######## block 1 ########
File: src/rtl/tnn_feat_pkg.sv
// Shared constants, default threshold table and state encoding for the feature framer.
package tnn_feat_pkg;

  localparam int unsigned NFEAT = 7;
  localparam int unsigned RAW_W = 8;
  localparam int unsigned Q_W   = 2;
  localparam int unsigned NLVL  = 3;

  // Entry k is threshold t_k applied to every feature after reset.
  localparam logic [NLVL-1:0][RAW_W-1:0] THR_DEF = {8'd192, 8'd128, 8'd64};

  typedef enum logic [1:0] {
    S_EMPTY,
    S_FILL,
    S_HOLD,
    S_HOLD_FILL
  } state_e;

endpackage

File: src/rtl/tnn_feature_frame_if.sv
// Raw-feature stream, threshold config port and quantized-frame output of the framer.
interface tnn_feature_frame_if #(
  parameter int unsigned NFEAT = tnn_feat_pkg::NFEAT,
  parameter int unsigned RAW_W = tnn_feat_pkg::RAW_W,
  parameter int unsigned Q_W   = tnn_feat_pkg::Q_W
) ();

  logic                   in_valid;
  logic [RAW_W-1:0]       in_data;
  logic                   in_last;
  logic                   in_ready;
  logic                   cfg_we;
  logic [2:0]             cfg_feat;
  logic [1:0]             cfg_lvl;
  logic [RAW_W-1:0]       cfg_data;
  logic                   out_valid;
  logic [NFEAT*Q_W-1:0]   out_frame;
  logic                   out_ready;
  logic                   err_pulse;

  modport master (
    output in_valid, in_data, in_last, cfg_we, cfg_feat, cfg_lvl, cfg_data, out_ready,
    input  in_ready, out_valid, out_frame, err_pulse
  );

  modport slave (
    input  in_valid, in_data, in_last, cfg_we, cfg_feat, cfg_lvl, cfg_data, out_ready,
    output in_ready, out_valid, out_frame, err_pulse
  );

endinterface

File: src/rtl/tnn_feat_quant.sv
// Maps one raw feature to a 2-bit level: the number of its three thresholds it reaches.
module tnn_feat_quant
  import tnn_feat_pkg::*;
#(
  parameter int unsigned P_RAW_W = tnn_feat_pkg::RAW_W
) (
  input  logic [P_RAW_W-1:0]           i_data,
  input  logic [NLVL-1:0][P_RAW_W-1:0] i_thr,
  output logic [1:0]                   o_level
);

  logic w_ge0, w_ge1, w_ge2;

  // Thresholds are not assumed ordered, so each compare counts independently.
  assign w_ge0   = (i_data >= i_thr[0]);
  assign w_ge1   = (i_data >= i_thr[1]);
  assign w_ge2   = (i_data >= i_thr[2]);
  assign o_level = {1'b0, w_ge0} + {1'b0, w_ge1} + {1'b0, w_ge2};

endmodule

File: src/rtl/tnn_feature_frame.sv
// Collects NFEAT quantized features into a frame, checks in_last framing and hands
// the frame to the classifier through a one-deep output register.
module tnn_feature_frame #(
  parameter int unsigned NFEAT = tnn_feat_pkg::NFEAT,
  parameter int unsigned RAW_W = tnn_feat_pkg::RAW_W,
  parameter int unsigned Q_W   = tnn_feat_pkg::Q_W
) (
  input logic               clk,
  input logic               rst_n,
  tnn_feature_frame_if.slave bus
);

  import tnn_feat_pkg::*;

  localparam int unsigned CNT_W = $clog2(NFEAT);
  localparam logic [CNT_W-1:0] LAST_IDX = CNT_W'(NFEAT - 1);

  state_e                          r_state;
  logic [CNT_W-1:0]                r_cnt;
  logic [NFEAT-1:0][Q_W-1:0]       r_fill;
  logic [NFEAT*Q_W-1:0]            r_frame;
  logic                            r_err;
  logic [NLVL-1:0][RAW_W-1:0]      r_thr [NFEAT];

  logic                      w_full, w_last_slot, w_xfer, w_done, w_frame_err, w_out_hs, w_cfg_ok;
  logic [Q_W-1:0]            w_level;
  logic [CNT_W-1:0]          w_cnt_nxt;
  logic                      w_full_nxt;
  state_e                    w_state_nxt;
  logic [NFEAT-1:0][Q_W-1:0] w_frame_nxt;

  assign w_full      = (r_state == S_HOLD) || (r_state == S_HOLD_FILL);
  assign w_last_slot = (r_cnt == LAST_IDX);
  assign w_out_hs    = w_full && bus.out_ready;
  assign w_xfer      = bus.in_valid && bus.in_ready;
  assign w_done      = w_xfer && w_last_slot && bus.in_last;
  assign w_frame_err = w_xfer && (bus.in_last != w_last_slot);
  assign w_cfg_ok    = (32'(bus.cfg_feat) < NFEAT) && (bus.cfg_lvl != 2'd3);

  // Only a completed frame needs the output slot, so stall just that last feature.
  assign bus.in_ready  = !(w_last_slot && w_full && !bus.out_ready);
  assign bus.out_valid = w_full;
  assign bus.out_frame = r_frame;
  assign bus.err_pulse = r_err;

  tnn_feat_quant #(.P_RAW_W(RAW_W)) u_quant (
    .i_data  (bus.in_data),
    .i_thr   (r_thr[r_cnt]),
    .o_level (w_level)
  );

  always_comb begin
    w_frame_nxt            = r_fill;
    w_frame_nxt[NFEAT-1]   = w_level;
    w_cnt_nxt              = r_cnt;
    if (w_xfer) begin
      w_cnt_nxt = (w_done || w_frame_err) ? '0 : r_cnt + CNT_W'(1);
    end
    w_full_nxt = w_done || (w_full && !w_out_hs);
    if (w_full_nxt) begin
      w_state_nxt = (w_cnt_nxt != '0) ? S_HOLD_FILL : S_HOLD;
    end else begin
      w_state_nxt = (w_cnt_nxt != '0) ? S_FILL : S_EMPTY;
    end
  end

  always_ff @(posedge clk or negedge rst_n) begin
    if (!rst_n) begin
      r_state <= S_EMPTY;
      r_cnt   <= '0;
      r_fill  <= '0;
      r_frame <= '0;
      r_err   <= 1'b0;
      for (int f = 0; f < NFEAT; f++) begin
        r_thr[f] <= THR_DEF;
      end
    end else begin
      r_state <= w_state_nxt;
      r_cnt   <= w_cnt_nxt;
      r_err   <= w_frame_err;
      if (w_xfer) begin
        r_fill[r_cnt] <= w_level;
      end
      if (w_done) begin
        r_frame <= w_frame_nxt;
      end
      // Same-cycle transfers still see the old threshold value.
      if (bus.cfg_we && w_cfg_ok) begin
        r_thr[bus.cfg_feat][bus.cfg_lvl] <= bus.cfg_data;
      end
    end
  end

endmodule

File: src/flat_wrapper.sv
// flat-port wrapper written by rule: the top's interface ports become plain ports
module tnn_feature_frame_flat import tnn_feat_pkg::*;
#(
  parameter int unsigned NFEAT = tnn_feat_pkg::NFEAT,
  parameter int unsigned RAW_W = tnn_feat_pkg::RAW_W,
  parameter int unsigned Q_W   = tnn_feat_pkg::Q_W
)
  (clk, rst_n, bus_in_valid, bus_in_data, bus_in_last, bus_cfg_we, bus_cfg_feat, bus_cfg_lvl, bus_cfg_data, bus_out_ready, bus_in_ready, bus_out_valid, bus_out_frame, bus_err_pulse);
  tnn_feature_frame_if #(.NFEAT(NFEAT), .RAW_W(RAW_W), .Q_W(Q_W)) bus_i ();
  input logic clk;
  input logic rst_n;
  input wire logic [$bits(bus_i.in_valid)-1:0] bus_in_valid;
  input wire logic [$bits(bus_i.in_data)-1:0] bus_in_data;
  input wire logic [$bits(bus_i.in_last)-1:0] bus_in_last;
  input wire logic [$bits(bus_i.cfg_we)-1:0] bus_cfg_we;
  input wire logic [$bits(bus_i.cfg_feat)-1:0] bus_cfg_feat;
  input wire logic [$bits(bus_i.cfg_lvl)-1:0] bus_cfg_lvl;
  input wire logic [$bits(bus_i.cfg_data)-1:0] bus_cfg_data;
  input wire logic [$bits(bus_i.out_ready)-1:0] bus_out_ready;
  output wire logic [$bits(bus_i.in_ready)-1:0] bus_in_ready;
  output wire logic [$bits(bus_i.out_valid)-1:0] bus_out_valid;
  output wire logic [$bits(bus_i.out_frame)-1:0] bus_out_frame;
  output wire logic [$bits(bus_i.err_pulse)-1:0] bus_err_pulse;
  assign bus_i.in_valid = bus_in_valid;
  assign bus_i.in_data = bus_in_data;
  assign bus_i.in_last = bus_in_last;
  assign bus_i.cfg_we = bus_cfg_we;
  assign bus_i.cfg_feat = bus_cfg_feat;
  assign bus_i.cfg_lvl = bus_cfg_lvl;
  assign bus_i.cfg_data = bus_cfg_data;
  assign bus_i.out_ready = bus_out_ready;
  assign bus_in_ready = bus_i.in_ready;
  assign bus_out_valid = bus_i.out_valid;
  assign bus_out_frame = bus_i.out_frame;
  assign bus_err_pulse = bus_i.err_pulse;
  tnn_feature_frame #(.NFEAT(NFEAT), .RAW_W(RAW_W), .Q_W(Q_W)) u_core (.clk(clk), .rst_n(rst_n), .bus(bus_i));
endmodule
File: config.mk
export PLATFORM = sky130hd
export DESIGN_NAME = tnn_feature_frame_flat
export DESIGN_NICKNAME = d
export VERILOG_FILES = /design/src/rtl/tnn_feat_pkg.sv /design/src/rtl/tnn_feature_frame_if.sv /design/src/rtl/tnn_feat_quant.sv /design/src/rtl/tnn_feature_frame.sv /design/src/flat_wrapper.sv
export SDC_FILE = /design/constraint.sdc
export NUM_CORES = 1
export LEC_CHECK = 0
export CORE_MARGIN = 10
export CORE_UTILIZATION = 35
export CTS_CLUSTER_DIAMETER = 30
export DETAILED_ROUTE_END_ITERATION = 12
export HOLD_SLACK_MARGIN = 0.05
export PLACE_DENSITY = 0.53
export SYNTH_ARGS = -nofsm -noshare
export SYNTH_HDL_FRONTEND = slang
export SYNTH_SLANG_ARGS = --single-unit
File: constraint.sdc
create_clock -name clk -period 7.55 [get_ports clk]
set_input_delay 1.51 -clock clk [delete_from_list [all_inputs] [get_ports clk]]
set_output_delay 1.51 -clock clk [all_outputs]
set_load 0.01 [all_outputs]
######## block 2 ########
$ cat src/rtl/tapeout_spi_port_router_if.sv
// tapeout_spi_port_router_if: SPI-stack val/rdy pair and per-port request/response bundles of the port router.
interface tapeout_spi_port_router_if #(
  parameter int nbits = 32,
  parameter int num_ports = 3,
  parameter int ab = 2
);
  localparam int pw = nbits - ab;
  logic                    spi_recv_val;
  logic [nbits-1:0]        spi_recv_msg;
  logic                    spi_recv_rdy;
  logic                    spi_send_val;
  logic [nbits-1:0]        spi_send_msg;
  logic                    spi_send_rdy;
  logic [num_ports-1:0]    req_val;
  logic [num_ports*pw-1:0] req_msg;
  logic [num_ports-1:0]    req_rdy;
  logic [num_ports-1:0]    resp_val;
  logic [num_ports*pw-1:0] resp_msg;
  logic [num_ports-1:0]    resp_rdy;
  modport master (
    input  spi_recv_val, spi_recv_msg, spi_send_rdy, req_rdy, resp_val, resp_msg,
    output spi_recv_rdy, spi_send_val, spi_send_msg, req_val, req_msg, resp_rdy
  );
  modport slave (
    output spi_recv_val, spi_recv_msg, spi_send_rdy, req_rdy, resp_val, resp_msg,
    input  spi_recv_rdy, spi_send_val, spi_send_msg, req_val, req_msg, resp_rdy
  );
endinterface

$ cat src/rtl/tapeout_spi_port_router.sv
// tapeout_spi_port_router: routes SPI-stack requests to ports by address; round-robins port responses back.
// Define SPI_PORT_ROUTER_ERR_EN to answer out-of-range requests with an all-ones error response.
module tapeout_spi_port_router #(
  parameter int nbits = 32,
  parameter int num_ports = 3,
  parameter int ab = 2
) (
  input logic clk,
  input logic reset,
  tapeout_spi_port_router_if.master bus
);
  localparam int pw = nbits - ab;
  localparam int na = 1 << ab;
  typedef enum logic {EMPTY, FULL} state_t;
  state_t req_st, req_nx, rsp_st, rsp_nx;
  logic [ab-1:0] req_addr, in_addr;
  logic [pw-1:0] req_pay, sel;
  logic [na-1:0] rdy_ext;
  logic [3:0] rv_ext;
  logic [1:0] rr, rr_nx, gnt, c;
  logic [nbits-1:0] out_msg, err_msg;
  logic in_ok, req_done, recv_rdy, accept, err_pend, err_go, take, gnt_val, port_go;

  assign in_addr = bus.spi_recv_msg[nbits-1 -: ab];
  assign in_ok = int'(in_addr) < num_ports;
  assign rdy_ext = na'(bus.req_rdy);
  assign req_done = req_st == FULL && rdy_ext[req_addr];
  assign recv_rdy = reset && (req_st == EMPTY || req_done) && !err_pend;
  assign accept = bus.spi_recv_val && recv_rdy;
  assign bus.spi_recv_rdy = recv_rdy;
  assign bus.req_val = req_st == FULL ? num_ports'(1 << req_addr) : '0;
  assign bus.req_msg = {num_ports{req_pay}};

`ifdef SPI_PORT_ROUTER_ERR_EN
  logic [ab-1:0] err_addr;
  always_ff @(posedge clk or negedge reset)
    if (!reset) begin
      err_pend <= 1'b0;
      err_addr <= '0;
    end else if (accept && !in_ok) begin
      err_pend <= 1'b1;
      err_addr <= in_addr;
    end else if (err_go) err_pend <= 1'b0;
  assign err_msg = {err_addr, {pw{1'b1}}};
`else
  assign err_pend = 1'b0;
  assign err_msg = '0;
`endif

  // first valid port at or after rr, wrapping; lowest loop index wins
  always_comb begin
    gnt_val = 1'b0;
    gnt = '0;
    c = '0;
    sel = '0;
    for (int k = num_ports - 1; k >= 0; k--) begin
      c = 2'((int'(rr) + k) % num_ports);
      if (rv_ext[c]) begin
        gnt_val = 1'b1;
        gnt = c;
      end
    end
    for (int k = 0; k < num_ports; k++) if (gnt == 2'(k)) sel = bus.resp_msg[k*pw +: pw];
  end

  assign rv_ext = 4'(bus.resp_val);
  assign take = rsp_st == EMPTY || bus.spi_send_rdy;
  assign err_go = err_pend && take;
  assign port_go = reset && !err_pend && gnt_val && take;
  assign bus.resp_rdy = port_go ? num_ports'(1 << gnt) : '0;
  assign bus.spi_send_val = rsp_st == FULL;
  assign bus.spi_send_msg = out_msg;

  always_comb begin
    req_nx = accept && in_ok ? FULL : req_done ? EMPTY : req_st;
    rsp_nx = port_go || err_go ? FULL : bus.spi_send_rdy ? EMPTY : rsp_st;
    rr_nx = port_go ? 2'((int'(gnt) + 1) % num_ports) : rr;
  end

  always_ff @(posedge clk or negedge reset)
    if (!reset) begin
      req_st <= EMPTY;
      req_addr <= '0;
      req_pay <= '0;
    end else begin
      req_st <= req_nx;
      if (accept && in_ok) begin
        req_addr <= in_addr;
        req_pay <= bus.spi_recv_msg[pw-1:0];
      end
    end

  always_ff @(posedge clk or negedge reset)
    if (!reset) begin
      rsp_st <= EMPTY;
      rr <= '0;
      out_msg <= '0;
    end else begin
      rsp_st <= rsp_nx;
      rr <= rr_nx;
      if (err_go) out_msg <= err_msg;
      else if (port_go) out_msg <= {ab'(gnt), sel};
    end
endmodule

$ cat src/flat_wrapper.sv
// flat-port wrapper written by rule: the top's interface ports become plain ports
module tapeout_spi_port_router_flat 
#(
  parameter int nbits = 32,
  parameter int num_ports = 3,
  parameter int ab = 2
)
  (clk, reset, bus_spi_recv_val, bus_spi_recv_msg, bus_spi_send_rdy, bus_req_rdy, bus_resp_val, bus_resp_msg, bus_spi_recv_rdy, bus_spi_send_val, bus_spi_send_msg, bus_req_val, bus_req_msg, bus_resp_rdy);
  tapeout_spi_port_router_if #(.nbits(nbits), .num_ports(num_ports), .ab(ab)) bus_i ();
  input logic clk;
  input logic reset;
  input wire logic [$bits(bus_i.spi_recv_val)-1:0] bus_spi_recv_val;
  input wire logic [$bits(bus_i.spi_recv_msg)-1:0] bus_spi_recv_msg;
  input wire logic [$bits(bus_i.spi_send_rdy)-1:0] bus_spi_send_rdy;
  input wire logic [$bits(bus_i.req_rdy)-1:0] bus_req_rdy;
  input wire logic [$bits(bus_i.resp_val)-1:0] bus_resp_val;
  input wire logic [$bits(bus_i.resp_msg)-1:0] bus_resp_msg;
  output wire logic [$bits(bus_i.spi_recv_rdy)-1:0] bus_spi_recv_rdy;
  output wire logic [$bits(bus_i.spi_send_val)-1:0] bus_spi_send_val;
  output wire logic [$bits(bus_i.spi_send_msg)-1:0] bus_spi_send_msg;
  output wire logic [$bits(bus_i.req_val)-1:0] bus_req_val;
  output wire logic [$bits(bus_i.req_msg)-1:0] bus_req_msg;
  output wire logic [$bits(bus_i.resp_rdy)-1:0] bus_resp_rdy;
  assign bus_i.spi_recv_val = bus_spi_recv_val;
  assign bus_i.spi_recv_msg = bus_spi_recv_msg;
  assign bus_i.spi_send_rdy = bus_spi_send_rdy;
  assign bus_i.req_rdy = bus_req_rdy;
  assign bus_i.resp_val = bus_resp_val;
  assign bus_i.resp_msg = bus_resp_msg;
  assign bus_spi_recv_rdy = bus_i.spi_recv_rdy;
  assign bus_spi_send_val = bus_i.spi_send_val;
  assign bus_spi_send_msg = bus_i.spi_send_msg;
  assign bus_req_val = bus_i.req_val;
  assign bus_req_msg = bus_i.req_msg;
  assign bus_resp_rdy = bus_i.resp_rdy;
  tapeout_spi_port_router #(.nbits(nbits), .num_ports(num_ports), .ab(ab)) u_core (.clk(clk), .reset(reset), .bus(bus_i));
endmodule
$ cat config.mk
export PLATFORM = sky130hd
export DESIGN_NAME = tapeout_spi_port_router_flat
export DESIGN_NICKNAME = d
export VERILOG_FILES = /design/src/rtl/tapeout_spi_port_router_if.sv /design/src/rtl/tapeout_spi_port_router.sv /design/src/flat_wrapper.sv
export SDC_FILE = /design/constraint.sdc
export NUM_CORES = 1
export LEC_CHECK = 0
export ABC_AREA = 1
export ABC_CLOCK_PERIOD_IN_PS = 2990
export CORE_MARGIN = 2
export CORE_UTILIZATION = 37
export CTS_CLUSTER_DIAMETER = 30
export DETAILED_ROUTE_END_ITERATION = 6
export GPL_TIMING_DRIVEN = 1
export PLACE_DENSITY = 0.82
export SYNTH_ARGS = -nofsm -noshare
export SYNTH_HDL_FRONTEND = slang
export SYNTH_SLANG_ARGS = --single-unit
$ cat constraint.sdc
create_clock -name clk -period 2.99 [get_ports clk]
set_input_delay 0.598 -clock clk [delete_from_list [all_inputs] [get_ports clk]]
set_output_delay 0.598 -clock clk [all_outputs]
set_load 0.03 [all_outputs]
######## block 3 ########
--- src/rtl/alu_pkg.sv ---
// Shared ALU definitions.
// Holds the ALU control codes that the ALU control unit, the single-cycle
// ALU and the multiply sequencer all decode, plus the state encoding of the
// multiply sequencer.
package alu_pkg;

    localparam logic [2:0] ALU_AND = 3'b000;
    localparam logic [2:0] ALU_OR  = 3'b001;
    localparam logic [2:0] ALU_ADD = 3'b010;
    localparam logic [2:0] ALU_SUB = 3'b110;
    localparam logic [2:0] ALU_MUL = 3'b111;

    typedef enum logic [1:0] {
        IDLE = 2'd0,
        BUSY = 2'd1,
        DONE = 2'd2
    } mul_state_e;

endpackage

--- src/rtl/mul_step.sv ---
// One shift-add multiply step (purely combinational).
//   acc   in  WIDTH  running partial product
//   mcand in  WIDTH  multiplicand, already shifted for this step
//   digit in  K      low K bits of the remaining multiplier
//   sum   out WIDTH  acc + digit*mcand, truncated to WIDTH bits
module mul_step #(
    parameter int WIDTH = 32,
    parameter int K     = 1
) (
    input  logic [WIDTH-1:0] acc,
    input  logic [WIDTH-1:0] mcand,
    input  logic [K-1:0]     digit,
    output logic [WIDTH-1:0] sum
);

    logic [WIDTH-1:0] digit_ext;

    assign digit_ext = WIDTH'(digit);
    // Only the low WIDTH bits of the product are ever consumed.
    assign sum = acc + digit_ext * mcand;

endmodule

--- src/rtl/alu_mul_sequencer.sv ---
// Multi-cycle multiply sequencer for the EX stage.
// Latches the operands when a valid MUL arrives, runs an iterative shift-add
// multiplier (BITS_PER_CYCLE multiplier bits per step, legal values 1, 2 and 4,
// which must divide WIDTH) and stalls the pipeline until the low WIDTH bits of
// the product are ready.
//   clk_i          in   clock
//   rst_i          in   synchronous active-high reset
//   valid_i        in   EX holds a valid instruction
//   flush_i        in   EX instruction squashed; aborts a running multiply
//   ALUCtrl_i      in   ALU control code (only ALU_MUL is acted on)
//   data1_i        in   multiplicand
//   data2_i        in   multiplier
//   stall_o        out  hold PC, IF/ID and ID/EX this cycle
//   result_o       out  accumulator; meaningful only with result_valid_o
//   result_valid_o out  product is presented this cycle
//
// state | meaning
// ------+-------------------------------------------------------------
// IDLE  | waiting for a MUL; stall raised combinationally on accept
// BUSY  | iterating; stall held until done, flushed, or early exit
// DONE  | product on result_o for one cycle, pipeline released
module alu_mul_sequencer
    import alu_pkg::*;
#(
    parameter int WIDTH          = 32,
    parameter int BITS_PER_CYCLE = 1,
    parameter int EARLY_EXIT     = 1
) (
    input  logic             clk_i,
    input  logic             rst_i,
    input  logic             valid_i,
    input  logic             flush_i,
    input  logic [2:0]       ALUCtrl_i,
    input  logic [WIDTH-1:0] data1_i,
    input  logic [WIDTH-1:0] data2_i,
    output logic             stall_o,
    output logic [WIDTH-1:0] result_o,
    output logic             result_valid_o
);

    localparam int ITERS = WIDTH / BITS_PER_CYCLE;
    localparam int CNT_W = $clog2(ITERS + 1);
    localparam logic [CNT_W-1:0] LAST_IDX = CNT_W'(ITERS - 1);

    mul_state_e       state_q;
    logic [WIDTH-1:0] mcand_q;
    logic [WIDTH-1:0] mplier_q;
    logic [WIDTH-1:0] acc_q;
    logic [CNT_W-1:0] cnt_q;

    logic             accept;
    logic             exit_now;
    logic [WIDTH-1:0] step_sum;

    assign accept   = valid_i && (ALUCtrl_i == ALU_MUL) && !flush_i;
    // Nothing left to add once the remaining multiplier bits are all zero.
    assign exit_now = (EARLY_EXIT != 0) && (mplier_q == '0);

    mul_step #(
        .WIDTH (WIDTH),
        .K     (BITS_PER_CYCLE)
    ) u_mul_step (
        .acc   (acc_q),
        .mcand (mcand_q),
        .digit (mplier_q[BITS_PER_CYCLE-1:0]),
        .sum   (step_sum)
    );

    // Stall must be combinational so it already covers the accept cycle.
    always_comb begin
        stall_o = 1'b0;
        case (state_q)
            IDLE:    stall_o = accept;
            BUSY:    stall_o = !flush_i;
            default: stall_o = 1'b0;
        endcase
    end

    assign result_valid_o = (state_q == DONE);
    assign result_o       = acc_q;

    always_ff @(posedge clk_i) begin
        if (rst_i) begin
            state_q  <= IDLE;
            mcand_q  <= '0;
            mplier_q <= '0;
            acc_q    <= '0;
            cnt_q    <= '0;
        end else begin
            case (state_q)
                IDLE: begin
                    if (accept) begin
                        mcand_q  <= data1_i;
                        mplier_q <= data2_i;
                        acc_q    <= '0;
                        cnt_q    <= '0;
                        state_q  <= BUSY;
                    end
                end
                BUSY: begin
                    if (flush_i) begin
                        state_q <= IDLE;
                    end else if (exit_now) begin
                        state_q <= DONE;
                    end else begin
                        acc_q    <= step_sum;
                        mcand_q  <= mcand_q << BITS_PER_CYCLE;
                        mplier_q <= mplier_q >> BITS_PER_CYCLE;
                        cnt_q    <= cnt_q + CNT_W'(1);
                        if (cnt_q == LAST_IDX) begin
                            state_q <= DONE;
                        end
                    end
                end
                DONE: begin
                    // Flush is ignored here; the consumer gates on its own flush.
                    state_q <= IDLE;
                end
                default: begin
                    state_q <= IDLE;
                end
            endcase
        end
    end

endmodule

--- config.mk ---
export PLATFORM = sky130hd
export DESIGN_NAME = alu_mul_sequencer
export DESIGN_NICKNAME = d
export VERILOG_FILES = /design/src/rtl/alu_pkg.sv /design/src/rtl/mul_step.sv /design/src/rtl/alu_mul_sequencer.sv
export SDC_FILE = /design/constraint.sdc
export NUM_CORES = 1
export LEC_CHECK = 0
export ABC_AREA = 1
export CORE_MARGIN = 8
export CORE_UTILIZATION = 60
export DETAILED_ROUTE_END_ITERATION = 8
export GPL_TIMING_DRIVEN = 0
export PLACE_DENSITY_LB_ADDON = 0.08
export SKIP_LAST_GASP = 1
export SLEW_MARGIN = 20
export SYNTH_ARGS = -nofsm -noshare
export SYNTH_HDL_FRONTEND = slang
export SYNTH_SLANG_ARGS = --single-unit
--- constraint.sdc ---
create_clock -name clk_i -period 4 [get_ports clk_i]
set_clock_uncertainty 0.05 [all_clocks]
set_input_delay 0.8 -clock clk_i [delete_from_list [all_inputs] [get_ports clk_i]]
set_output_delay 0.8 -clock clk_i [all_outputs]
set_load 0.05 [all_outputs]
######## block 4 ########
## src/rtl/proc_pkg.sv

```systemverilog
// rtl/proc_pkg.sv - shared opcodes, FSM states and instruction field offsets for the proto-processor
package proc_pkg;

    localparam logic [2:0] OP_ADD  = 3'd0;
    localparam logic [2:0] OP_JMP  = 3'd5;
    localparam logic [2:0] OP_LDI  = 3'd6;
    localparam logic [2:0] OP_HALT = 3'd7;

    // Instruction layout: [7:5] opcode, [4:3] rA, [2:1] rB, [4:0] immediate
    localparam int OPC_LSB   = 5;
    localparam int OPC_W     = 3;
    localparam int RA_LSB    = 3;
    localparam int RB_LSB    = 1;
    localparam int RIDX_W    = 2;
    localparam int IMM_LSB   = 0;
    localparam int IMM_W     = 5;
    localparam int NUM_REGS  = 4;

    typedef enum logic [2:0] {
        ST_IDLE,
        ST_FETCH,
        ST_DECODE,
        ST_EXEC1,
        ST_EXEC2,
        ST_WB,
        ST_HALTED
    } state_t;

endpackage

```

## src/rtl/instr_rom.sv

```systemverilog
// rtl/instr_rom.sv - program memory, one write port and one registered read port
// Ports: clk; we/waddr/wdata write port; raddr in, rdata out one cycle later.
module instr_rom #(
    parameter int DEPTH = 32,
    parameter int AW    = 5
) (
    input  logic          clk,
    input  logic          we,
    input  logic [AW-1:0] waddr,
    input  logic [7:0]    wdata,
    input  logic [AW-1:0] raddr,
    output logic [7:0]    rdata
);

    logic [7:0] mem [DEPTH];

    // No reset: program contents survive rst_n.
    always_ff @(posedge clk) begin
        if (we) begin
            mem[waddr] <= wdata;
        end
        rdata <= mem[raddr];
    end

endmodule

```

## src/rtl/fetch_issue.sv

```systemverilog
// rtl/fetch_issue.sv - fetch/decode/issue stage with register file, writeback, local jump and halt
// Ports: clk, rst_n (async active-low); start pulse; prog_we/prog_addr/prog_data program load;
//        res_in execute result; instr/regA/regB/main_enable to execute unit; pc, busy, halted status.
// Build option: FETCH_JMP_EN makes opcode 5 a local jump; otherwise it is issued like 1-4.
module fetch_issue
    import proc_pkg::*;
#(
    parameter int DATASIZE   = 8,
    parameter int PROG_DEPTH = 32
) (
    input  logic                          clk,
    input  logic                          rst_n,
    input  logic                          start,
    input  logic                          prog_we,
    input  logic [$clog2(PROG_DEPTH)-1:0] prog_addr,
    input  logic [7:0]                    prog_data,
    input  logic [7:0]                    res_in,
    output logic [7:0]                    instr,
    output logic [DATASIZE-1:0]           regA,
    output logic [DATASIZE-1:0]           regB,
    output logic                          main_enable,
    output logic [$clog2(PROG_DEPTH)-1:0] pc,
    output logic                          busy,
    output logic                          halted
);

    localparam int PCW = $clog2(PROG_DEPTH);

    state_t              state;
    state_t              state_nx;
    logic [7:0]          fetched;
    logic [DATASIZE-1:0] rf [NUM_REGS];
    logic [OPC_W-1:0]    dec_op;
    logic [OPC_W-1:0]    wb_op;
    logic                dec_jmp;
    logic                rom_we;
    logic [DATASIZE-1:0] res_fit;
    logic [PCW-1:0]      jmp_target;
    logic [PCW-1:0]      pc_inc;

    assign dec_op  = fetched[OPC_LSB +: OPC_W];
    assign wb_op   = instr[OPC_LSB +: OPC_W];
    assign res_fit = DATASIZE'(res_in);
    assign rom_we  = prog_we && (state == ST_IDLE || state == ST_HALTED);

`ifdef FETCH_JMP_EN
    assign dec_jmp = (dec_op == OP_JMP);
`else
    assign dec_jmp = 1'b0;
`endif

    assign jmp_target = PCW'({27'd0, fetched[IMM_LSB +: IMM_W]} % 32'(PROG_DEPTH));
    assign pc_inc     = (pc == PCW'(PROG_DEPTH - 1)) ? '0 : pc + 1'b1;

    // Read address is the live pc: the word captured at the end of FETCH is
    // the one DECODE acts on, since pc only moves at DECODE exit.
    instr_rom #(
        .DEPTH (PROG_DEPTH),
        .AW    (PCW)
    ) u_rom (
        .clk   (clk),
        .we    (rom_we),
        .waddr (prog_addr),
        .wdata (prog_data),
        .raddr (pc),
        .rdata (fetched)
    );

    always_ff @(posedge clk or negedge rst_n) begin
        if (!rst_n) begin
            state <= ST_IDLE;
        end else begin
            state <= state_nx;
        end
    end

    always_comb begin
        state_nx    = state;
        main_enable = 1'b0;
        busy        = 1'b1;
        halted      = 1'b0;
        case (state)
            ST_IDLE: begin
                busy = 1'b0;
                if (start) state_nx = ST_FETCH;
            end
            ST_FETCH: state_nx = ST_DECODE;
            ST_DECODE: begin
                if (dec_op == OP_HALT) state_nx = ST_HALTED;
                else if (dec_jmp)      state_nx = ST_FETCH;
                else                   state_nx = ST_EXEC1;
            end
            ST_EXEC1: begin
                main_enable = 1'b1;
                state_nx    = ST_EXEC2;
            end
            ST_EXEC2: begin
                main_enable = 1'b1;
                state_nx    = ST_WB;
            end
            ST_WB: state_nx = ST_FETCH;
            ST_HALTED: begin
                busy   = 1'b0;
                halted = 1'b1;
                if (start) state_nx = ST_FETCH;
            end
            default: begin
                busy     = 1'b0;
                state_nx = ST_IDLE;
            end
        endcase
    end

    // instr/regA/regB change only at DECODE exit, so they stay stable through
    // EXEC1, EXEC2 and WB as the execute unit requires.
    always_ff @(posedge clk or negedge rst_n) begin
        if (!rst_n) begin
            pc    <= '0;
            instr <= '0;
            regA  <= '0;
            regB  <= '0;
            for (int i = 0; i < NUM_REGS; i++) begin
                rf[i] <= '0;
            end
        end else begin
            case (state)
                ST_IDLE, ST_HALTED: begin
                    if (start) pc <= '0;
                end
                ST_DECODE: begin
                    instr <= fetched;
                    regA  <= rf[fetched[RA_LSB +: RIDX_W]];
                    regB  <= rf[fetched[RB_LSB +: RIDX_W]];
                    if (dec_op != OP_HALT) begin
                        pc <= dec_jmp ? jmp_target : pc_inc;
                    end
                end
                ST_WB: begin
                    if (wb_op == OP_ADD) begin
                        rf[instr[RA_LSB +: RIDX_W]] <= res_fit;
                    end else if (wb_op == OP_LDI) begin
                        rf[0] <= res_fit;
                    end
                end
                default: ;
            endcase
        end
    end

endmodule

```

## config.mk

```make
export PLATFORM = sky130hd
export DESIGN_NAME = fetch_issue
export DESIGN_NICKNAME = d
export VERILOG_FILES = /design/src/rtl/proc_pkg.sv /design/src/rtl/instr_rom.sv /design/src/rtl/fetch_issue.sv
export SDC_FILE = /design/constraint.sdc
export NUM_CORES = 1
export LEC_CHECK = 0
export ABC_AREA = 1
export CORE_MARGIN = 4
export CORE_UTILIZATION = 50
export CTS_CLUSTER_DIAMETER = 200
export DETAILED_ROUTE_END_ITERATION = 8
export GPL_ROUTABILITY_DRIVEN = 1
export PLACE_DENSITY = 0.68
export SKIP_LAST_GASP = 1
export SYNTH_ARGS = -nofsm -noshare
export SYNTH_HDL_FRONTEND = slang
export SYNTH_SLANG_ARGS = --single-unit
```

## constraint.sdc

```tcl
create_clock -name clk -period 5.6 [get_ports clk]
set_clock_uncertainty 0.05 [all_clocks]
set_input_delay 1.12 -clock clk [delete_from_list [all_inputs] [get_ports clk]]
set_output_delay 1.12 -clock clk [all_outputs]
set_load 0.1 [all_outputs]
```

==> block_4/pdn.png <==
(2 px per um) Pins as bars on the die edge. Tap cells in gray.
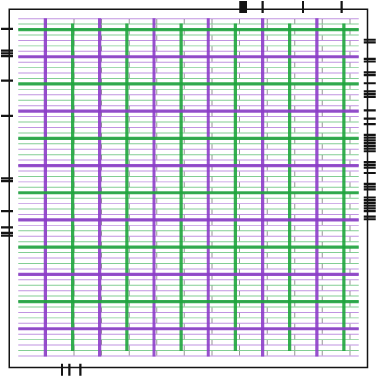
- purple: VSS
- green: VDD
- met1 rails: 63
- met4 straps: 12
height of the die: 178 um
maximum vdd drop: 252 uV
Die Span X: 178 um
core footprint: 28700 um2

==> run notes, block 4 <==
Summary of the current implementation state.

- The average cell area after synthesis is 9.51 um2, for reference.
- The startpoint identified for the worst hold timing path is u_rom.rdata[0]$_DFF_P_.
- The global-route usage over all layers is between 20% and 30%, for reference.
- Note that the worst hold path type here is register to register.
- The synthesis report lists the most area-consuming cells as sky130_fd_sc_hd__edfxtp_1 53%, sky130_fd_sc_hd__nand2_1 13%, sky130_fd_sc_hd__dfrtp_1 11%.
- The met3 wire length is roughly 2300 um, for reference.
- Setup repair after global routing left no endpoint under its margin.
- For reference, the critical path cell chain is inv_1 > nand3_2 > inv_1 > nor2_1 > o21ai_0 > clkdlybuf4s50_1.
- The completed layout was analyzed and its total power is around 0.0078 W.
- The biggest area contributor in the post-synthesis netlist is sky130_fd_sc_hd__edfxtp_1.
- The placed standard-cell area is ~15000 um2, for reference.
- The logic area is between 3000 and 4000 um2, for reference.
- The number of logic stages on the critical path including buffering is 6, for reference.
- The well tap count is about 380, for reference.
- The tree is rooted in a sky130_fd_sc_hd__clkbuf_16.
- The worst hold path passes through 2 cells.
- The number of enable flip-flop cells is about 260, for reference.
- Buffers inserted to repair hold after CTS numbered 0.
- The highest routed metal layer is met4, for reference.
- The final core utilization is roughly 57%, for reference.
- For this run, the register share of the synthesized area comes to between 60% and 70%.
- The flow ran to the end, and the final reports show no timing, DRC or antenna violations.
- Following the worst setup path forward leads to its endpoint at busy.
- The number of antenna diodes is 0, for reference.
- On the critical path, the stage with the largest delay is an instance of sky130_fd_sc_hd__clkdlybuf4s50_1.
- The wire length of the first global-routing pass is 51500 um, for reference.
- The layout report lists the combined flip-flop and latch area as around 9500 um2.
- The number of warnings reported in the stage logs is 26.
- The routed layout reports a DRC error count of 0.
- The worst register-to-register path depth is 10.
-- block 4: logic make-up (layout without fill, tap and decap cells) --
logic type / Yosys count / count (layout)
fa+ha+maj: 2 / 2
flops: 328 / 328
xor+xnor: 1 / 1
compound gates: 119 / 119
simple gates: 771 / 771
buf+inv: 306 / 357
-- block 4: where the power goes --
group / leakage [nW] / switching (W) / total [W] / internal [W]
sequential: 3.09 / 0.000252 / 0.00312 / 0.00287
clock: 0.563 / 0.000918 / 0.00229 / 0.00137
combinational: 3.52 / 0.00175 / 0.00237 / 0.000625
total: 7.18 / 0.00292 / 0.00778 / 0.00487
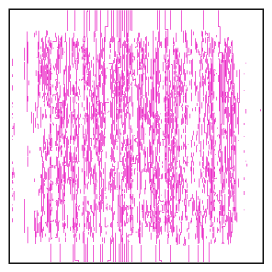
(block_3/met2.png)
(2 px per um)
- longest straight run: 42.2 um
- main direction: vertical
total routed wirelength: 21400 um
DR vias: 8148

==> run notes, block 3 <==
Summary of the current implementation state.

- The flow ran to the end, and the final reports show no timing, DRC or antenna violations.
- The initial cell density of the core is 61.0%, for reference.
- Combinational cells account for 8.6% of the total power.
- In this run, the synthesized area fraction spent on adder and majority cells is recorded as 5.76%.
- Setup repair after global routing left no endpoint under its margin.
- The well tap count is about 150, for reference.
- The number of nets produced by synthesis is 1375, for reference.
- The hold path startpoint is mplier_q[10]$_SDFFE_PP0P_, for reference.
- The critical path data required time is ~3200 ps, for reference.
- The number of instances in the synthesized netlist is around 1300, for reference.
- Checking max transition, the worst relative margin is approximately three fifths.
- According to the hold report, the worst path is of the register to register type.
- Clock network power for this build is around 0.00094 W.
- The leakage power is roughly 4.4 nW, for reference.
- The total clock sinks is ~100, for reference.
- Recorded from the global router log, the overflow total was 0.
- The startpoint type of the worst setup path is a primary input, for reference.
block 3: routing by layer:
metal	share of wire (%)	routed length, um	GRT usage, %
met1	44	9420	32.4
met4	3.0	650	11.3
met2	47	10100	45.4
met5	0	0	0
met3	5.6	1190	5.19
block 3: worst max path at each step:
stage                     cells past startpoint  endpoint    startpoint
after CTS                                     8   stall_o       flush_i
final                                         8   stall_o       flush_i
after global routing                          8   stall_o       flush_i
after floorplan                               6   stall_o       flush_i
after global placement                        7   stall_o  ALUCtrl_i[0]
after detailed placement                      7   stall_o  ALUCtrl_i[0]
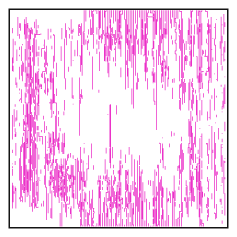
(block_2/met2.png)
(2 px per um)
- share of all routed wire: 53%
- wire length on this layer: 6650 um
- main direction: vertical
- longest straight run: 75.8 um
- nets with wire on the layer: 718
total routed wirelength: 12500 um
met2 global-route usage: 39.8%
DR vias: 4138

==> run notes, block 2 <==
Summary of the current implementation state.

- The run finished with clean final reports.
- After synthesis, the design contains approximately 500 cells according to Yosys.
- The clock tree synthesis step divided the H-tree into 3 levels.
- The final weighted congestion recorded by global placement is just under 0.9.
- The script logs the mean routed wire length per placed instance as about 15 um.
- The post-synthesis instance area is 4040 um2, for reference.
- The number of ordinary and repair buffers in the finished layout is 273, for reference.
- The synthesis stat section lists a flop and latch total of a little under 70.
- In this run the top signal layer used is met4.
- The net switching power is 0.00415 W, for reference.
- The main logic family after synthesis is buffers and inverters, for reference.
- The overall die size recorded for this design is approximately 12000 um2.
- The synthesis area per yosys is 4040 um2, for reference.
- The library cells used most frequently in the layout, excluding fill and tap cells, are 257 x sky130_fd_sc_hd__clkdlybuf4s50_1, 114 x sky130_fd_sc_hd__nand2_1, 68 x sky130_fd_sc_hd__dfrtp_1.
- The later pin in the worst-skew pair is clocked with a latency of between 300 and 400 ps.
- Counting the fill cells in the layout gives about 940.
- The post-CTS clock slew at the launch and capture registers of the worst setup and hold paths is approximately 70 ps, for reference.
- The via density per instance is roughly 4.9, for reference.
- For this block, the initial DRC count from the detailed router was between 150 and 200.
- Cells fill between 60% and 70% of the core in the end.
- The sum of negative setup slack is 0 ps, for reference.
- The leading area contributor after synthesis is sky130_fd_sc_hd__dfrtp_1, for reference.
- The well tap count is about 140, for reference.
- The maximum clock frequency is around 0.35 GHz, for reference.
- The global-route layer with the greatest usage is met2, for reference.
- The share of synthesized cell area in and, or, nand and nor gates is 17.5%, for reference.
- The warning tally printed by Yosys for this design is 0.
- In the global route stage, met3 resource usage came out at around 4.8%.
- The relative contribution of sequential cells to total power is ~20%, for reference.
- The logic depth of the worst register-to-register path is 17, for reference.
- Global routing consumed, on the met1 layer, 22.4% of the routing resources.
- The startpoint type of the worst setup path is a register, for reference.
- The startpoint of the worst register-to-register path is u_core.rr[0]$_DFFE_PN0P_, for reference.
- Per report_power, the combinational group accounts for 70.4% of the total.
- STA puts the critical path data arrival time at 2260 ps.
- At floorplan, the net count of the design was reported as roughly 650.
- Counting tap cells, the placed design contains a total of 836 instances.
- The average cell area after synthesis is 7.86 um2, for reference.
- The maximum VDD drop is between 1000 and 1500 uV, for reference.
- The total clock sinks is between 60 and 70, for reference.
- Sequential cells placed in the final layout were counted as ~68.
- Of the total power, the clock network draws under 10%.
- In the final layout, the clock buffer count is 14.
- The final antenna diode tally reported by the flow is 0.
- The count of tool warnings is 30, for reference.
block 2: registers in the layout, summed over array words and instances (netlist names):
signal / flops
u_core.rr: 2
u_core.req_addr: 2
u_core.bus.spi_send_msg: 32
u_core.req_pay: 30
u_core.req_st: 1
u_core.bus.spi_send_val: 1
block 2: timing repair:
| action | in CTS | in global routing |
|---|---|---|
| endpoints found under the hold margin | 0 | 0 |
| buffers inserted | 0 | 2 |
| endpoints found under the setup margin | 0 | 3 |
| gates resized | 0 | 9 |
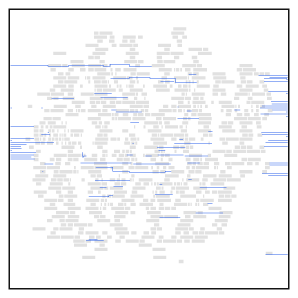
(block_1/met3.png)
(1.5 px per um) Cells faint in the background.
- main direction: horizontal
- nets with wire on the layer: 65
- longest straight run: 33.6 um
- share of all routed wire: 4.4%
GRT met3 Usage: 3.17%
DR vias: 5969

==> run notes, block 1 <==
Summary of the current implementation state.

- Counting buffers and inverters, the worst setup path is 12 cells deep.
- Sorting the synthesized cells by how often they occur yields 196 x sky130_fd_sc_hd__mux2_2, 171 x sky130_fd_sc_hd__dfrtp_1, 39 x sky130_fd_sc_hd__nand2_1, 30 x sky130_fd_sc_hd__clkbuf_1, 28 x sky130_fd_sc_hd__dfstp_2.
- The count of cells in the finished layout, fillers not included, comes to approximately 1100.
- The critical path endpoint is u_core.r_fill[4]$_DFFE_PN0P_, for reference.
- The hold-critical path depth is 1, for reference.
- The relative contribution of sequential cells to total power is ~47%, for reference.
- The most common logic cell in the final layout is sky130_fd_sc_hd__mux2_2.
- Cells fill roughly two fifths of the core in the end.
- From synthesis to final layout, the design area changed by 13.5%.
- In the layout the commonest cells are 196 x sky130_fd_sc_hd__mux2_2, 169 x sky130_fd_sc_hd__dfrtp_1, 42 x sky130_fd_sc_hd__clkdlybuf4s50_1.
- The flow ran to the end, and the final reports show no timing, DRC or antenna violations.
- The violation count after the first detailed-routing iteration is roughly 380, for reference.
- The final layout report lists a non-clock inverter count of 3.
- The number of top-level pins is about 44, for reference.
- The tool warning count for the run is 29.
- The height of the chip is ~190 um, for reference.
- The maximum VDD drop is between 100 and 150 uV, for reference.
- The maximum fanout along the worst path is 34, for reference.
- The layout stage reports a final design area of roughly 11000 um2.
- The post-synthesis sequential area ratio is 52.4%, for reference.
- The share of synthesized cell area in and, or, nand and nor gates is 6.24%, for reference.
- The share of synthesized area in the top cell type comes to 44.7%.
- Final hold analysis gives a worst-case slack of around 500 ps.
- Counting the warning lines in the Yosys log gives 0.
- Looking at hold timing, the worst path starts from u_core.r_thr[100]$_DFFE_PN0P_.
- Per the post-synthesis report, the number of cells in the design is around 720.
- In the final routed layout, each cell accounts on average for roughly 23 um.
- The power in sequential cells is roughly 0.0015 W, for reference.
- The final tally of setup violations is 0, for reference.
- The first global-routing pass estimated ~40000 um of wire.
-- block 1: state kept, by name, indices dropped and copies added, names as in the netlist --
signal / flops
u_core.r_cnt: 3
u_core.r_fill: 12
u_core.r_thr: 168
u_core.bus.out_frame: 14
u_core.bus.err_pulse: 1
u_core.r_state: 1
-- block 1: metal layers --
metal  global-route usage [%]  part of all wire, %
met1                     20.2                   48
met2                     23.7                   46
met3                     3.17                  4.4
met4                     3.90                  1.4
met5                        0                    0

######## block 5 ########
==> block_5/metal_stack.png <==
(2 px per um)
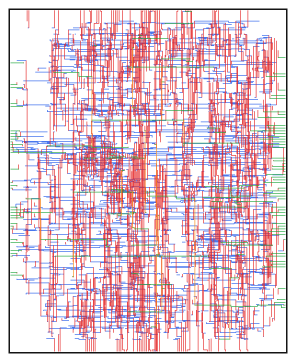

## src/rtl/rv_fetch_pkg.sv

```systemverilog
// Shared fetch-path types: fetch FSM states, data width and queue entry.
// Used by ifetch_queue and ifq_fifo.
package rv_fetch_pkg;

    localparam int XLEN = 32;

    typedef enum logic [1:0] {
        IDLE,
        REQ,
        WAIT,
        DROP
    } fetch_state_e;

    typedef struct packed {
        logic [XLEN-1:0] pc;
        logic [XLEN-1:0] inst;
    } fetch_entry_t;

endpackage

```

## src/rtl/ifq_fifo.sv

```systemverilog
// DEPTH-entry FIFO of fetch entries with flush and async active-low clear.
// DEPTH must be a power of two so the pointers wrap naturally.
module ifq_fifo
    import rv_fetch_pkg::*;
#(
    parameter int DEPTH = 4
) (
    input  logic                     clk,
    input  logic                     reset,
    input  logic                     flush,
    input  logic                     push,
    input  fetch_entry_t             wdata,
    input  logic                     pop,
    output fetch_entry_t             head,
    output logic [$clog2(DEPTH):0]   count
);

    localparam int AW = $clog2(DEPTH);
    localparam logic [AW:0] FULL = (AW+1)'(DEPTH);

    fetch_entry_t  mem [DEPTH];
    logic [AW-1:0] rptr;
    logic [AW-1:0] wptr;
    logic          do_push;
    logic          do_pop;

    assign do_push = push && (count != FULL);
    assign do_pop  = pop && (count != '0);
    assign head    = mem[rptr];

    always_ff @(posedge clk or negedge reset) begin
        if (!reset) begin
            rptr  <= '0;
            wptr  <= '0;
            count <= '0;
        end else if (flush) begin
            rptr  <= '0;
            wptr  <= '0;
            count <= '0;
        end else begin
            if (do_push) wptr <= wptr + 1'b1;
            if (do_pop)  rptr <= rptr + 1'b1;
            case ({do_push, do_pop})
                2'b10:   count <= count + 1'b1;
                2'b01:   count <= count - 1'b1;
                default: count <= count;
            endcase
        end
    end

    always_ff @(posedge clk) begin
        if (do_push && !flush) mem[wptr] <= wdata;
    end

endmodule

```

## src/rtl/ifetch_queue.sv

```systemverilog
// Instruction fetch front end: one outstanding imem read, credit-limited queue.
// Define IFQ_BYPASS_EN to forward a response straight to decode when empty.
module ifetch_queue #(
    parameter int DEPTH = 4,
    parameter int XLEN  = 32
) (
    input  logic            clk,
    input  logic            reset,
    input  logic [XLEN-1:0] fetch_pc,
    input  logic            redirect,
    output logic            pc_stall,
    output logic            imem_req,
    output logic [XLEN-1:0] imem_addr,
    input  logic            imem_gnt,
    input  logic            imem_rvalid,
    input  logic [XLEN-1:0] imem_rdata,
    output logic            inst_valid,
    input  logic            inst_ready,
    output logic [XLEN-1:0] inst,
    output logic [XLEN-1:0] inst_pc
);

    import rv_fetch_pkg::*;

    localparam int AW = $clog2(DEPTH);
    localparam logic [AW:0] FULL = (AW+1)'(DEPTH);

    fetch_state_e    state;
    logic [XLEN-1:0] pend_pc;
    logic [AW:0]     count;
    logic [AW:0]     count_after;
    fetch_entry_t    head;
    fetch_entry_t    wentry;
    logic            grant;
    logic            rsp;
    logic            has_data;
    logic            bypass;
    logic            push;
    logic            pop;

    assign imem_req  = (state == REQ);
    assign imem_addr = imem_req ? {fetch_pc[XLEN-1:2], 2'b00} : '0;
    assign grant     = imem_req && imem_gnt;
    assign pc_stall  = !grant && !redirect;
    assign rsp       = (state == WAIT) && imem_rvalid && !redirect;
    assign has_data  = (count != '0);

`ifdef IFQ_BYPASS_EN
    assign bypass = rsp && !has_data;
`else
    assign bypass = 1'b0;
`endif

    assign inst_valid = has_data || bypass;
    assign inst    = bypass ? imem_rdata : (has_data ? head.inst : '0);
    assign inst_pc = bypass ? pend_pc : (has_data ? head.pc : '0);

    // A forwarded response that decode takes never occupies a slot.
    assign pop    = has_data && inst_ready && !redirect;
    assign push   = rsp && !(bypass && inst_ready);
    assign wentry = '{pc: pend_pc, inst: imem_rdata};

    always_comb begin
        count_after = count;
        if (push && !pop)      count_after = count + 1'b1;
        else if (pop && !push) count_after = count - 1'b1;
    end

    ifq_fifo #(
        .DEPTH (DEPTH)
    ) u_fifo (
        .clk   (clk),
        .reset (reset),
        .flush (redirect),
        .push  (push),
        .wdata (wentry),
        .pop   (pop),
        .head  (head),
        .count (count)
    );

    always_ff @(posedge clk or negedge reset) begin
        if (!reset) begin
            state   <= IDLE;
            pend_pc <= '0;
        end else begin
            if (grant) pend_pc <= fetch_pc;
            unique case (state)
                IDLE: if (!redirect && count < FULL) state <= REQ;
                REQ: begin
                    if (redirect)   state <= grant ? DROP : IDLE;
                    else if (grant) state <= WAIT;
                end
                WAIT: begin
                    if (redirect)
                        state <= imem_rvalid ? IDLE : DROP;
                    else if (imem_rvalid)
                        state <= (count_after < FULL) ? REQ : IDLE;
                end
                DROP: if (imem_rvalid) state <= IDLE;
                default: state <= IDLE;
            endcase
        end
    end

endmodule

```

## config.mk

```make
export PLATFORM = sky130hd
export DESIGN_NAME = ifetch_queue
export DESIGN_NICKNAME = d
export VERILOG_FILES = /design/src/rtl/rv_fetch_pkg.sv /design/src/rtl/ifq_fifo.sv /design/src/rtl/ifetch_queue.sv
export SDC_FILE = /design/constraint.sdc
export NUM_CORES = 1
export LEC_CHECK = 0
export CAP_MARGIN = 25
export CORE_ASPECT_RATIO = 1.25
export CORE_MARGIN = 3
export CORE_UTILIZATION = 54
export DETAILED_ROUTE_END_ITERATION = 8
export MAX_ROUTING_LAYER = met4
export PLACE_DENSITY = 0.76
export REMOVE_ABC_BUFFERS = 1
export SYNTH_ARGS = -nofsm -noshare
export SYNTH_HDL_FRONTEND = slang
export SYNTH_SLANG_ARGS = --single-unit
export TNS_END_PERCENT = 50
```

## constraint.sdc

```tcl
create_clock -name clk -period 2.7 [get_ports clk]
set_input_delay 0.675 -clock clk [delete_from_list [all_inputs] [get_ports clk]]
set_output_delay 0.675 -clock clk [all_outputs]
set_load 0.01 [all_outputs]
```

######## block 6 ########
`src/rtl/mem_port_arbiter.sv`:
```
// mem_port_arbiter
// Shares one single-ported memory between the instruction-fetch (F) and the
// data-memory (M) requesters. One transaction at a time is sequenced through
// IDLE -> REQ -> WAIT -> RESP. The WAIT state has a timeout that aborts the
// transaction and returns zero data.
//
// Ports
//   clk, rst            clock (rising edge), asynchronous active-low reset
//   if_req/if_addr      fetch read request (held until if_gnt), 4-byte aligned
//   if_gnt/if_rvalid    one-cycle pulses: accepted / if_rdata valid
//   if_rdata            32-bit instruction word (selected half of the doubleword)
//   dm_req/dm_we        data request (held until dm_gnt), 1 = write
//   dm_addr/dm_wdata    doubleword address and write data
//   dm_be               write byte enables
//   dm_gnt/dm_rvalid    one-cycle pulses: accepted / read data or write ack
//   dm_rdata            64-bit read data (0 for writes)
//   mem_req..mem_be     request to memory, driven only in REQ
//   mem_ready           memory accepts the request this cycle
//   mem_rvalid/rdata    memory response, one cycle
//   stall_f/stall_m     requester pending and not yet answered
//   err                 one-cycle pulse on timeout abort
//
// Optional feature macro: ARB_FAIRNESS_EN
//   When defined, a starve counter forces a fetch win after MAX_STARVE
//   consecutive data wins that happened while fetch was waiting.
//   When undefined, data always has fixed priority.
module mem_port_arbiter #(
  parameter int unsigned MAX_STARVE = 4,
  parameter int unsigned TIMEOUT    = 255
) (
  input  logic        clk,
  input  logic        rst,
  input  logic        if_req,
  input  logic [63:0] if_addr,
  output logic        if_gnt,
  output logic        if_rvalid,
  output logic [31:0] if_rdata,
  input  logic        dm_req,
  input  logic        dm_we,
  input  logic [63:0] dm_addr,
  input  logic [63:0] dm_wdata,
  input  logic [7:0]  dm_be,
  output logic        dm_gnt,
  output logic        dm_rvalid,
  output logic [63:0] dm_rdata,
  output logic        mem_req,
  output logic        mem_we,
  output logic [63:0] mem_addr,
  output logic [63:0] mem_wdata,
  output logic [7:0]  mem_be,
  input  logic        mem_ready,
  input  logic        mem_rvalid,
  input  logic [63:0] mem_rdata,
  output logic        stall_f,
  output logic        stall_m,
  output logic        err
);

  typedef enum logic [1:0] {IDLE, REQ, WAIT, RESP} state_e;

  localparam logic [7:0] TimeoutCnt  = 8'(TIMEOUT);
  localparam logic [3:0] StarveLimit = 4'(MAX_STARVE);

  state_e      state_q, state_d;
  logic        ownerData_q, ownerData_d;
  logic        we_q, we_d;
  logic [63:0] addr_q, addr_d;
  logic [63:0] wdata_q, wdata_d;
  logic [7:0]  be_q, be_d;
  logic [63:0] rdata_q, rdata_d;
  logic [7:0]  cnt_q, cnt_d;
  logic        fetchForced;
  logic        unusedBits;

  // The low address bits never reach memory; addr_q[2] alone picks the
  // instruction half. The starve limit is only consumed by the fairness build.
  assign unusedBits = ^{addr_q[1:0], StarveLimit};

`ifdef ARB_FAIRNESS_EN
  logic [3:0] starve_q, starve_d;

  // Starve counter: counts data wins taken while fetch was also waiting.
  always_ff @(posedge clk or negedge rst) begin
    if (!rst) starve_q <= '0;
    else      starve_q <= starve_d;
  end

  assign fetchForced = if_req && (starve_q == StarveLimit);
`else
  assign fetchForced = 1'b0;
`endif

  // Transaction state: the FSM plus everything latched at arbitration time,
  // so the requesters are free to change their inputs after the grant.
  always_ff @(posedge clk or negedge rst) begin
    if (!rst) begin
      state_q     <= IDLE;
      ownerData_q <= 1'b0;
      we_q        <= 1'b0;
      addr_q      <= '0;
      wdata_q     <= '0;
      be_q        <= '0;
      rdata_q     <= '0;
      cnt_q       <= '0;
    end else begin
      state_q     <= state_d;
      ownerData_q <= ownerData_d;
      we_q        <= we_d;
      addr_q      <= addr_d;
      wdata_q     <= wdata_d;
      be_q        <= be_d;
      rdata_q     <= rdata_d;
      cnt_q       <= cnt_d;
    end
  end

  // Next-state and output decode. Every output defaults to 0 so that nothing
  // belonging to the idle requester or to memory leaks out in other states.
  always_comb begin
    state_d     = state_q;
    ownerData_d = ownerData_q;
    we_d        = we_q;
    addr_d      = addr_q;
    wdata_d     = wdata_q;
    be_d        = be_q;
    rdata_d     = rdata_q;
    cnt_d       = cnt_q;
`ifdef ARB_FAIRNESS_EN
    starve_d    = starve_q;
`endif
    if_gnt      = 1'b0;
    if_rvalid   = 1'b0;
    if_rdata    = '0;
    dm_gnt      = 1'b0;
    dm_rvalid   = 1'b0;
    dm_rdata    = '0;
    mem_req     = 1'b0;
    mem_we      = 1'b0;
    mem_addr    = '0;
    mem_wdata   = '0;
    mem_be      = '0;
    err         = 1'b0;

    case (state_q)
      IDLE: begin
        if (dm_req && !fetchForced) begin
          ownerData_d = 1'b1;
          we_d        = dm_we;
          addr_d      = dm_addr;
          wdata_d     = dm_wdata;
          be_d        = dm_we ? dm_be : 8'hFF;
          state_d     = REQ;
`ifdef ARB_FAIRNESS_EN
          if (if_req) starve_d = starve_q + 4'd1;
`endif
        end else if (if_req) begin
          ownerData_d = 1'b0;
          we_d        = 1'b0;
          addr_d      = if_addr;
          wdata_d     = '0;
          be_d        = 8'hFF;
          state_d     = REQ;
`ifdef ARB_FAIRNESS_EN
          starve_d    = '0;
`endif
        end
      end

      REQ: begin
        mem_req   = 1'b1;
        mem_we    = we_q;
        mem_addr  = {addr_q[63:3], 3'b000};
        mem_wdata = wdata_q;
        mem_be    = be_q;
        if (mem_ready) begin
          if (ownerData_q) dm_gnt = 1'b1;
          else             if_gnt = 1'b1;
          cnt_d   = '0;
          state_d = WAIT;
        end
      end

      // A response on the very cycle the limit is hit still wins over abort.
      WAIT: begin
        if (mem_rvalid) begin
          rdata_d = mem_rdata;
          state_d = RESP;
        end else if (cnt_q == TimeoutCnt) begin
          err     = 1'b1;
          rdata_d = '0;
          state_d = RESP;
        end else begin
          cnt_d = cnt_q + 8'd1;
        end
      end

      RESP: begin
        if (ownerData_q) begin
          dm_rvalid = 1'b1;
          dm_rdata  = we_q ? 64'd0 : rdata_q;
        end else begin
          if_rvalid = 1'b1;
          if_rdata  = addr_q[2] ? rdata_q[63:32] : rdata_q[31:0];
        end
        state_d = IDLE;
      end

      default: state_d = IDLE;
    endcase
  end

  // Stalls drop only in the cycle the owner's answer is presented.
  assign stall_f = if_req && !(state_q == RESP && !ownerData_q);
  assign stall_m = dm_req && !(state_q == RESP && ownerData_q);

endmodule

```
`config.mk`:
```
export PLATFORM = sky130hd
export DESIGN_NAME = mem_port_arbiter
export DESIGN_NICKNAME = d
export VERILOG_FILES = /design/src/rtl/mem_port_arbiter.sv
export SDC_FILE = /design/constraint.sdc
export NUM_CORES = 1
export LEC_CHECK = 0
export CAP_MARGIN = 20
export CORE_ASPECT_RATIO = 0.75
export CORE_MARGIN = 10
export CORE_UTILIZATION = 35
export DETAILED_ROUTE_END_ITERATION = 10
export HOLD_SLACK_MARGIN = 0.06
export PLACE_DENSITY = 0.77
export SYNTH_ARGS = -nofsm -noshare
export SYNTH_HDL_FRONTEND = slang
export SYNTH_SLANG_ARGS = --single-unit
```
`constraint.sdc`:
```
create_clock -name clk -period 4 [get_ports clk]
set_input_delay 0.6 -clock clk [delete_from_list [all_inputs] [get_ports clk]]
set_output_delay 0.6 -clock clk [all_outputs]
set_load 0.1 [all_outputs]
```
######## block 7 ########
<file path="config.mk">
export PLATFORM = sky130hd
export DESIGN_NAME = serial_adder_unit
export DESIGN_NICKNAME = d
export VERILOG_FILES = /design/src/rtl/serial_adder_unit.sv
export SDC_FILE = /design/constraint.sdc
export NUM_CORES = 1
export LEC_CHECK = 0
export ABC_AREA = 1
export ABC_CLOCK_PERIOD_IN_PS = 1900
export CORE_ASPECT_RATIO = 2
export CORE_MARGIN = 3
export CORE_UTILIZATION = 54
export CTS_BUF_LIST = sky130_fd_sc_hd__clkbuf_4 sky130_fd_sc_hd__clkbuf_8
export CTS_CLUSTER_SIZE = 20
export DETAILED_ROUTE_END_ITERATION = 8
export PLACE_DENSITY = 0.84
export SETUP_SLACK_MARGIN = 0.15
export SLEW_MARGIN = 5
export SYNTH_ARGS = -nofsm -noshare
export SYNTH_HDL_FRONTEND = slang
export SYNTH_SLANG_ARGS = --single-unit
</file>
<file path="constraint.sdc">
create_clock -name Clk -period 1.9 [get_ports Clk]
set_input_delay 0.475 -clock Clk [delete_from_list [all_inputs] [get_ports Clk]]
set_output_delay 0.475 -clock Clk [all_outputs]
set_load 0.03 [all_outputs]
</file>
<file path="src/rtl/serial_adder_unit.sv">
// serial_adder_unit: bit-serial adder/subtractor. Operands are latched on
// accept, then one bit per clock is pushed LSB-first through a single 1-bit
// full adder with a registered carry. Results and flags are registered and
// held until the next completed operation or reset.
module serial_adder_unit #(
    parameter int WIDTH = 32
) (
    input  logic             Clk,
    input  logic             Rst,
    input  logic             Start,
    input  logic             Sub,
    input  logic [WIDTH-1:0] A,
    input  logic [WIDTH-1:0] B,
    output logic             Busy,
    output logic             Done,
    output logic [WIDTH-1:0] S,
    output logic             Cout,
    output logic             Ovf,
    output logic             Zero
);

    localparam int CW = (WIDTH > 1) ? $clog2(WIDTH) : 1;
    localparam logic [CW-1:0] CNT_LAST = CW'(WIDTH - 1);
    localparam logic [CW-1:0] CNT_ONE  = CW'(1);

    typedef enum logic [1:0] {
        IDLE = 2'd0,
        RUN  = 2'd1,
        DONE = 2'd2
    } state_t;

    state_t           state_r;
    state_t           state_s;
    logic [WIDTH-1:0] a_sh_r;
    logic [WIDTH-1:0] b_sh_r;
    logic [WIDTH-1:0] s_sh_r;
    logic [WIDTH-1:0] s_next_s;
    logic             carry_r;
    logic             c_msb_r;
    logic [CW-1:0]    cnt_r;
    logic             fa_sum_s;
    logic             fa_cout_s;
    logic             busy_r;
    logic             done_r;
    logic [WIDTH-1:0] s_out_r;
    logic             cout_r;
    logic             ovf_r;
    logic             zero_r;

    // The one and only adder cell; everything else is sequencing around it.
    Full_Adder u_fa (
        .a    (a_sh_r[0]),
        .b    (b_sh_r[0]),
        .cin  (carry_r),
        .sum  (fa_sum_s),
        .cout (fa_cout_s)
    );

    // Result shift register value after this step: new bit enters at the MSB.
    always_comb begin
        s_next_s = {fa_sum_s, s_sh_r[WIDTH-1:1]};
    end

    // Next-state logic: accept in IDLE, exit RUN on the last bit, DONE lasts one cycle.
    always_comb begin
        state_s = state_r;
        case (state_r)
            IDLE: begin
                if (Start) begin
                    state_s = RUN;
                end else begin
                    state_s = IDLE;
                end
            end
            RUN: begin
                if (cnt_r == CNT_LAST) begin
                    state_s = DONE;
                end else begin
                    state_s = RUN;
                end
            end
            DONE:    state_s = IDLE;
            default: state_s = IDLE;
        endcase
    end

    // State register plus status outputs registered from the upcoming state.
    always_ff @(posedge Clk) begin
        if (Rst) begin
            state_r <= IDLE;
            busy_r  <= 1'b0;
            done_r  <= 1'b0;
        end else begin
            state_r <= state_s;
            busy_r  <= (state_s != IDLE);
            done_r  <= (state_s == DONE);
        end
    end

    // Datapath: operand latch on accept, one serial step per clock in RUN.
    always_ff @(posedge Clk) begin
        if (Rst) begin
            a_sh_r  <= {WIDTH{1'b0}};
            b_sh_r  <= {WIDTH{1'b0}};
            s_sh_r  <= {WIDTH{1'b0}};
            carry_r <= 1'b0;
            c_msb_r <= 1'b0;
            cnt_r   <= {CW{1'b0}};
        end else begin
            case (state_r)
                IDLE: begin
                    if (Start) begin
                        a_sh_r  <= A;
                        // Subtraction as A + ~B + 1: the +1 rides in on the carry.
                        b_sh_r  <= Sub ? ~B : B;
                        carry_r <= Sub;
                        cnt_r   <= {CW{1'b0}};
                    end
                end
                RUN: begin
                    s_sh_r  <= s_next_s;
                    a_sh_r  <= {1'b0, a_sh_r[WIDTH-1:1]};
                    b_sh_r  <= {1'b0, b_sh_r[WIDTH-1:1]};
                    carry_r <= fa_cout_s;
                    cnt_r   <= cnt_r + CNT_ONE;
                    if (cnt_r == CNT_LAST) begin
                        // Carry into the MSB is needed for signed overflow.
                        c_msb_r <= carry_r;
                    end
                end
                default: ;
            endcase
        end
    end

    // Result/flag registers: loaded on the final step so they are valid in DONE,
    // then held until the next completion; a new accept does not clear them.
    always_ff @(posedge Clk) begin
        if (Rst) begin
            s_out_r <= {WIDTH{1'b0}};
            cout_r  <= 1'b0;
            ovf_r   <= 1'b0;
            zero_r  <= 1'b0;
        end else if ((state_r == RUN) && (cnt_r == CNT_LAST)) begin
            s_out_r <= s_next_s;
            cout_r  <= fa_cout_s;
            ovf_r   <= carry_r ^ fa_cout_s;
            zero_r  <= (s_next_s == {WIDTH{1'b0}});
        end
    end

    assign Busy = busy_r;
    assign Done = done_r;
    assign S    = s_out_r;
    assign Cout = cout_r;
    assign Ovf  = ovf_r;
    assign Zero = zero_r;

endmodule

// Single-bit full adder cell used by the serial datapath.
module Full_Adder (
    input  logic a,
    input  logic b,
    input  logic cin,
    output logic sum,
    output logic cout
);
    assign sum  = a ^ b ^ cin;
    assign cout = (a & b) | (a & cin) | (b & cin);
endmodule

</file>
######## block 8 ########
===== src/rtl/aclk_load_arbiter.sv =====
// Two-requester arbiter for the alarm clock core's time/alarm load port.
// Validates BCD, sequences the LD strobes and data, reads time loads back and acks.
module aclk_load_arbiter #(
  parameter int LOAD_CYCLES   = 1,
  parameter int SETTLE_CYCLES = 2
) (
  input  logic        clk,
  input  logic        reset,
  input  logic        r0_req,
  input  logic        r0_alarm,
  input  logic [13:0] r0_data,
  output logic        r0_ack,
  input  logic        r1_req,
  input  logic        r1_alarm,
  input  logic [13:0] r1_data,
  output logic        r1_ack,
  output logic [1:0]  err,
  output logic        busy,
  output logic [1:0]  H_in1,
  output logic [3:0]  H_in0,
  output logic [3:0]  M_in1,
  output logic [3:0]  M_in0,
  output logic        LD_time,
  output logic        LD_alarm,
  input  logic [1:0]  H_out1,
  input  logic [3:0]  H_out0,
  input  logic [3:0]  M_out1,
  input  logic [3:0]  M_out0
);

  typedef enum logic [2:0] {IDLE, CHECK, DRIVE, SETTLE, VERIFY, DONE} state_t;
  typedef enum logic [1:0] {ERR_OK = 2'b00, ERR_BCD = 2'b01, ERR_READBACK = 2'b10} err_t;

  localparam logic [7:0] LOAD_LAST   = 8'(LOAD_CYCLES - 1);
  localparam logic [7:0] SETTLE_LAST = 8'(SETTLE_CYCLES - 1);

  state_t      state_q, state_d;
  err_t        code_q, code_d;
  logic [7:0]  cnt_q, cnt_d;
  logic [1:0]  armed_q, armed_d;
  logic        rr_last_q;
  logic        win_q;
  logic [13:0] data_q;
  logic        alarm_q;

  logic [1:0]  eligible;
  logic        grant_valid;
  logic        grant_idx;
  logic        readback_ok;

  function automatic logic bcd_ok(input logic [13:0] d);
    int h1, h0, m1, m0;
    h1 = int'(d[13:12]);
    h0 = int'(d[11:8]);
    m1 = int'(d[7:4]);
    m0 = int'(d[3:0]);
    return (h1 <= 2) && (h0 <= 9) && (h1 * 10 + h0 <= 23) && (m1 <= 5) && (m0 <= 9);
  endfunction

  assign eligible    = {r1_req & armed_q[1], r0_req & armed_q[0]};
  assign grant_valid = (state_q == IDLE) && (|eligible);
  // On a tie the requester that did not win last time goes first.
  assign grant_idx   = (&eligible) ? ~rr_last_q : eligible[1];
  assign readback_ok = ({H_out1, H_out0, M_out1, M_out0} == data_q);

  always_comb begin
    armed_d = armed_q;
    for (int i = 0; i < 2; i++) begin
      if (!(i == 0 ? r0_req : r1_req))
        armed_d[i] = 1'b1;
      else if (grant_valid && (grant_idx == 1'(i)))
        armed_d[i] = 1'b0;
    end
  end

  // State register and transaction context.
  // NOTE: sequential state uses non-blocking assignments so every flop samples pre-edge values.
  always_ff @(posedge clk or negedge reset) begin
    if (!reset) begin
      state_q   <= IDLE;
      code_q    <= ERR_OK;
      cnt_q     <= '0;
      armed_q   <= 2'b11;
      rr_last_q <= 1'b1;
      win_q     <= 1'b0;
      data_q    <= '0;
      alarm_q   <= 1'b0;
    end else begin
      state_q <= state_d;
      code_q  <= code_d;
      cnt_q   <= cnt_d;
      armed_q <= armed_d;
      if (grant_valid) begin
        rr_last_q <= grant_idx;
        win_q     <= grant_idx;
        data_q    <= grant_idx ? r1_data : r0_data;
        alarm_q   <= grant_idx ? r1_alarm : r0_alarm;
      end
    end
  end

  // Next-state logic.
  // NOTE: every combinational output gets a default first so no latch is inferred.
  always_comb begin
    state_d = state_q;
    cnt_d   = cnt_q;
    code_d  = code_q;
    case (state_q)
      IDLE: begin
        cnt_d  = '0;
        code_d = ERR_OK;
        if (|eligible) state_d = CHECK;
      end
      CHECK: begin
        if (bcd_ok(data_q)) begin
          state_d = DRIVE;
          cnt_d   = '0;
        end else begin
          // A rejected request lingers one extra cycle so the error ack lands two edges after grant.
          code_d = ERR_BCD;
          if (cnt_q == '0) cnt_d = 8'd1;
          else             state_d = DONE;
        end
      end
      DRIVE: begin
        if (cnt_q == LOAD_LAST) begin
          state_d = SETTLE;
          cnt_d   = '0;
        end else begin
          cnt_d = cnt_q + 8'd1;
        end
      end
      SETTLE: begin
        if (cnt_q == SETTLE_LAST) begin
          state_d = alarm_q ? DONE : VERIFY;
          cnt_d   = '0;
        end else begin
          cnt_d = cnt_q + 8'd1;
        end
      end
      VERIFY: begin
        code_d  = readback_ok ? ERR_OK : ERR_READBACK;
        state_d = DONE;
      end
      DONE:    state_d = IDLE;
      default: state_d = IDLE;
    endcase
  end

  // Outputs are registered from the next state, so they line up with the state they describe.
  always_ff @(posedge clk or negedge reset) begin
    if (!reset) begin
      r0_ack   <= 1'b0;
      r1_ack   <= 1'b0;
      err      <= 2'b00;
      busy     <= 1'b0;
      LD_time  <= 1'b0;
      LD_alarm <= 1'b0;
      H_in1    <= '0;
      H_in0    <= '0;
      M_in1    <= '0;
      M_in0    <= '0;
    end else begin
      r0_ack   <= (state_d == DONE) && !win_q;
      r1_ack   <= (state_d == DONE) && win_q;
      err      <= (state_d == DONE) ? code_d : ERR_OK;
      busy     <= (state_d != IDLE);
      LD_time  <= (state_d == DRIVE) && !alarm_q;
      LD_alarm <= (state_d == DRIVE) && alarm_q;
      if ((state_q == CHECK) && (state_d == DRIVE))
        {H_in1, H_in0, M_in1, M_in0} <= data_q;
    end
  end

endmodule


===== config.mk =====
export PLATFORM = sky130hd
export DESIGN_NAME = aclk_load_arbiter
export DESIGN_NICKNAME = d
export VERILOG_FILES = /design/src/rtl/aclk_load_arbiter.sv
export SDC_FILE = /design/constraint.sdc
export NUM_CORES = 1
export LEC_CHECK = 0
export CORE_ASPECT_RATIO = 0.9
export CORE_MARGIN = 1.5
export CORE_UTILIZATION = 43
export CTS_CLUSTER_SIZE = 24
export DETAILED_ROUTE_END_ITERATION = 8
export HOLD_SLACK_MARGIN = 0.02
export MAX_ROUTING_LAYER = met4
export PLACE_DENSITY_LB_ADDON = 0.1
export RECOVER_POWER = 25
export SLEW_MARGIN = 20
export SYNTH_ARGS = -nofsm -noshare
export SYNTH_HDL_FRONTEND = slang
export SYNTH_SLANG_ARGS = --single-unit

===== constraint.sdc =====
create_clock -name clk -period 3.4 [get_ports clk]
set_clock_uncertainty 0.05 [all_clocks]
set_input_delay 0.68 -clock clk [delete_from_list [all_inputs] [get_ports clk]]
set_output_delay 0.68 -clock clk [all_outputs]
set_load 0.02 [all_outputs]

==> block_8/met3.png <==
(3 px per um) Cells faint in the background.
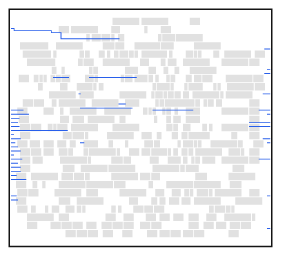
- longest straight run: 19.3 um
- share of all routed wire: 3.4%
- nets with wire on the layer: 37
- wire length on this layer: 194 um
- main direction: horizontal
DR vias: 2049
total routed wirelength: 5790 um

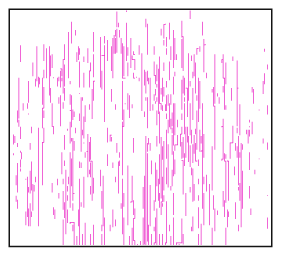
(block_8/met2.png)
(3 px per um)
- main direction: vertical
- nets with wire on the layer: 304
- wire length on this layer: 2670 um
- share of all routed wire: 46%
met2 global-route usage: 30.0%

==> run notes, block 8 <==
Summary of the current implementation state.

- Dividing the synthesized area by the synthesized cell count gives between 10 and 15 um2.
- The number of buffers created by CTS is 5, for reference.
- The maximum VDD drop is 342 uV, for reference.
- The sum of negative setup slack is 0 ps, for reference.
- Per the detail_route report, vias per standard cell equal 4.97.
- Multi-input combinational cells in the finished layout were counted as between 150 and 200.
- The synthesis-to-layout area growth is 31.5%, for reference.
- The global-route layer with the greatest usage is met2, for reference.
- Setup repair after global routing left no endpoint under its margin.
- The number of pins exceeding their max-slew limit in the final report is just over 40, for reference.
- The run finished, with violations left.
- Per the run summary, max-cap violations total 1.
- The transition time at the pin with the least slew margin is around 2000 ps, for reference.
- Nets still carrying antenna violations after routing amount to 0.
- On the critical path the largest part of the delay comes from simple AND/OR/NAND/NOR gates.
- The total half-perimeter wirelength after legalization and detailed placement is 4400 um, for reference.
- The checks that failed: max-capacitance violations, max-slew violations.
- In the final layout, multi-input gates take up between 30% and 40% of the cell area.
- For this design, the CTS-stage hold fixing added 0 buffers.
- The highest metal layer carrying signal wires in the routed design is met4.
==> block 8: kinds of logic (layout without fill, tap and decap cells) <==
logic type,count (synthesis),count (layout),share of synthesized area [%]
muxes,31,31,12.0
buffers and inverters,20,91,3.21
and+or+nand+nor,74,74,14.1
DFF,53,53,48.7
xor gates and xnor gates,17,17,5.45
AOI/OAI and AO/OA,52,52,13.1
adders and majority gates,7,7,3.48
==> block 8: state kept, by name, indices dropped and copies added, names as in the netlist, 2 cells and up <==
signal	flops
H_in0	4
H_in1	2
M_in0	4
M_in1	4
armed_q	2
cnt_q	8
code_q	2
data_q	14
err	2
state_q	3
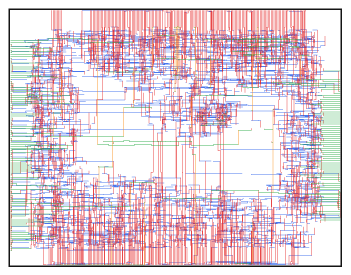
(block_6/metal_stack.png)
(1.5 px per um)
- blue: met1 (wire length 15400 um)
- red: met2 (wire length 19800 um)
- orange: met4 (wire length 833 um)
- green: met3 (wire length 3420 um)
combined global-route utilization of all metal layers: 19.9%
final routed wire length divided by cell count: 20.2 um
total routed wirelength: 39400 um

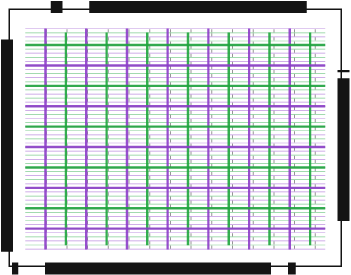
(block_6/pdn.png)
(1.5 px per um) Pins as bars on the die edge. Tap cells in gray.
- green: VDD
- purple: VSS
- tap cells: 392
- met5 straps: 10
height of the die: 170 um
maximum vdd drop: 630 uV
Die Span X: 220 um
core footprint: 29400 um2

==> run notes, block 6 <==
Summary of the current implementation state.

- Per the synthesis report, the simple-gate share of the synthesized area is between 20% and 30%.
- The number of buffers created by CTS is 24, for reference.
- The min-delay analysis places its worst path in the category primary input to async pin.
- The initial antenna violation count is 1.
- The first global-routing pass estimated 58500 um of wire.
- The finished layout holds about 2000 standard cells, fillers aside.
- The relative contribution of sequential cells to total power is about a quarter, for reference.
- The startpoint type of the worst setup path is a register, for reference.
- The CTS log lists the clock sinks for this run as 210.
- The worst path arrival time is 2470 ps, for reference.
- The flow ran to the end, and the final reports show no timing, DRC or antenna violations.
- The main area contributors are sky130_fd_sc_hd__dfrtp_1 50%, sky130_fd_sc_hd__and2_1 12%, sky130_fd_sc_hd__mux2i_1 9.1%.
- Clock skew on the completed layout was measured at between 10 and 15 ps.
- Per the post-route antenna check, the number of violating nets is 0.
- The number of core rows is approximately 54, for reference.
- The power consumed by combinational cells is around 0.0084 W, for reference.
- The count of multi-input combinational gates is 785, for reference.
- The final layout reports a setup TNS of 0 ps.
- The routed length on met1 is between 15000 and 20000 um, for reference.
- The share of synthesized area spent on multiplexers is a little under a tenth, for reference.
- The total overflow reported by the global router is 0, for reference.
- Setup repair after global routing left no endpoint under its margin.
- In the finished design the tool counted flip-flops and latches totalling about 210.
## block 6: flip-flops by register name, summed over array words and instances (netlist names)
| signal | count |
|---|---|
| be_q | 8 |
| we_q | 1 |
| rdata_q | 64 |
| wdata_q | 64 |
| ownerData_q | 1 |
| addr_q | 62 |
| cnt_q | 8 |
| state_q | 2 |
## block 6: critical path, stage by stage (launching register included)
cell	delay (ps)
sky130_fd_sc_hd__dfrtp_1	420
sky130_fd_sc_hd__ha_1	200
sky130_fd_sc_hd__nand2_1	110
sky130_fd_sc_hd__inv_1	70
sky130_fd_sc_hd__clkdlybuf4s50_1	1160
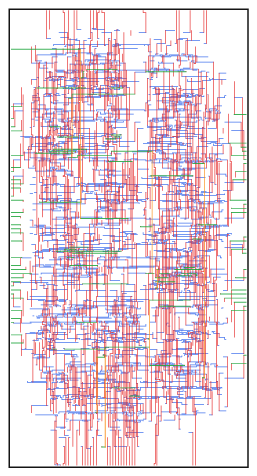
(block_7/metal_stack.png)
(3 px per um)
- blue: met1 (wire length 5090 um)
- orange: met4 (wire length 265 um)
- red: met2 (wire length 7650 um)
- green: met3 (wire length 633 um)
DR vias: 5216
final routed wire length divided by cell count: 13.8 um
total routed wirelength: 13600 um
combined global-route utilization of all metal layers: 23.0%

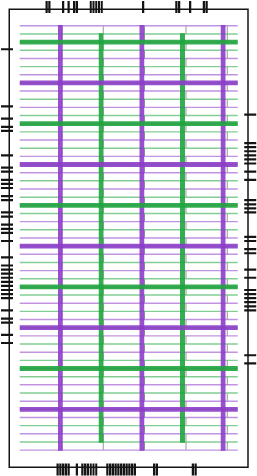
(block_7/pdn.png)
(3 px per um) Pins as bars on the die edge. Tap cells in gray.
- purple: VSS
- green: VDD
- met1 rails: 53
- met4 straps: 5
- tap cells: 135
- met5 straps: 10
height of the die: 152 um
maximum vdd drop: 717 uV
Die Span X: 79.1 um

==> run notes, block 7 <==
Summary of the current implementation state.

- The global router reports that the layer with the highest usage is met2.
- By instance count after routing, the leading logic cell types are 235 x sky130_fd_sc_hd__nand2_1, 137 x sky130_fd_sc_hd__dfxtp_1, 65 x sky130_fd_sc_hd__clkdlybuf4s50_1.
- The number of ordinary and repair buffers in the finished layout is about 120, for reference.
- The pre-CTS setup slack is between 80 and 90 ps, for reference.
- For the worst min-delay path, the startpoint reported by OpenROAD is Rst.
- The clock buffers instantiated in the layout total 19.
- The run finished with clean final reports.
- The logic area is approximately 2500 um2, for reference.
- around 500 cells are multi-input combinational gates.
- Combinational logic burns about an eighth of the power.
- Setup repair after global routing could not meet its margin everywhere.
- The non-clock inverters instantiated in the layout total slightly below 60.
- The combined buffer and inverter count along the critical path is 3, for reference.
- The startpoint type of the worst setup path is a register, for reference.
- The layout stage reports a final design area of approximately 7400 um2.
- The layout has ~820 filler cells.
- The core box area is between 10000 and 15000 um2, for reference.
- The count of buffers inserted at the top-level ports is about 100, for reference.
- The design received a total of 135 well taps at floorplan.
- The maximum clock frequency is 0.569 GHz, for reference.
- The initial cell density of the core is ~56%, for reference.
- The post-CTS clock slew at the launch and capture registers of the worst setup and hold paths is ~80 ps, for reference.
- The most common cell after layout, fill and taps aside is sky130_fd_sc_hd__nand2_1, for reference.
- STA classifies the critical path endpoint as a register.
- The met3 wire length is around 630 um, for reference.
- After layout, the worst setup slack is roughly 140 ps.
- The leakage power in the latest report is 3.06 nW.
- The met2 usage in global routing is between 40% and 50%, for reference.
- Between clock sinks in the finished design, the worst skew comes to slightly above 9 ps.
-- block 7: cell usage after synthesis, drive strengths merged, types with 2 or more instances --
cell type | n | share of area [%]
a211oi | 10 | 1.3
a21oi | 47 | 4.1
a22oi | 2 | 0.26
a31oi | 35 | 3.8
buf | 33 | 3.6
clkbuf | 18 | 1.2
dfxtp | 140 | 49
ha | 2 | 0.43
inv | 56 | 3.6
nand2 | 237 | 16
nand3 | 29 | 2.6
nor2 | 37 | 2.5
o211ai | 18 | 2.3
o21a | 2 | 0.26
o21ai | 46 | 4.0
xnor2 | 18 | 2.7
xor2 | 15 | 2.3
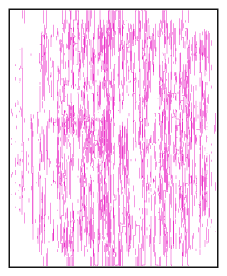
(block_5/met2.png)
(1.5 px per um)
- main direction: vertical
- nets with wire on the layer: 818
- longest straight run: 78.5 um
- wire length on this layer: 13900 um
- share of all routed wire: 55%
DR vias: 6185
met2 global-route usage: 39.0%

## Picture notes: block_5/metal_stack.png
- blue: met1 (wire length 9520 um)
- red: met2 (wire length 13900 um)
- green: met3 (wire length 1290 um)
- orange: met4 (wire length 441 um)
combined global-route utilization of all metal layers: 22.5%
total routed wirelength: 25100 um
final routed wire length divided by cell count: 22.8 um

==> run notes, block 5 <==
Summary of the current implementation state.

- The share of synthesized cell area in and, or, nand and nor gates is under 10%, for reference.
- Cells fill about 74% of the core in the end.
- The design draws about 0.016 W.
- The flow ran to the end, but the final reports show violations.
- The number of fill cells is around 1200, for reference.
- The final report lists the setup-violating endpoint count as between 50 and 60.
- The total half-perimeter wirelength after legalization and detailed placement is ~15000 um, for reference.
- The initial antenna violation count is 0, for reference.
- The most common cell after layout, fill and taps aside is sky130_fd_sc_hd__edfxtp_1, for reference.
- The number of register bits inferred by synthesis is 297, for reference.
- After layout, the worst path uses 105% of the clock period.
- After layout, the setup clock skew is reported as roughly 11 ps.
- The critical path in the final layout is reported with a setup slack of -135 ps.
- The wire length of the first global-routing pass is around 39000 um, for reference.
- Entering global routing, the biggest net connects 35 pins.
- The post-synthesis sequential area ratio is roughly three quarters, for reference.
- The post-CTS clock slew at the launch and capture registers of the worst setup and hold paths is 70 ps, for reference.
- In the final timing run, aggregate negative setup slack is -3190 ps.
- The cell area after layout is approximately 16000 um2, for reference.
- According to the floorplan report, the total die area is about 24000 um2.
- The script parses the final routing iteration and logs DRC violations as 0.
- The final reports fail on negative setup slack.
- The maximum VDD drop is roughly 680 uV, for reference.
-- block 5: routing by layer --
metal	GRT usage (%)	wire (um)	vias to the layer above
met5	-	0	-
met2	39.0	13900	204
li1	-	-	2740
met3	3.12	1290	36
met4	5.46	441	0
met1	28.3	9520	3205
-- block 5: cell type report --
class,count,share of cell area (%)
well taps,274,2.21
multi-input cells,251,19.3
repair buffers,220,16.1
clock buffers,32,4.53
flip-flops and latches,297,56.1
clock inverters,17,1.46
inverters,10,0.258

######## block 9 ########
<file path="config.mk">
export PLATFORM = sky130hd
export DESIGN_NAME = serial_adder_flat
export DESIGN_NICKNAME = d
export VERILOG_FILES = /design/src/rtl/serial_adder_pkg.sv /design/src/rtl/serial_adder_if.sv /design/src/rtl/serial_adder_fa_cell.sv /design/src/rtl/serial_adder.sv /design/src/flat_wrapper.sv
export SDC_FILE = /design/constraint.sdc
export NUM_CORES = 1
export LEC_CHECK = 0
export CAP_MARGIN = 20
export CORE_MARGIN = 3
export CORE_UTILIZATION = 45
export CTS_CLUSTER_SIZE = 25
export DETAILED_ROUTE_END_ITERATION = 8
export PLACE_DENSITY = 0.72
export SYNTH_ARGS = -nofsm -noshare
export SYNTH_HDL_FRONTEND = slang
export SYNTH_SLANG_ARGS = --single-unit
</file>
<file path="constraint.sdc">
create_clock -name clk -period 2.1 [get_ports clk]
set_input_delay 0.42 -clock clk [delete_from_list [all_inputs] [get_ports clk]]
set_output_delay 0.42 -clock clk [all_outputs]
set_load 0.02 [all_outputs]
</file>
<file path="src/rtl/serial_adder_pkg.sv">
// Shared types and helpers for the bit-serial adder.
package serial_adder_pkg;

  typedef enum logic [1:0] {
    IDLE = 2'b00,
    RUN  = 2'b01,
    DONE = 2'b10
  } state_e;

  // Bit counter width; a 1-bit adder still needs a 1-bit counter.
  function automatic int cnt_w(input int width);
    return (width > 1) ? $clog2(width) : 1;
  endfunction

endpackage

</file>
<file path="src/rtl/serial_adder_if.sv">
// Start/done request bus of the serial adder; ovf exists only when SERIAL_ADD_OVF_EN is defined.
interface serial_adder_if #(parameter int WIDTH = 8);
  logic             start;
  logic [WIDTH-1:0] a;
  logic [WIDTH-1:0] b;
  logic             cin;
  logic [WIDTH-1:0] sum;
  logic             cout;
  logic             busy;
  logic             done;
`ifdef SERIAL_ADD_OVF_EN
  logic             ovf;
`endif

  modport master (
    output start, a, b, cin,
    input  sum, cout, busy, done
`ifdef SERIAL_ADD_OVF_EN
    , input ovf
`endif
  );

  modport slave (
    input  start, a, b, cin,
    output sum, cout, busy, done
`ifdef SERIAL_ADD_OVF_EN
    , output ovf
`endif
  );
endinterface

</file>
<file path="src/rtl/serial_adder_fa_cell.sv">
// Combinational full adder cell, the single arithmetic element of the serial adder.
module fa_cell (
  input  logic a,
  input  logic b,
  input  logic ci,
  output logic s,
  output logic co
);
  assign s  = a ^ b ^ ci;
  assign co = (a & b) | (ci & (a ^ b));
endmodule

</file>
<file path="src/rtl/serial_adder.sv">
// Bit-serial adder: {cout,sum} = a + b + cin, one bit per clock, LSB first.
// Optional signed overflow output enabled by defining SERIAL_ADD_OVF_EN.
module serial_adder
  import serial_adder_pkg::*;
#(
  parameter int WIDTH = 8
) (
  input  logic           clk,
  input  logic           rst,
  serial_adder_if.slave  bus
);
  localparam int             CNT_W    = cnt_w(WIDTH);
  localparam logic [CNT_W-1:0] CNT_LAST = CNT_W'(WIDTH - 1);

  state_e           state, state_nxt;
  logic [WIDTH-1:0] a_sh, b_sh, sum_q, sum_nxt;
  logic [CNT_W-1:0] cnt;
  logic             carry, cout_q;
  logic             s, co;
  logic             accept, last;
`ifdef SERIAL_ADD_OVF_EN
  logic             ovf_q;
`endif

  fa_cell u_fa (
    .a  (a_sh[0]),
    .b  (b_sh[0]),
    .ci (carry),
    .s  (s),
    .co (co)
  );

  // New sum bit enters at the MSB so the LSB lands at bit 0 after WIDTH shifts.
  generate
    if (WIDTH == 1) begin : g_w1
      assign sum_nxt = s;
    end else begin : g_wn
      assign sum_nxt = {s, sum_q[WIDTH-1:1]};
    end
  endgenerate

  always_ff @(posedge clk or posedge rst) begin
    if (rst) state <= IDLE;
    else     state <= state_nxt;
  end

  always_comb begin
    state_nxt = state;
    accept    = 1'b0;
    last      = 1'b0;
    case (state)
      IDLE: begin
        if (bus.start) begin
          accept    = 1'b1;
          state_nxt = RUN;
        end
      end
      RUN: begin
        if (cnt == CNT_LAST) begin
          last      = 1'b1;
          state_nxt = DONE;
        end
      end
      DONE: begin
        if (bus.start) begin
          accept    = 1'b1;
          state_nxt = RUN;
        end else begin
          state_nxt = IDLE;
        end
      end
      default: state_nxt = IDLE;
    endcase
  end

  always_ff @(posedge clk or posedge rst) begin
    if (rst) begin
      a_sh   <= '0;
      b_sh   <= '0;
      sum_q  <= '0;
      cnt    <= '0;
      carry  <= 1'b0;
      cout_q <= 1'b0;
`ifdef SERIAL_ADD_OVF_EN
      ovf_q  <= 1'b0;
`endif
    end else if (accept) begin
      a_sh   <= bus.a;
      b_sh   <= bus.b;
      carry  <= bus.cin;
      cnt    <= '0;
`ifdef SERIAL_ADD_OVF_EN
      ovf_q  <= 1'b0;
`endif
    end else if (state == RUN) begin
      sum_q <= sum_nxt;
      carry <= co;
      a_sh  <= a_sh >> 1;
      b_sh  <= b_sh >> 1;
      cnt   <= cnt + CNT_W'(1);
      if (last) begin
        cout_q <= co;
`ifdef SERIAL_ADD_OVF_EN
        // Carry into the MSB differing from carry out means signed overflow.
        ovf_q  <= carry ^ co;
`endif
      end
    end
  end

  assign bus.sum  = sum_q;
  assign bus.cout = cout_q;
  assign bus.busy = (state == RUN);
  assign bus.done = (state == DONE);
`ifdef SERIAL_ADD_OVF_EN
  assign bus.ovf  = ovf_q;
`endif

endmodule

</file>
<file path="src/flat_wrapper.sv">
// flat-port wrapper written by rule: the top's interface ports become plain ports
module serial_adder_flat import serial_adder_pkg::*;
#(
  parameter int WIDTH = 8
)
  (clk, rst, bus_start, bus_a, bus_b, bus_cin, bus_sum, bus_cout, bus_busy, bus_done);
  serial_adder_if #(.WIDTH(WIDTH)) bus_i ();
  input  logic clk;
  input  logic rst;
  input wire logic [$bits(bus_i.start)-1:0] bus_start;
  input wire logic [$bits(bus_i.a)-1:0] bus_a;
  input wire logic [$bits(bus_i.b)-1:0] bus_b;
  input wire logic [$bits(bus_i.cin)-1:0] bus_cin;
  output wire logic [$bits(bus_i.sum)-1:0] bus_sum;
  output wire logic [$bits(bus_i.cout)-1:0] bus_cout;
  output wire logic [$bits(bus_i.busy)-1:0] bus_busy;
  output wire logic [$bits(bus_i.done)-1:0] bus_done;
  assign bus_i.start = bus_start;
  assign bus_i.a = bus_a;
  assign bus_i.b = bus_b;
  assign bus_i.cin = bus_cin;
  assign bus_sum = bus_i.sum;
  assign bus_cout = bus_i.cout;
  assign bus_busy = bus_i.busy;
  assign bus_done = bus_i.done;
  serial_adder #(.WIDTH(WIDTH)) u_core (.clk(clk), .rst(rst), .bus(bus_i));
endmodule
</file>
######## block 10 ########
**src/rtl/debouncer.sv**
```systemverilog
// Button debouncer: 2-flop synchronizer followed by a stability counter.
// btn_state follows the synchronized input only after it has differed for STABLE_CYCLES edges.
module debouncer #(
  parameter int unsigned STABLE_CYCLES = 65000
) (
  input  logic clk,
  input  logic reset,
  input  logic btn_in,
  output logic btn_state,
  output logic btn_pressed
);

  localparam logic [15:0] CNT_LAST = 16'(STABLE_CYCLES - 1);

  logic        sync1_q, sync1_d;
  logic        sync2_q, sync2_d;
  logic        state_q, state_d;
  logic        pressed_q, pressed_d;
  logic [15:0] cnt_q, cnt_d;

  always_comb begin
    sync1_d   = btn_in;
    sync2_d   = sync1_q;
    state_d   = state_q;
    cnt_d     = cnt_q;
    pressed_d = 1'b0;
    if (sync2_q == state_q) begin
      cnt_d = '0;
    end else if (cnt_q >= CNT_LAST) begin
      // Compare with >= so the counter can never run past the limit.
      state_d   = sync2_q;
      cnt_d     = '0;
      pressed_d = sync2_q;
    end else begin
      cnt_d = cnt_q + 16'd1;
    end
  end

  always_ff @(posedge clk or negedge reset) begin
    if (!reset) begin
      sync1_q   <= 1'b0;
      sync2_q   <= 1'b0;
      state_q   <= 1'b0;
      pressed_q <= 1'b0;
      cnt_q     <= '0;
    end else begin
      sync1_q   <= sync1_d;
      sync2_q   <= sync2_d;
      state_q   <= state_d;
      pressed_q <= pressed_d;
      cnt_q     <= cnt_d;
    end
  end

  assign btn_state   = state_q;
  assign btn_pressed = pressed_q;

endmodule

```
**config.mk**
```make
export PLATFORM = sky130hd
export DESIGN_NAME = debouncer
export DESIGN_NICKNAME = d
export VERILOG_FILES = /design/src/rtl/debouncer.sv
export SDC_FILE = /design/constraint.sdc
export NUM_CORES = 1
export LEC_CHECK = 0
export ABC_AREA = 1
export CELL_PAD_IN_SITES_DETAIL_PLACEMENT = 2
export CELL_PAD_IN_SITES_GLOBAL_PLACEMENT = 2
export CORE_AREA = 2 2 57 59
export CTS_CLUSTER_DIAMETER = 200
export CTS_CLUSTER_SIZE = 24
export DETAILED_ROUTE_END_ITERATION = 6
export DIE_AREA = 0 0 59 61
export PLACE_DENSITY = 0.84
export SLEW_MARGIN = 10
export SYNTH_ARGS = -nofsm -noshare
export SYNTH_HDL_FRONTEND = slang
export SYNTH_SLANG_ARGS = --single-unit
export TNS_END_PERCENT = 100
```
**constraint.sdc**
```tcl
create_clock -name clk -period 1.6 [get_ports clk]
set_input_delay 0.32 -clock clk [delete_from_list [all_inputs] [get_ports clk]]
set_output_delay 0.32 -clock clk [all_outputs]
set_load 0.03 [all_outputs]
```
######## block 11 ########
<file path="config.mk">
export PLATFORM = sky130hd
export DESIGN_NAME = tx_encoder
export DESIGN_NICKNAME = d
export VERILOG_FILES = /design/src/rtl/tx_encoder.sv
export SDC_FILE = /design/constraint.sdc
export NUM_CORES = 1
export LEC_CHECK = 0
export ABC_AREA = 1
export CORE_ASPECT_RATIO = 1.2
export CORE_UTILIZATION = 50
export CTS_CLUSTER_DIAMETER = 150
export DETAILED_ROUTE_END_ITERATION = 8
export GPL_TIMING_DRIVEN = 0
export HOLD_SLACK_MARGIN = 0.15
export PLACE_DENSITY = 0.85
export SLEW_MARGIN = 5
export SYNTH_ARGS = -nofsm -noshare
export SYNTH_HDL_FRONTEND = slang
export SYNTH_SLANG_ARGS = --single-unit
</file>
<file path="constraint.sdc">
create_clock -name bitclk -period 1.3 [get_ports bitclk]
set_input_delay 0.325 -clock bitclk [delete_from_list [all_inputs] [get_ports bitclk]]
set_output_delay 0.325 -clock bitclk [all_outputs]
set_load 0.1 [all_outputs]
</file>
<file path="src/rtl/tx_encoder.sv">
`default_nettype none
// ============================================================================
// Module      : tx_encoder
// Description : Backscatter line encoder. It sends the pilot tone, the preamble
//               and the data bits using FM0 or Miller-2/4/8, then a dummy-1.
//               TX_MILLER_EN selects the Miller encodings; without it every
//               transmission is FM0.
// Revision    : 1.0 - initial release
// ============================================================================
module tx_encoder (
  input  logic       bitclk,
  input  logic       reset,
  input  logic       send,
  input  logic [1:0] m,
  input  logic       trext,
  input  logic       tx_bit,
  input  logic       tx_last,
  output logic       tx_bit_req,
  output logic       txout,
  output logic       tx_busy,
  output logic       tx_done
);

  typedef enum logic [2:0] {
    S_IDLE     = 3'd0,
    S_PILOT    = 3'd1,
    S_PREAMBLE = 3'd2,
    S_DATA     = 3'd3,
    S_DUMMY    = 3'd4
  } state_t;

  // Bit i is the level of FM0 preamble cycle i, or the value of Miller preamble symbol i.
  localparam logic [15:0] c_fm0_pre = 16'b0000_1100_0100_1011;
  localparam logic [7:0]  c_mil_pre = 8'b0011_1010;

  state_t     r_state;
  logic [3:0] r_cyc;
  logic [3:0] r_sym;
  logic       r_bit;
  logic       r_last;
  logic       r_lvl;

  logic       w_m_sel;
  logic [3:0] w_sym_last;
  logic [3:0] w_phase_last;
  logic       w_sym_end;
  logic       w_phase_end;
  logic       w_nbit;
  logic       w_req_nxt;
  logic       w_fm0_lvl;
  logic       w_lvl_nxt;
  logic       w_tx_nxt;

  assign w_sym_end   = (r_cyc == w_sym_last);
  assign w_phase_end = w_sym_end && (r_sym == w_phase_last);
  assign w_req_nxt   = ((r_cyc + 4'd1) == w_sym_last) &&
                       ((r_state == S_PREAMBLE && r_sym == w_phase_last) ||
                        (r_state == S_DATA && !r_last));

  // Value of the symbol that starts after the current one ends.
  always_comb begin
    w_nbit = 1'b1;
    case (r_state)
      S_PILOT:    w_nbit = 1'b0;
      S_PREAMBLE: w_nbit = w_phase_end ? tx_bit : c_mil_pre[r_sym[2:0] + 3'd1];
      S_DATA:     w_nbit = r_last ? 1'b1 : tx_bit;
      default:    w_nbit = 1'b1;
    endcase
  end

  always_comb begin
    if (r_state == S_PREAMBLE && !w_sym_end) w_fm0_lvl = c_fm0_pre[r_cyc + 4'd1];
    else if (w_sym_end)                      w_fm0_lvl = ~r_lvl;
    else                                     w_fm0_lvl = r_bit ? r_lvl : ~r_lvl;
  end

`ifdef TX_MILLER_EN
  logic [1:0] r_m;
  logic       r_trext;
  logic       r_sc;
  logic       w_mil;
  logic       w_mil_lvl;
  logic [3:0] w_mid;

  assign w_mil   = (r_m != 2'b00);
  assign w_m_sel = (m != 2'b00);
  assign w_mid   = {1'b0, w_sym_last[3:1]};

  always_comb begin
    w_sym_last = 4'd1;
    if (w_mil)                       w_sym_last = (r_m == 2'b01) ? 4'd3 :
                                                  (r_m == 2'b10) ? 4'd7 : 4'd15;
    else if (r_state == S_PREAMBLE)  w_sym_last = 4'd11;
  end

  always_comb begin
    w_phase_last = 4'd0;
    if (r_state == S_PILOT)                  w_phase_last = !w_mil ? 4'd11 : (r_trext ? 4'd15 : 4'd3);
    else if (r_state == S_PREAMBLE && w_mil) w_phase_last = 4'd5;
  end

  // Baseband: a 0 after a 0 flips at the symbol start, a 1 flips at mid-symbol.
  always_comb begin
    w_mil_lvl = r_lvl;
    if (w_sym_end) begin
      if (!w_nbit && !r_bit) w_mil_lvl = ~r_lvl;
    end else if (r_bit && r_cyc == w_mid) begin
      w_mil_lvl = ~r_lvl;
    end
  end

  assign w_lvl_nxt = w_mil ? w_mil_lvl : w_fm0_lvl;
  assign w_tx_nxt  = w_mil ? (w_mil_lvl ^ ~r_sc) : w_fm0_lvl;

  always_ff @(posedge bitclk) begin
    if (reset) begin
      r_m     <= 2'b00;
      r_trext <= 1'b0;
      r_sc    <= 1'b0;
    end else if (r_state == S_IDLE) begin
      r_sc <= 1'b0;
      if (send) begin
        r_m     <= m;
        r_trext <= trext;
      end
    end else begin
      r_sc <= ~r_sc;
    end
  end
`else
  logic w_unused_m;
  assign w_unused_m   = ^m;
  assign w_m_sel      = 1'b0;
  assign w_sym_last   = (r_state == S_PREAMBLE) ? 4'd11 : 4'd1;
  assign w_phase_last = (r_state == S_PILOT) ? 4'd11 : 4'd0;
  assign w_lvl_nxt    = w_fm0_lvl;
  assign w_tx_nxt     = w_fm0_lvl;
`endif

  always_ff @(posedge bitclk) begin
    if (reset) begin
      r_state    <= S_IDLE;
      r_cyc      <= 4'd0;
      r_sym      <= 4'd0;
      r_bit      <= 1'b0;
      r_last     <= 1'b0;
      r_lvl      <= 1'b0;
      txout      <= 1'b0;
      tx_busy    <= 1'b0;
      tx_done    <= 1'b0;
      tx_bit_req <= 1'b0;
    end else begin
      tx_done    <= 1'b0;
      tx_bit_req <= w_req_nxt;
      case (r_state)
        S_IDLE: begin
          if (send) begin
            r_cyc   <= 4'd0;
            r_sym   <= 4'd0;
            r_bit   <= 1'b0;
            r_last  <= 1'b0;
            r_lvl   <= ~w_m_sel;
            txout   <= ~w_m_sel;
            tx_busy <= 1'b1;
            r_state <= (w_m_sel || trext) ? S_PILOT : S_PREAMBLE;
          end
        end
        default: begin
          r_lvl <= w_lvl_nxt;
          txout <= w_tx_nxt;
          if (!w_sym_end) begin
            r_cyc <= r_cyc + 4'd1;
          end else begin
            r_cyc <= 4'd0;
            r_bit <= w_nbit;
            case (r_state)
              S_PILOT: begin
                if (w_phase_end) begin
                  r_state <= S_PREAMBLE;
                  r_sym   <= 4'd0;
                end else begin
                  r_sym <= r_sym + 4'd1;
                end
              end
              S_PREAMBLE: begin
                if (w_phase_end) begin
                  r_state <= S_DATA;
                  r_last  <= tx_last;
                end else begin
                  r_sym <= r_sym + 4'd1;
                end
              end
              S_DATA: begin
                if (r_last) r_state <= S_DUMMY;
                else        r_last  <= tx_last;
              end
              default: begin
                r_state <= S_IDLE;
                r_lvl   <= 1'b0;
                txout   <= 1'b0;
                tx_busy <= 1'b0;
                tx_done <= 1'b1;
              end
            endcase
          end
        end
      endcase
    end
  end

endmodule
`default_nettype wire

</file>
######## block 12 ########
===== config.mk =====
export PLATFORM = sky130hd
export DESIGN_NAME = mem_bus_arbiter
export DESIGN_NICKNAME = d
export VERILOG_FILES = /design/src/rtl/mem_bus_arbiter.sv
export SDC_FILE = /design/constraint.sdc
export NUM_CORES = 1
export LEC_CHECK = 0
export CAP_MARGIN = 20
export CORE_MARGIN = 3
export CORE_UTILIZATION = 39
export DETAILED_ROUTE_END_ITERATION = 10
export PLACE_DENSITY = 0.83
export REMOVE_ABC_BUFFERS = 1
export SYNTH_ARGS = -nofsm -noshare
export SYNTH_HDL_FRONTEND = slang
export SYNTH_SLANG_ARGS = --single-unit

===== constraint.sdc =====
create_clock -name clk -period 3.9 [get_ports clk]
set_clock_uncertainty 0.15 [all_clocks]
set_input_delay 0.39 -clock clk [delete_from_list [all_inputs] [get_ports clk]]
set_output_delay 0.39 -clock clk [all_outputs]
set_load 0.1 [all_outputs]

===== src/rtl/mem_bus_arbiter.sv =====
// Arbitrates one synchronous single-port RAM between the CPU (fixed priority) and a DMA requester.
// Define ARB_BURST_LOCK_EN to let DMA hold the bus for bursts via dma_lock.
module mem_bus_arbiter #(
  parameter int ADDR_W    = 16,
  parameter int DATA_W    = 8,
  parameter int MAX_WAIT  = 4,
  parameter int MAX_BURST = 8
) (
  input  logic              clk,
  input  logic              reset,
  input  logic              cpu_req,
  input  logic              cpu_we,
  input  logic [ADDR_W-1:0] cpu_addr,
  input  logic [DATA_W-1:0] cpu_wdata,
  output logic              cpu_gnt,
  output logic              cpu_rvalid,
  output logic [DATA_W-1:0] cpu_rdata,
  input  logic              dma_req,
  input  logic              dma_we,
  input  logic [ADDR_W-1:0] dma_addr,
  input  logic [DATA_W-1:0] dma_wdata,
  input  logic              dma_lock,
  output logic              dma_gnt,
  output logic              dma_rvalid,
  output logic [DATA_W-1:0] dma_rdata,
  output logic [ADDR_W-1:0] mem_addr,
  output logic              mem_we,
  output logic [DATA_W-1:0] mem_wdata,
  input  logic [DATA_W-1:0] mem_rdata,
  output logic [1:0]        owner
);

  localparam logic [1:0] ST_IDLE = 2'b00;
  localparam logic [1:0] ST_CPU  = 2'b01;
  localparam logic [1:0] ST_DMA  = 2'b10;

  if (MAX_WAIT < 1 || MAX_WAIT > 15 || MAX_BURST < 1 || MAX_BURST > 255) begin : g_param_check
    $error("mem_bus_arbiter: MAX_WAIT or MAX_BURST out of range");
  end

  logic [3:0] wait_cnt;
  logic       starve;
  logic       lock_win;
  logic       grant_cpu;
  logic       grant_dma;

  assign starve    = (wait_cnt == 4'(MAX_WAIT));
  assign cpu_rdata = mem_rdata;
  assign dma_rdata = mem_rdata;

`ifdef ARB_BURST_LOCK_EN
  localparam logic [2:0] ST_DMA_LOCK = {1'b1, ST_DMA};

  logic       lock_q;
  logic [7:0] burst_cnt;
  logic       burst_full;
  logic [2:0] state;

  // Full state view: owner plus the lock qualifier.
  assign state      = {lock_q, owner};
  assign burst_full = (burst_cnt == 8'(MAX_BURST));
  assign lock_win   = lock_q && dma_req && dma_lock && !(cpu_req && burst_full);

  always_ff @(posedge clk) begin
    if (!reset) begin
      lock_q    <= 1'b0;
      burst_cnt <= 8'd0;
    end else if (grant_dma && dma_lock) begin
      lock_q <= 1'b1;
      if (!lock_q)
        burst_cnt <= 8'd1;
      else if (!burst_full)
        burst_cnt <= burst_cnt + 8'd1;
    end else if (grant_cpu && lock_q && dma_req && dma_lock) begin
      // CPU took its slot after a full burst; lock stays armed for the next DMA grant.
      burst_cnt <= 8'd0;
    end else if (!(dma_req && dma_lock)) begin
      lock_q    <= 1'b0;
      burst_cnt <= 8'd0;
    end
  end

  logic unused_state;
  assign unused_state = (state == ST_DMA_LOCK);
`else
  logic unused_lock;
  assign unused_lock = dma_lock;
  assign lock_win    = 1'b0;
`endif

  always_comb begin
    grant_cpu = 1'b0;
    grant_dma = 1'b0;
    if (lock_win)
      grant_dma = 1'b1;
    else if (starve && dma_req)
      grant_dma = 1'b1;
    else if (cpu_req)
      grant_cpu = 1'b1;
    else if (dma_req)
      grant_dma = 1'b1;
  end

  always_ff @(posedge clk) begin
    if (!reset) begin
      cpu_gnt    <= 1'b0;
      dma_gnt    <= 1'b0;
      cpu_rvalid <= 1'b0;
      dma_rvalid <= 1'b0;
      mem_addr   <= '0;
      mem_we     <= 1'b0;
      mem_wdata  <= '0;
      owner      <= ST_IDLE;
      wait_cnt   <= 4'd0;
    end else begin
      cpu_gnt    <= grant_cpu;
      dma_gnt    <= grant_dma;
      // mem_we still describes the access granted last cycle, so it tells reads from writes.
      cpu_rvalid <= cpu_gnt && !mem_we;
      dma_rvalid <= dma_gnt && !mem_we;
      if (grant_cpu) begin
        mem_addr  <= cpu_addr;
        mem_we    <= cpu_we;
        mem_wdata <= cpu_wdata;
        owner     <= ST_CPU;
      end else if (grant_dma) begin
        mem_addr  <= dma_addr;
        mem_we    <= dma_we;
        mem_wdata <= dma_wdata;
        owner     <= ST_DMA;
      end else begin
        mem_we <= 1'b0;
        owner  <= ST_IDLE;
      end
      if (!dma_req || grant_dma)
        wait_cnt <= 4'd0;
      else if (!starve)
        wait_cnt <= wait_cnt + 4'd1;
    end
  end

endmodule

==> block_9/met3.png <==
(4 px per um) Cells faint in the background.
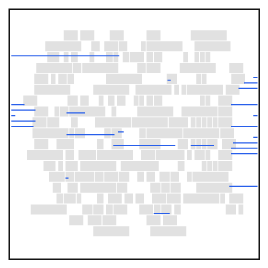
- wire length on this layer: 137 um
- longest straight run: 26.7 um
- main direction: horizontal
- share of all routed wire: 4.8%
- nets with wire on the layer: 20
DR vias: 1093
total routed wirelength: 2830 um

==> run notes, block 9 <==
Summary of the current implementation state.

- The run finished with clean final reports.
- The congestion estimate from routability-driven global placement came to 0.697.
- Per the run report, area growth between synthesis and finish was 28.1%.
- Per the post-CTS timing run, clock transition at the registers of the reported paths is around 90 ps.
- The count of buffers inserted at the top-level ports is 30, for reference.
- The final critical-path required period is 2010 ps, for reference.
- The end of the worst register-to-register path is u_core.bus.cout$_DFFE_PP0P_, for reference.
- The startpoint of the worst register-to-register path is u_core.state[1]$_DFFE_PP0P_, for reference.
- The leading area contributor after synthesis is sky130_fd_sc_hd__dfrtp_1, for reference.
- The number of gates resized after cts is 0, for reference.
- The startpoint type of the worst setup path is a register, for reference.
- The average wire per cell in the routed design is ~13 um, for reference.
- met1 track demand over resource after global routing is a little under a fifth.
- The capturing element type of the critical path is an output port, for reference.
- The routed wirelength on the met1 layer is recorded as 1250 um.
- The power after layout is 0.00266 W, for reference.
- The report lists the power per cell area as ~1500 nW/um2.
- The number of register bits inferred by synthesis is 31, for reference.
- Per the detail_route log, the uppermost layer with routed signals is met4.
- The biggest slice of the total power is consumed by combinational cells.
- The pre-CTS setup slack is 417 ps, for reference.
- Yosys attributes the largest share of cell area to sky130_fd_sc_hd__dfrtp_1 55%, sky130_fd_sc_hd__nand2_1 6.6%, sky130_fd_sc_hd__o22ai_1 4.4%.
- The clock latency on the worst-skew pair is ~320 ps, for reference.
- The final tally of setup violations is 0, for reference.
- The leakage power is roughly 0.78 nW, for reference.
- The met3 wire length is between 100 and 150 um, for reference.
- The height of the chip is 62.1 um, for reference.
- The number of nets produced by synthesis is around 160, for reference.
- The clock tree has to reach 31 sinks.
- The sum of negative setup slack is 0 ps, for reference.
- The number of global-route vias before repair is roughly 1100, for reference.
- The number of different library cells used by synthesis comes to 24.
- Tracing the worst setup path back leads to its startpoint at u_core.state[1]$_DFFE_PP0P_.
- The cell area after layout is roughly 1800 um2, for reference.
- The logic depth of the worst register-to-register path is 5, for reference.
- Along the worst path, the maximum fanout reaches 6.
- The maximum number of pins on one net before global-route repair is 32, for reference.
==> block 9: sequential cells by signal, summed over array words and instances, names as in the netlist <==
name             count
u_core.state         2
u_core.bus.sum       8
u_core.a_sh          8
u_core.carry         1
u_core.bus.cout      1
u_core.cnt           3
u_core.b_sh          8
==> block 9: layout make-up <==
cell class / instances / area (um2) / share of cell area, %
Tap cell: 42 / 52.6 / 2.90
Sequential cell: 31 / 777 / 42.8
Timing Repair Buffer: 37 / 353 / 19.4
Multi-Input combinational cell: 95 / 568 / 31.3
Clock buffer: 6 / 51.3 / 2.83
Inverter: 2 / 7.51 / 0.414
Clock inverter: 1 / 5.00 / 0.276
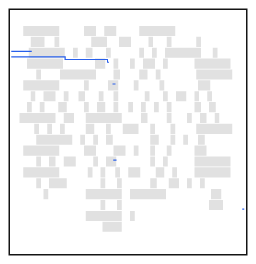
(block_10/met3.png)
(4 px per um) Cells faint in the background.
- nets with wire on the layer: 4
- main direction: horizontal
- longest straight run: 13.3 um
GRT met3 Usage: 1.92%
total routed wirelength: 2330 um
DR vias: 790

==> run notes, block 10 <==
Summary of the current implementation state.

- The run finished with clean final reports.
- The initial antenna violation count is 0, for reference.
- The leading cell type by number of instances after synthesis is sky130_fd_sc_hd__nor2_1, for reference.
- The most common cell after layout, fill and taps aside is sky130_fd_sc_hd__nor2_1, for reference.
- The layout report lists the non-clock buffer share of cell area as approximately 4.1%.
- The number of top-level pins is 5, for reference.
- Per the synth stats, the proportion of register bits with asynchronous set or reset is 100%.
- Summed over all layers, the global routing overflow is 0.
- In this run the critical register-to-register path is captured at cnt_q[14]$_DFF_PN0_.
- The first global-routing pass estimated ~4000 um of wire.
- Cells fill 37.2% of the core in the end.
- According to the floorplan report, the die height is between 60 and 70 um.
- The met3 wire length is a little over 30 um, for reference.
- The critical path goes through dlygate4sd2_1.
- The core region is about 3000 um2.
- The fraction of power spent switching nets is 21.6%, for reference.
- The tightest slew margin relative to the limit is approximately three quarters, for reference.
- The routed length on met1 is 1090 um, for reference.
- The largest buffer count on any clock path is 2, for reference.
- The violation count after the first detailed-routing iteration is 10, for reference.
- Counting both buffers and inverters, the worst setup path holds a total of 1.
- As reported, the later end of the worst-skew pair has a clock insertion delay of around 300 ps.
- The logic gate share of total power is ~4.5%, for reference.
- Per STA, the highest per-stage delay on the worst path measures around 420 ps.
- The share of cells above drive strength 1 is between 7 and 8%, for reference.
- The smallest hold slack is roughly 350 ps, for reference.
- Per the post-route antenna check, the number of violating nets is 0.
- Summed over all cells, the static leakage comes to 0.471 nW.
- The number of standard cells in the layout, taps in and fillers out is around 160, for reference.
- The critical path's slowest stage uses the library cell sky130_fd_sc_hd__dfrtp_1.
- In this run the full chip footprint comes out at approximately 3600 um2.
- The number of register bits inferred by synthesis is 20, for reference.
- Yosys mapped a number of flops with a built-in enable equal to 0.
- Counting every sink on the clock net gives 20.
- The analysis reports a worst IR drop on VDD of about 420 uV.
- The number of nets produced by synthesis is 123, for reference.
- The detailed router reports a met2 wire length of 1190 um.
- The primary flip-flop cell chosen by synthesis mapping is sky130_fd_sc_hd__dfrtp_1, for reference.
- After technology mapping, the gate count stands at between 100 and 150.
- The internal power consumption is roughly 0.00067 W, for reference.
- The number of sequential cells is 20, for reference.
- STA reports a reg2reg setup slack of 160 ps.
- The number of logic stages on the critical path including buffering is 1, for reference.
- After floorplanning, the core was divided into 20 placement rows.
- The highest routed metal layer is met4, for reference.
## block 10: cells by family after synthesis
| family | share of synthesized area, % |
|---|---|
| simple gates | 30.9 |
| flops | 50.4 |
| buf+inv | 5.67 |
| xor+xnor | 7.94 |
| compound gates | 3.78 |
| fa+ha+maj | 1.26 |
## block 10: sequential cells by signal (all words and copies together) (netlist names)
| signal | count |
|---|---|
| sync2_q | 1 |
| sync1_q | 1 |
| btn_pressed | 1 |
| cnt_q | 16 |
| btn_state | 1 |
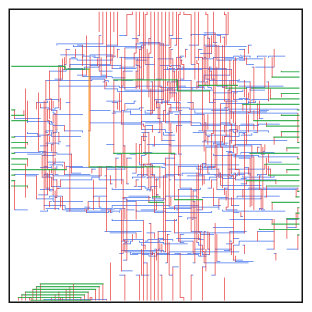
(block_12/metal_stack.png)
(4 px per um)
- blue: met1 (wire length 1940 um)
- orange: met4 (wire length 24.5 um)
- green: met3 (wire length 425 um)
- red: met2 (wire length 2410 um)
combined global-route utilization of all metal layers: 18.3%
DR vias: 1591
final routed wire length divided by cell count: 15.7 um
total routed wirelength: 4800 um

==> run notes, block 12 <==
Summary of the current implementation state.

- The run finished with clean final reports.
- According to the floorplan report, the die height is 72.9 um.
- The worst hold path terminates at mem_addr[4]$_SDFFE_PN0P_.
- The count of tool warnings is 27, for reference.
- The power share of the clock group is a little over a quarter, for reference.
- The primary flip-flop cell chosen by synthesis mapping is sky130_fd_sc_hd__dfxtp_1, for reference.
- The category of the critical setup timing path is register to output port, for reference.
- Once placement completed, the tool counted placed cells totaling about 300.
- Summed over all sequential cells, the power is around 0.00038 W.
- The proportion of cell area spent on the clock network is between 3 and 4%, for reference.
- As reported, the later end of the worst-skew pair has a clock insertion delay of 280 ps.
- Signal routing reaches up to met4.
- Warnings reported by Yosys during synthesis add up to 0.
- The stat command in Yosys gives a chip area of about 1700 um2.
- Per the power-grid run, VDD falls by no more than about 160 uV.
- The post-placement cell area is 2450 um2.
- The congestion estimate from routability-driven global placement came to between 0.7 and 0.8.
- The count of hold buffers inserted by post-cts repair is 0, for reference.
- The final layout report lists a non-clock inverter count of 4.
- OpenSTA, run right after detailed placement, puts the worst setup slack at about 1300 ps.
- For reference, the final report shows the max-slew violation count at 0.
- The plain and repair buffers instantiated in the layout total between 80 and 90.
- The power consumed by combinational cells is roughly 0.00034 W, for reference.
- Yosys reports that the most numerous cell types are 44 x sky130_fd_sc_hd__nand2_1, 34 x sky130_fd_sc_hd__dfxtp_1, 22 x sky130_fd_sc_hd__nand4_1, 20 x sky130_fd_sc_hd__o211ai_2, 17 x sky130_fd_sc_hd__buf_4.
- The number of maximum-capacitance violations recorded for the run is 0.
- The cell at the slowest stage of the critical path is sky130_fd_sc_hd__clkdlybuf4s50_1, for reference.
- The register bank with the most flops is mem_addr, for reference.
==> block 12: metal layers <==
layer | up-vias | GRT usage [%]
met2 | 80 | 31.3
met3 | 2 | 8.82
met4 | 0 | 5.53
met5 | - | 0
met1 | 728 | 20.1
li1 | 781 | -
==> block 12: worst min-delay path: stages, from the launching register on <==
cell	delay, ps
sky130_fd_sc_hd__dfxtp_1	330
sky130_fd_sc_hd__nand2_1	60
sky130_fd_sc_hd__o211ai_2	50
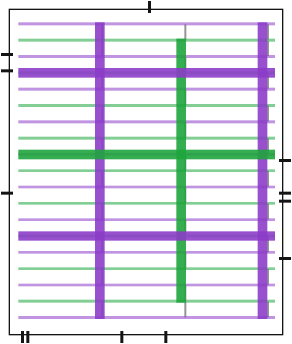
(block_11/pdn.png)
(6 px per um) Pins as bars on the die edge. Tap cells in gray.
- green: VDD
- purple: VSS
- tap cells: 30
- signal pins: 12
- rows: 18
- met4 straps: 3
- met1 rails: 19
Die Span X: 45.3 um
height of the die: 54.0 um
core footprint: 2090 um2
maximum vdd drop: 1720 uV

==> run notes, block 11 <==
Summary of the current implementation state.

- In the final report, the number of pins over their slew limit comes to 0.
- Setup repair after global routing could not meet its margin everywhere.
- Across the run, the number of max-cap violations was 0.
- Of all flip-flops after synthesis, the portion carrying an async set or reset was 0%.
- Dividing total power by cell area gives a power density of 2880 nW/um2.
- The run finished, with violations left.
- Leaving out fill and tap cells, the most frequent cells in the layout are 27 x sky130_fd_sc_hd__nand2_1, 27 x sky130_fd_sc_hd__buf_4, 14 x sky130_fd_sc_hd__nand2_2.
- The clock buffers instantiated in the layout total 4.
- STA classifies the critical path startpoint as a register.
- The number of standard cells in the layout, taps in and fillers out is around 230, for reference.
- The synthesis report lists the Yosys warning total as 0.
- The post-route DRC violation count is 0, for reference.
- The worst path arrival time is between 1500 and 2000 ps, for reference.
- The worst hold path class is register to register, for reference.
- The share of the synthesized area in the top cell type is a little under a third, for reference.
- The number of instances in the placed design is about 200, for reference.
- The share of cells above drive strength 1 is between 50% and 60%, for reference.
- The last timing report of the flow puts the setup violation total at 15.
- The checks that failed: negative setup slack.
- The worst setup margin is -280 ps, for reference.
- In the finished design, the share of the clock period the worst path needs comes to 122%.
-- block 11: power by group through the flow --
| stage | clock (W) | sequential, W | combinational, W |
|---|---|---|---|
| after CTS | 0.000296 | 0.000848 | 0.00314 |
| after global routing | 0.000341 | 0.000888 | 0.00393 |
| final | 0.000301 | 0.000872 | 0.00374 |
| after global placement | 0 | 0.000830 | 0.00234 |
| after detailed placement | 0 | 0.000839 | 0.00240 |
| after floorplan | 0 | 0.00102 | 0.00179 |
-- block 11: routing by layer --
metal	share of wire [%]	wire, um
met4	6.4	253
met3	6.4	253
met1	36	1440
met2	51	2010
met5	0	0


==> gallery <==
Power grid.
picture 1
(2 px per um) Pins as bars on the die edge. Tap cells in gray.
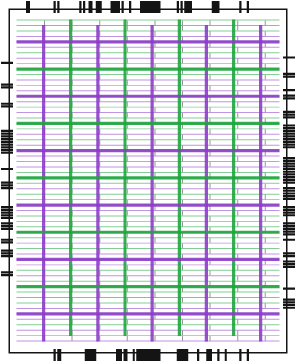
picture 2
(6 px per um) Pins as bars on the die edge. Tap cells in gray.
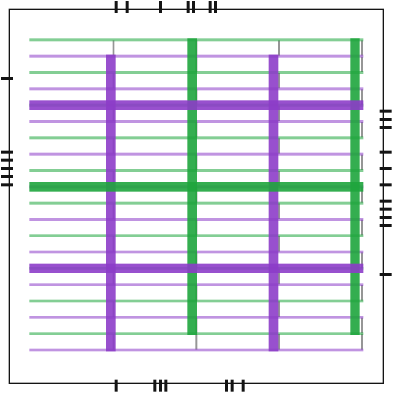
picture 3
(4 px per um) Pins as bars on the die edge. Tap cells in gray.
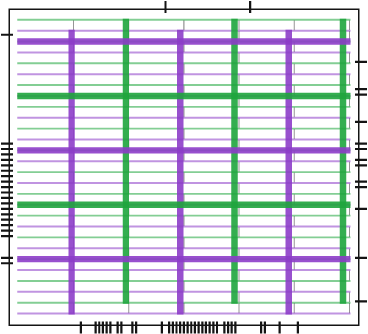
picture 4
(4 px per um) Pins as bars on the die edge. Tap cells in gray.
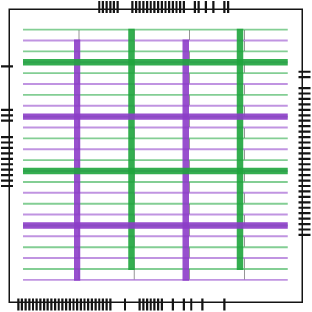
picture 5
(3 px per um) Pins as bars on the die edge. Tap cells in gray.
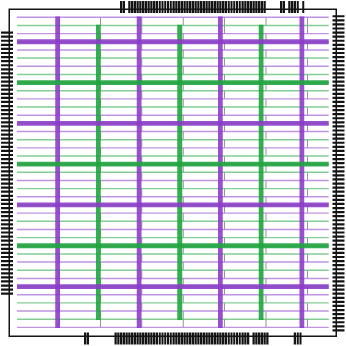
picture 6
(6 px per um) Pins as bars on the die edge. Tap cells in gray.
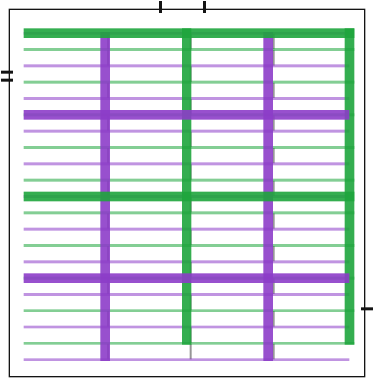
Picture 1 comes from block 5.
Picture 5 comes from block 2.
Picture 6 comes from block 10.
Picture 3 comes from block 8.
Picture 2 comes from block 9.
Picture 4 comes from block 12.


==> gallery <==
Met2 routing.
image #1
(2 px per um)
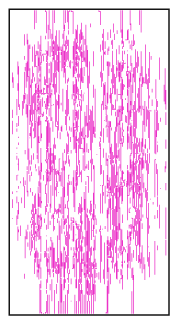
image #2
(1 px per um)
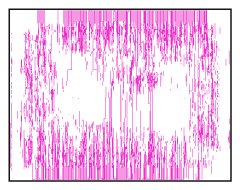
image #3
(4 px per um)
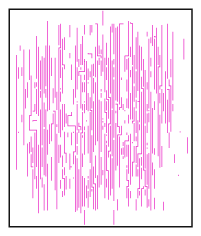
image #4
(4 px per um)
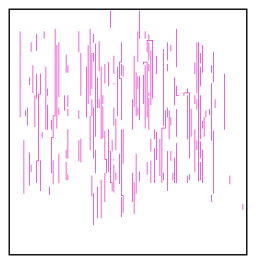
image #5
(4 px per um)
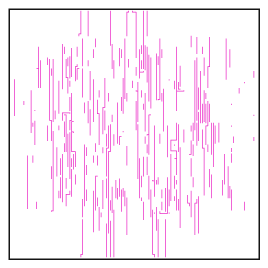
image #6
(1.5 px per um)
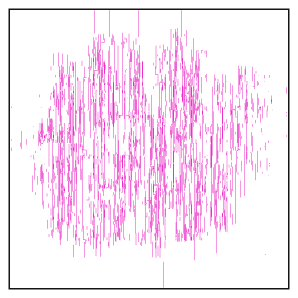
Of these, smallest die: image #3
For block 11, see image #3.
For block 6, see image #2.
For block 10, see image #4.
For block 7, see image #1.
For block 1, see image #6.
For block 9, see image #5.

Key to image #6:
- share of all routed wire: 46%
- nets with wire on the layer: 718
- main direction: vertical
- longest straight run: 64.6 um

Power and IR drop assume default switching activity.
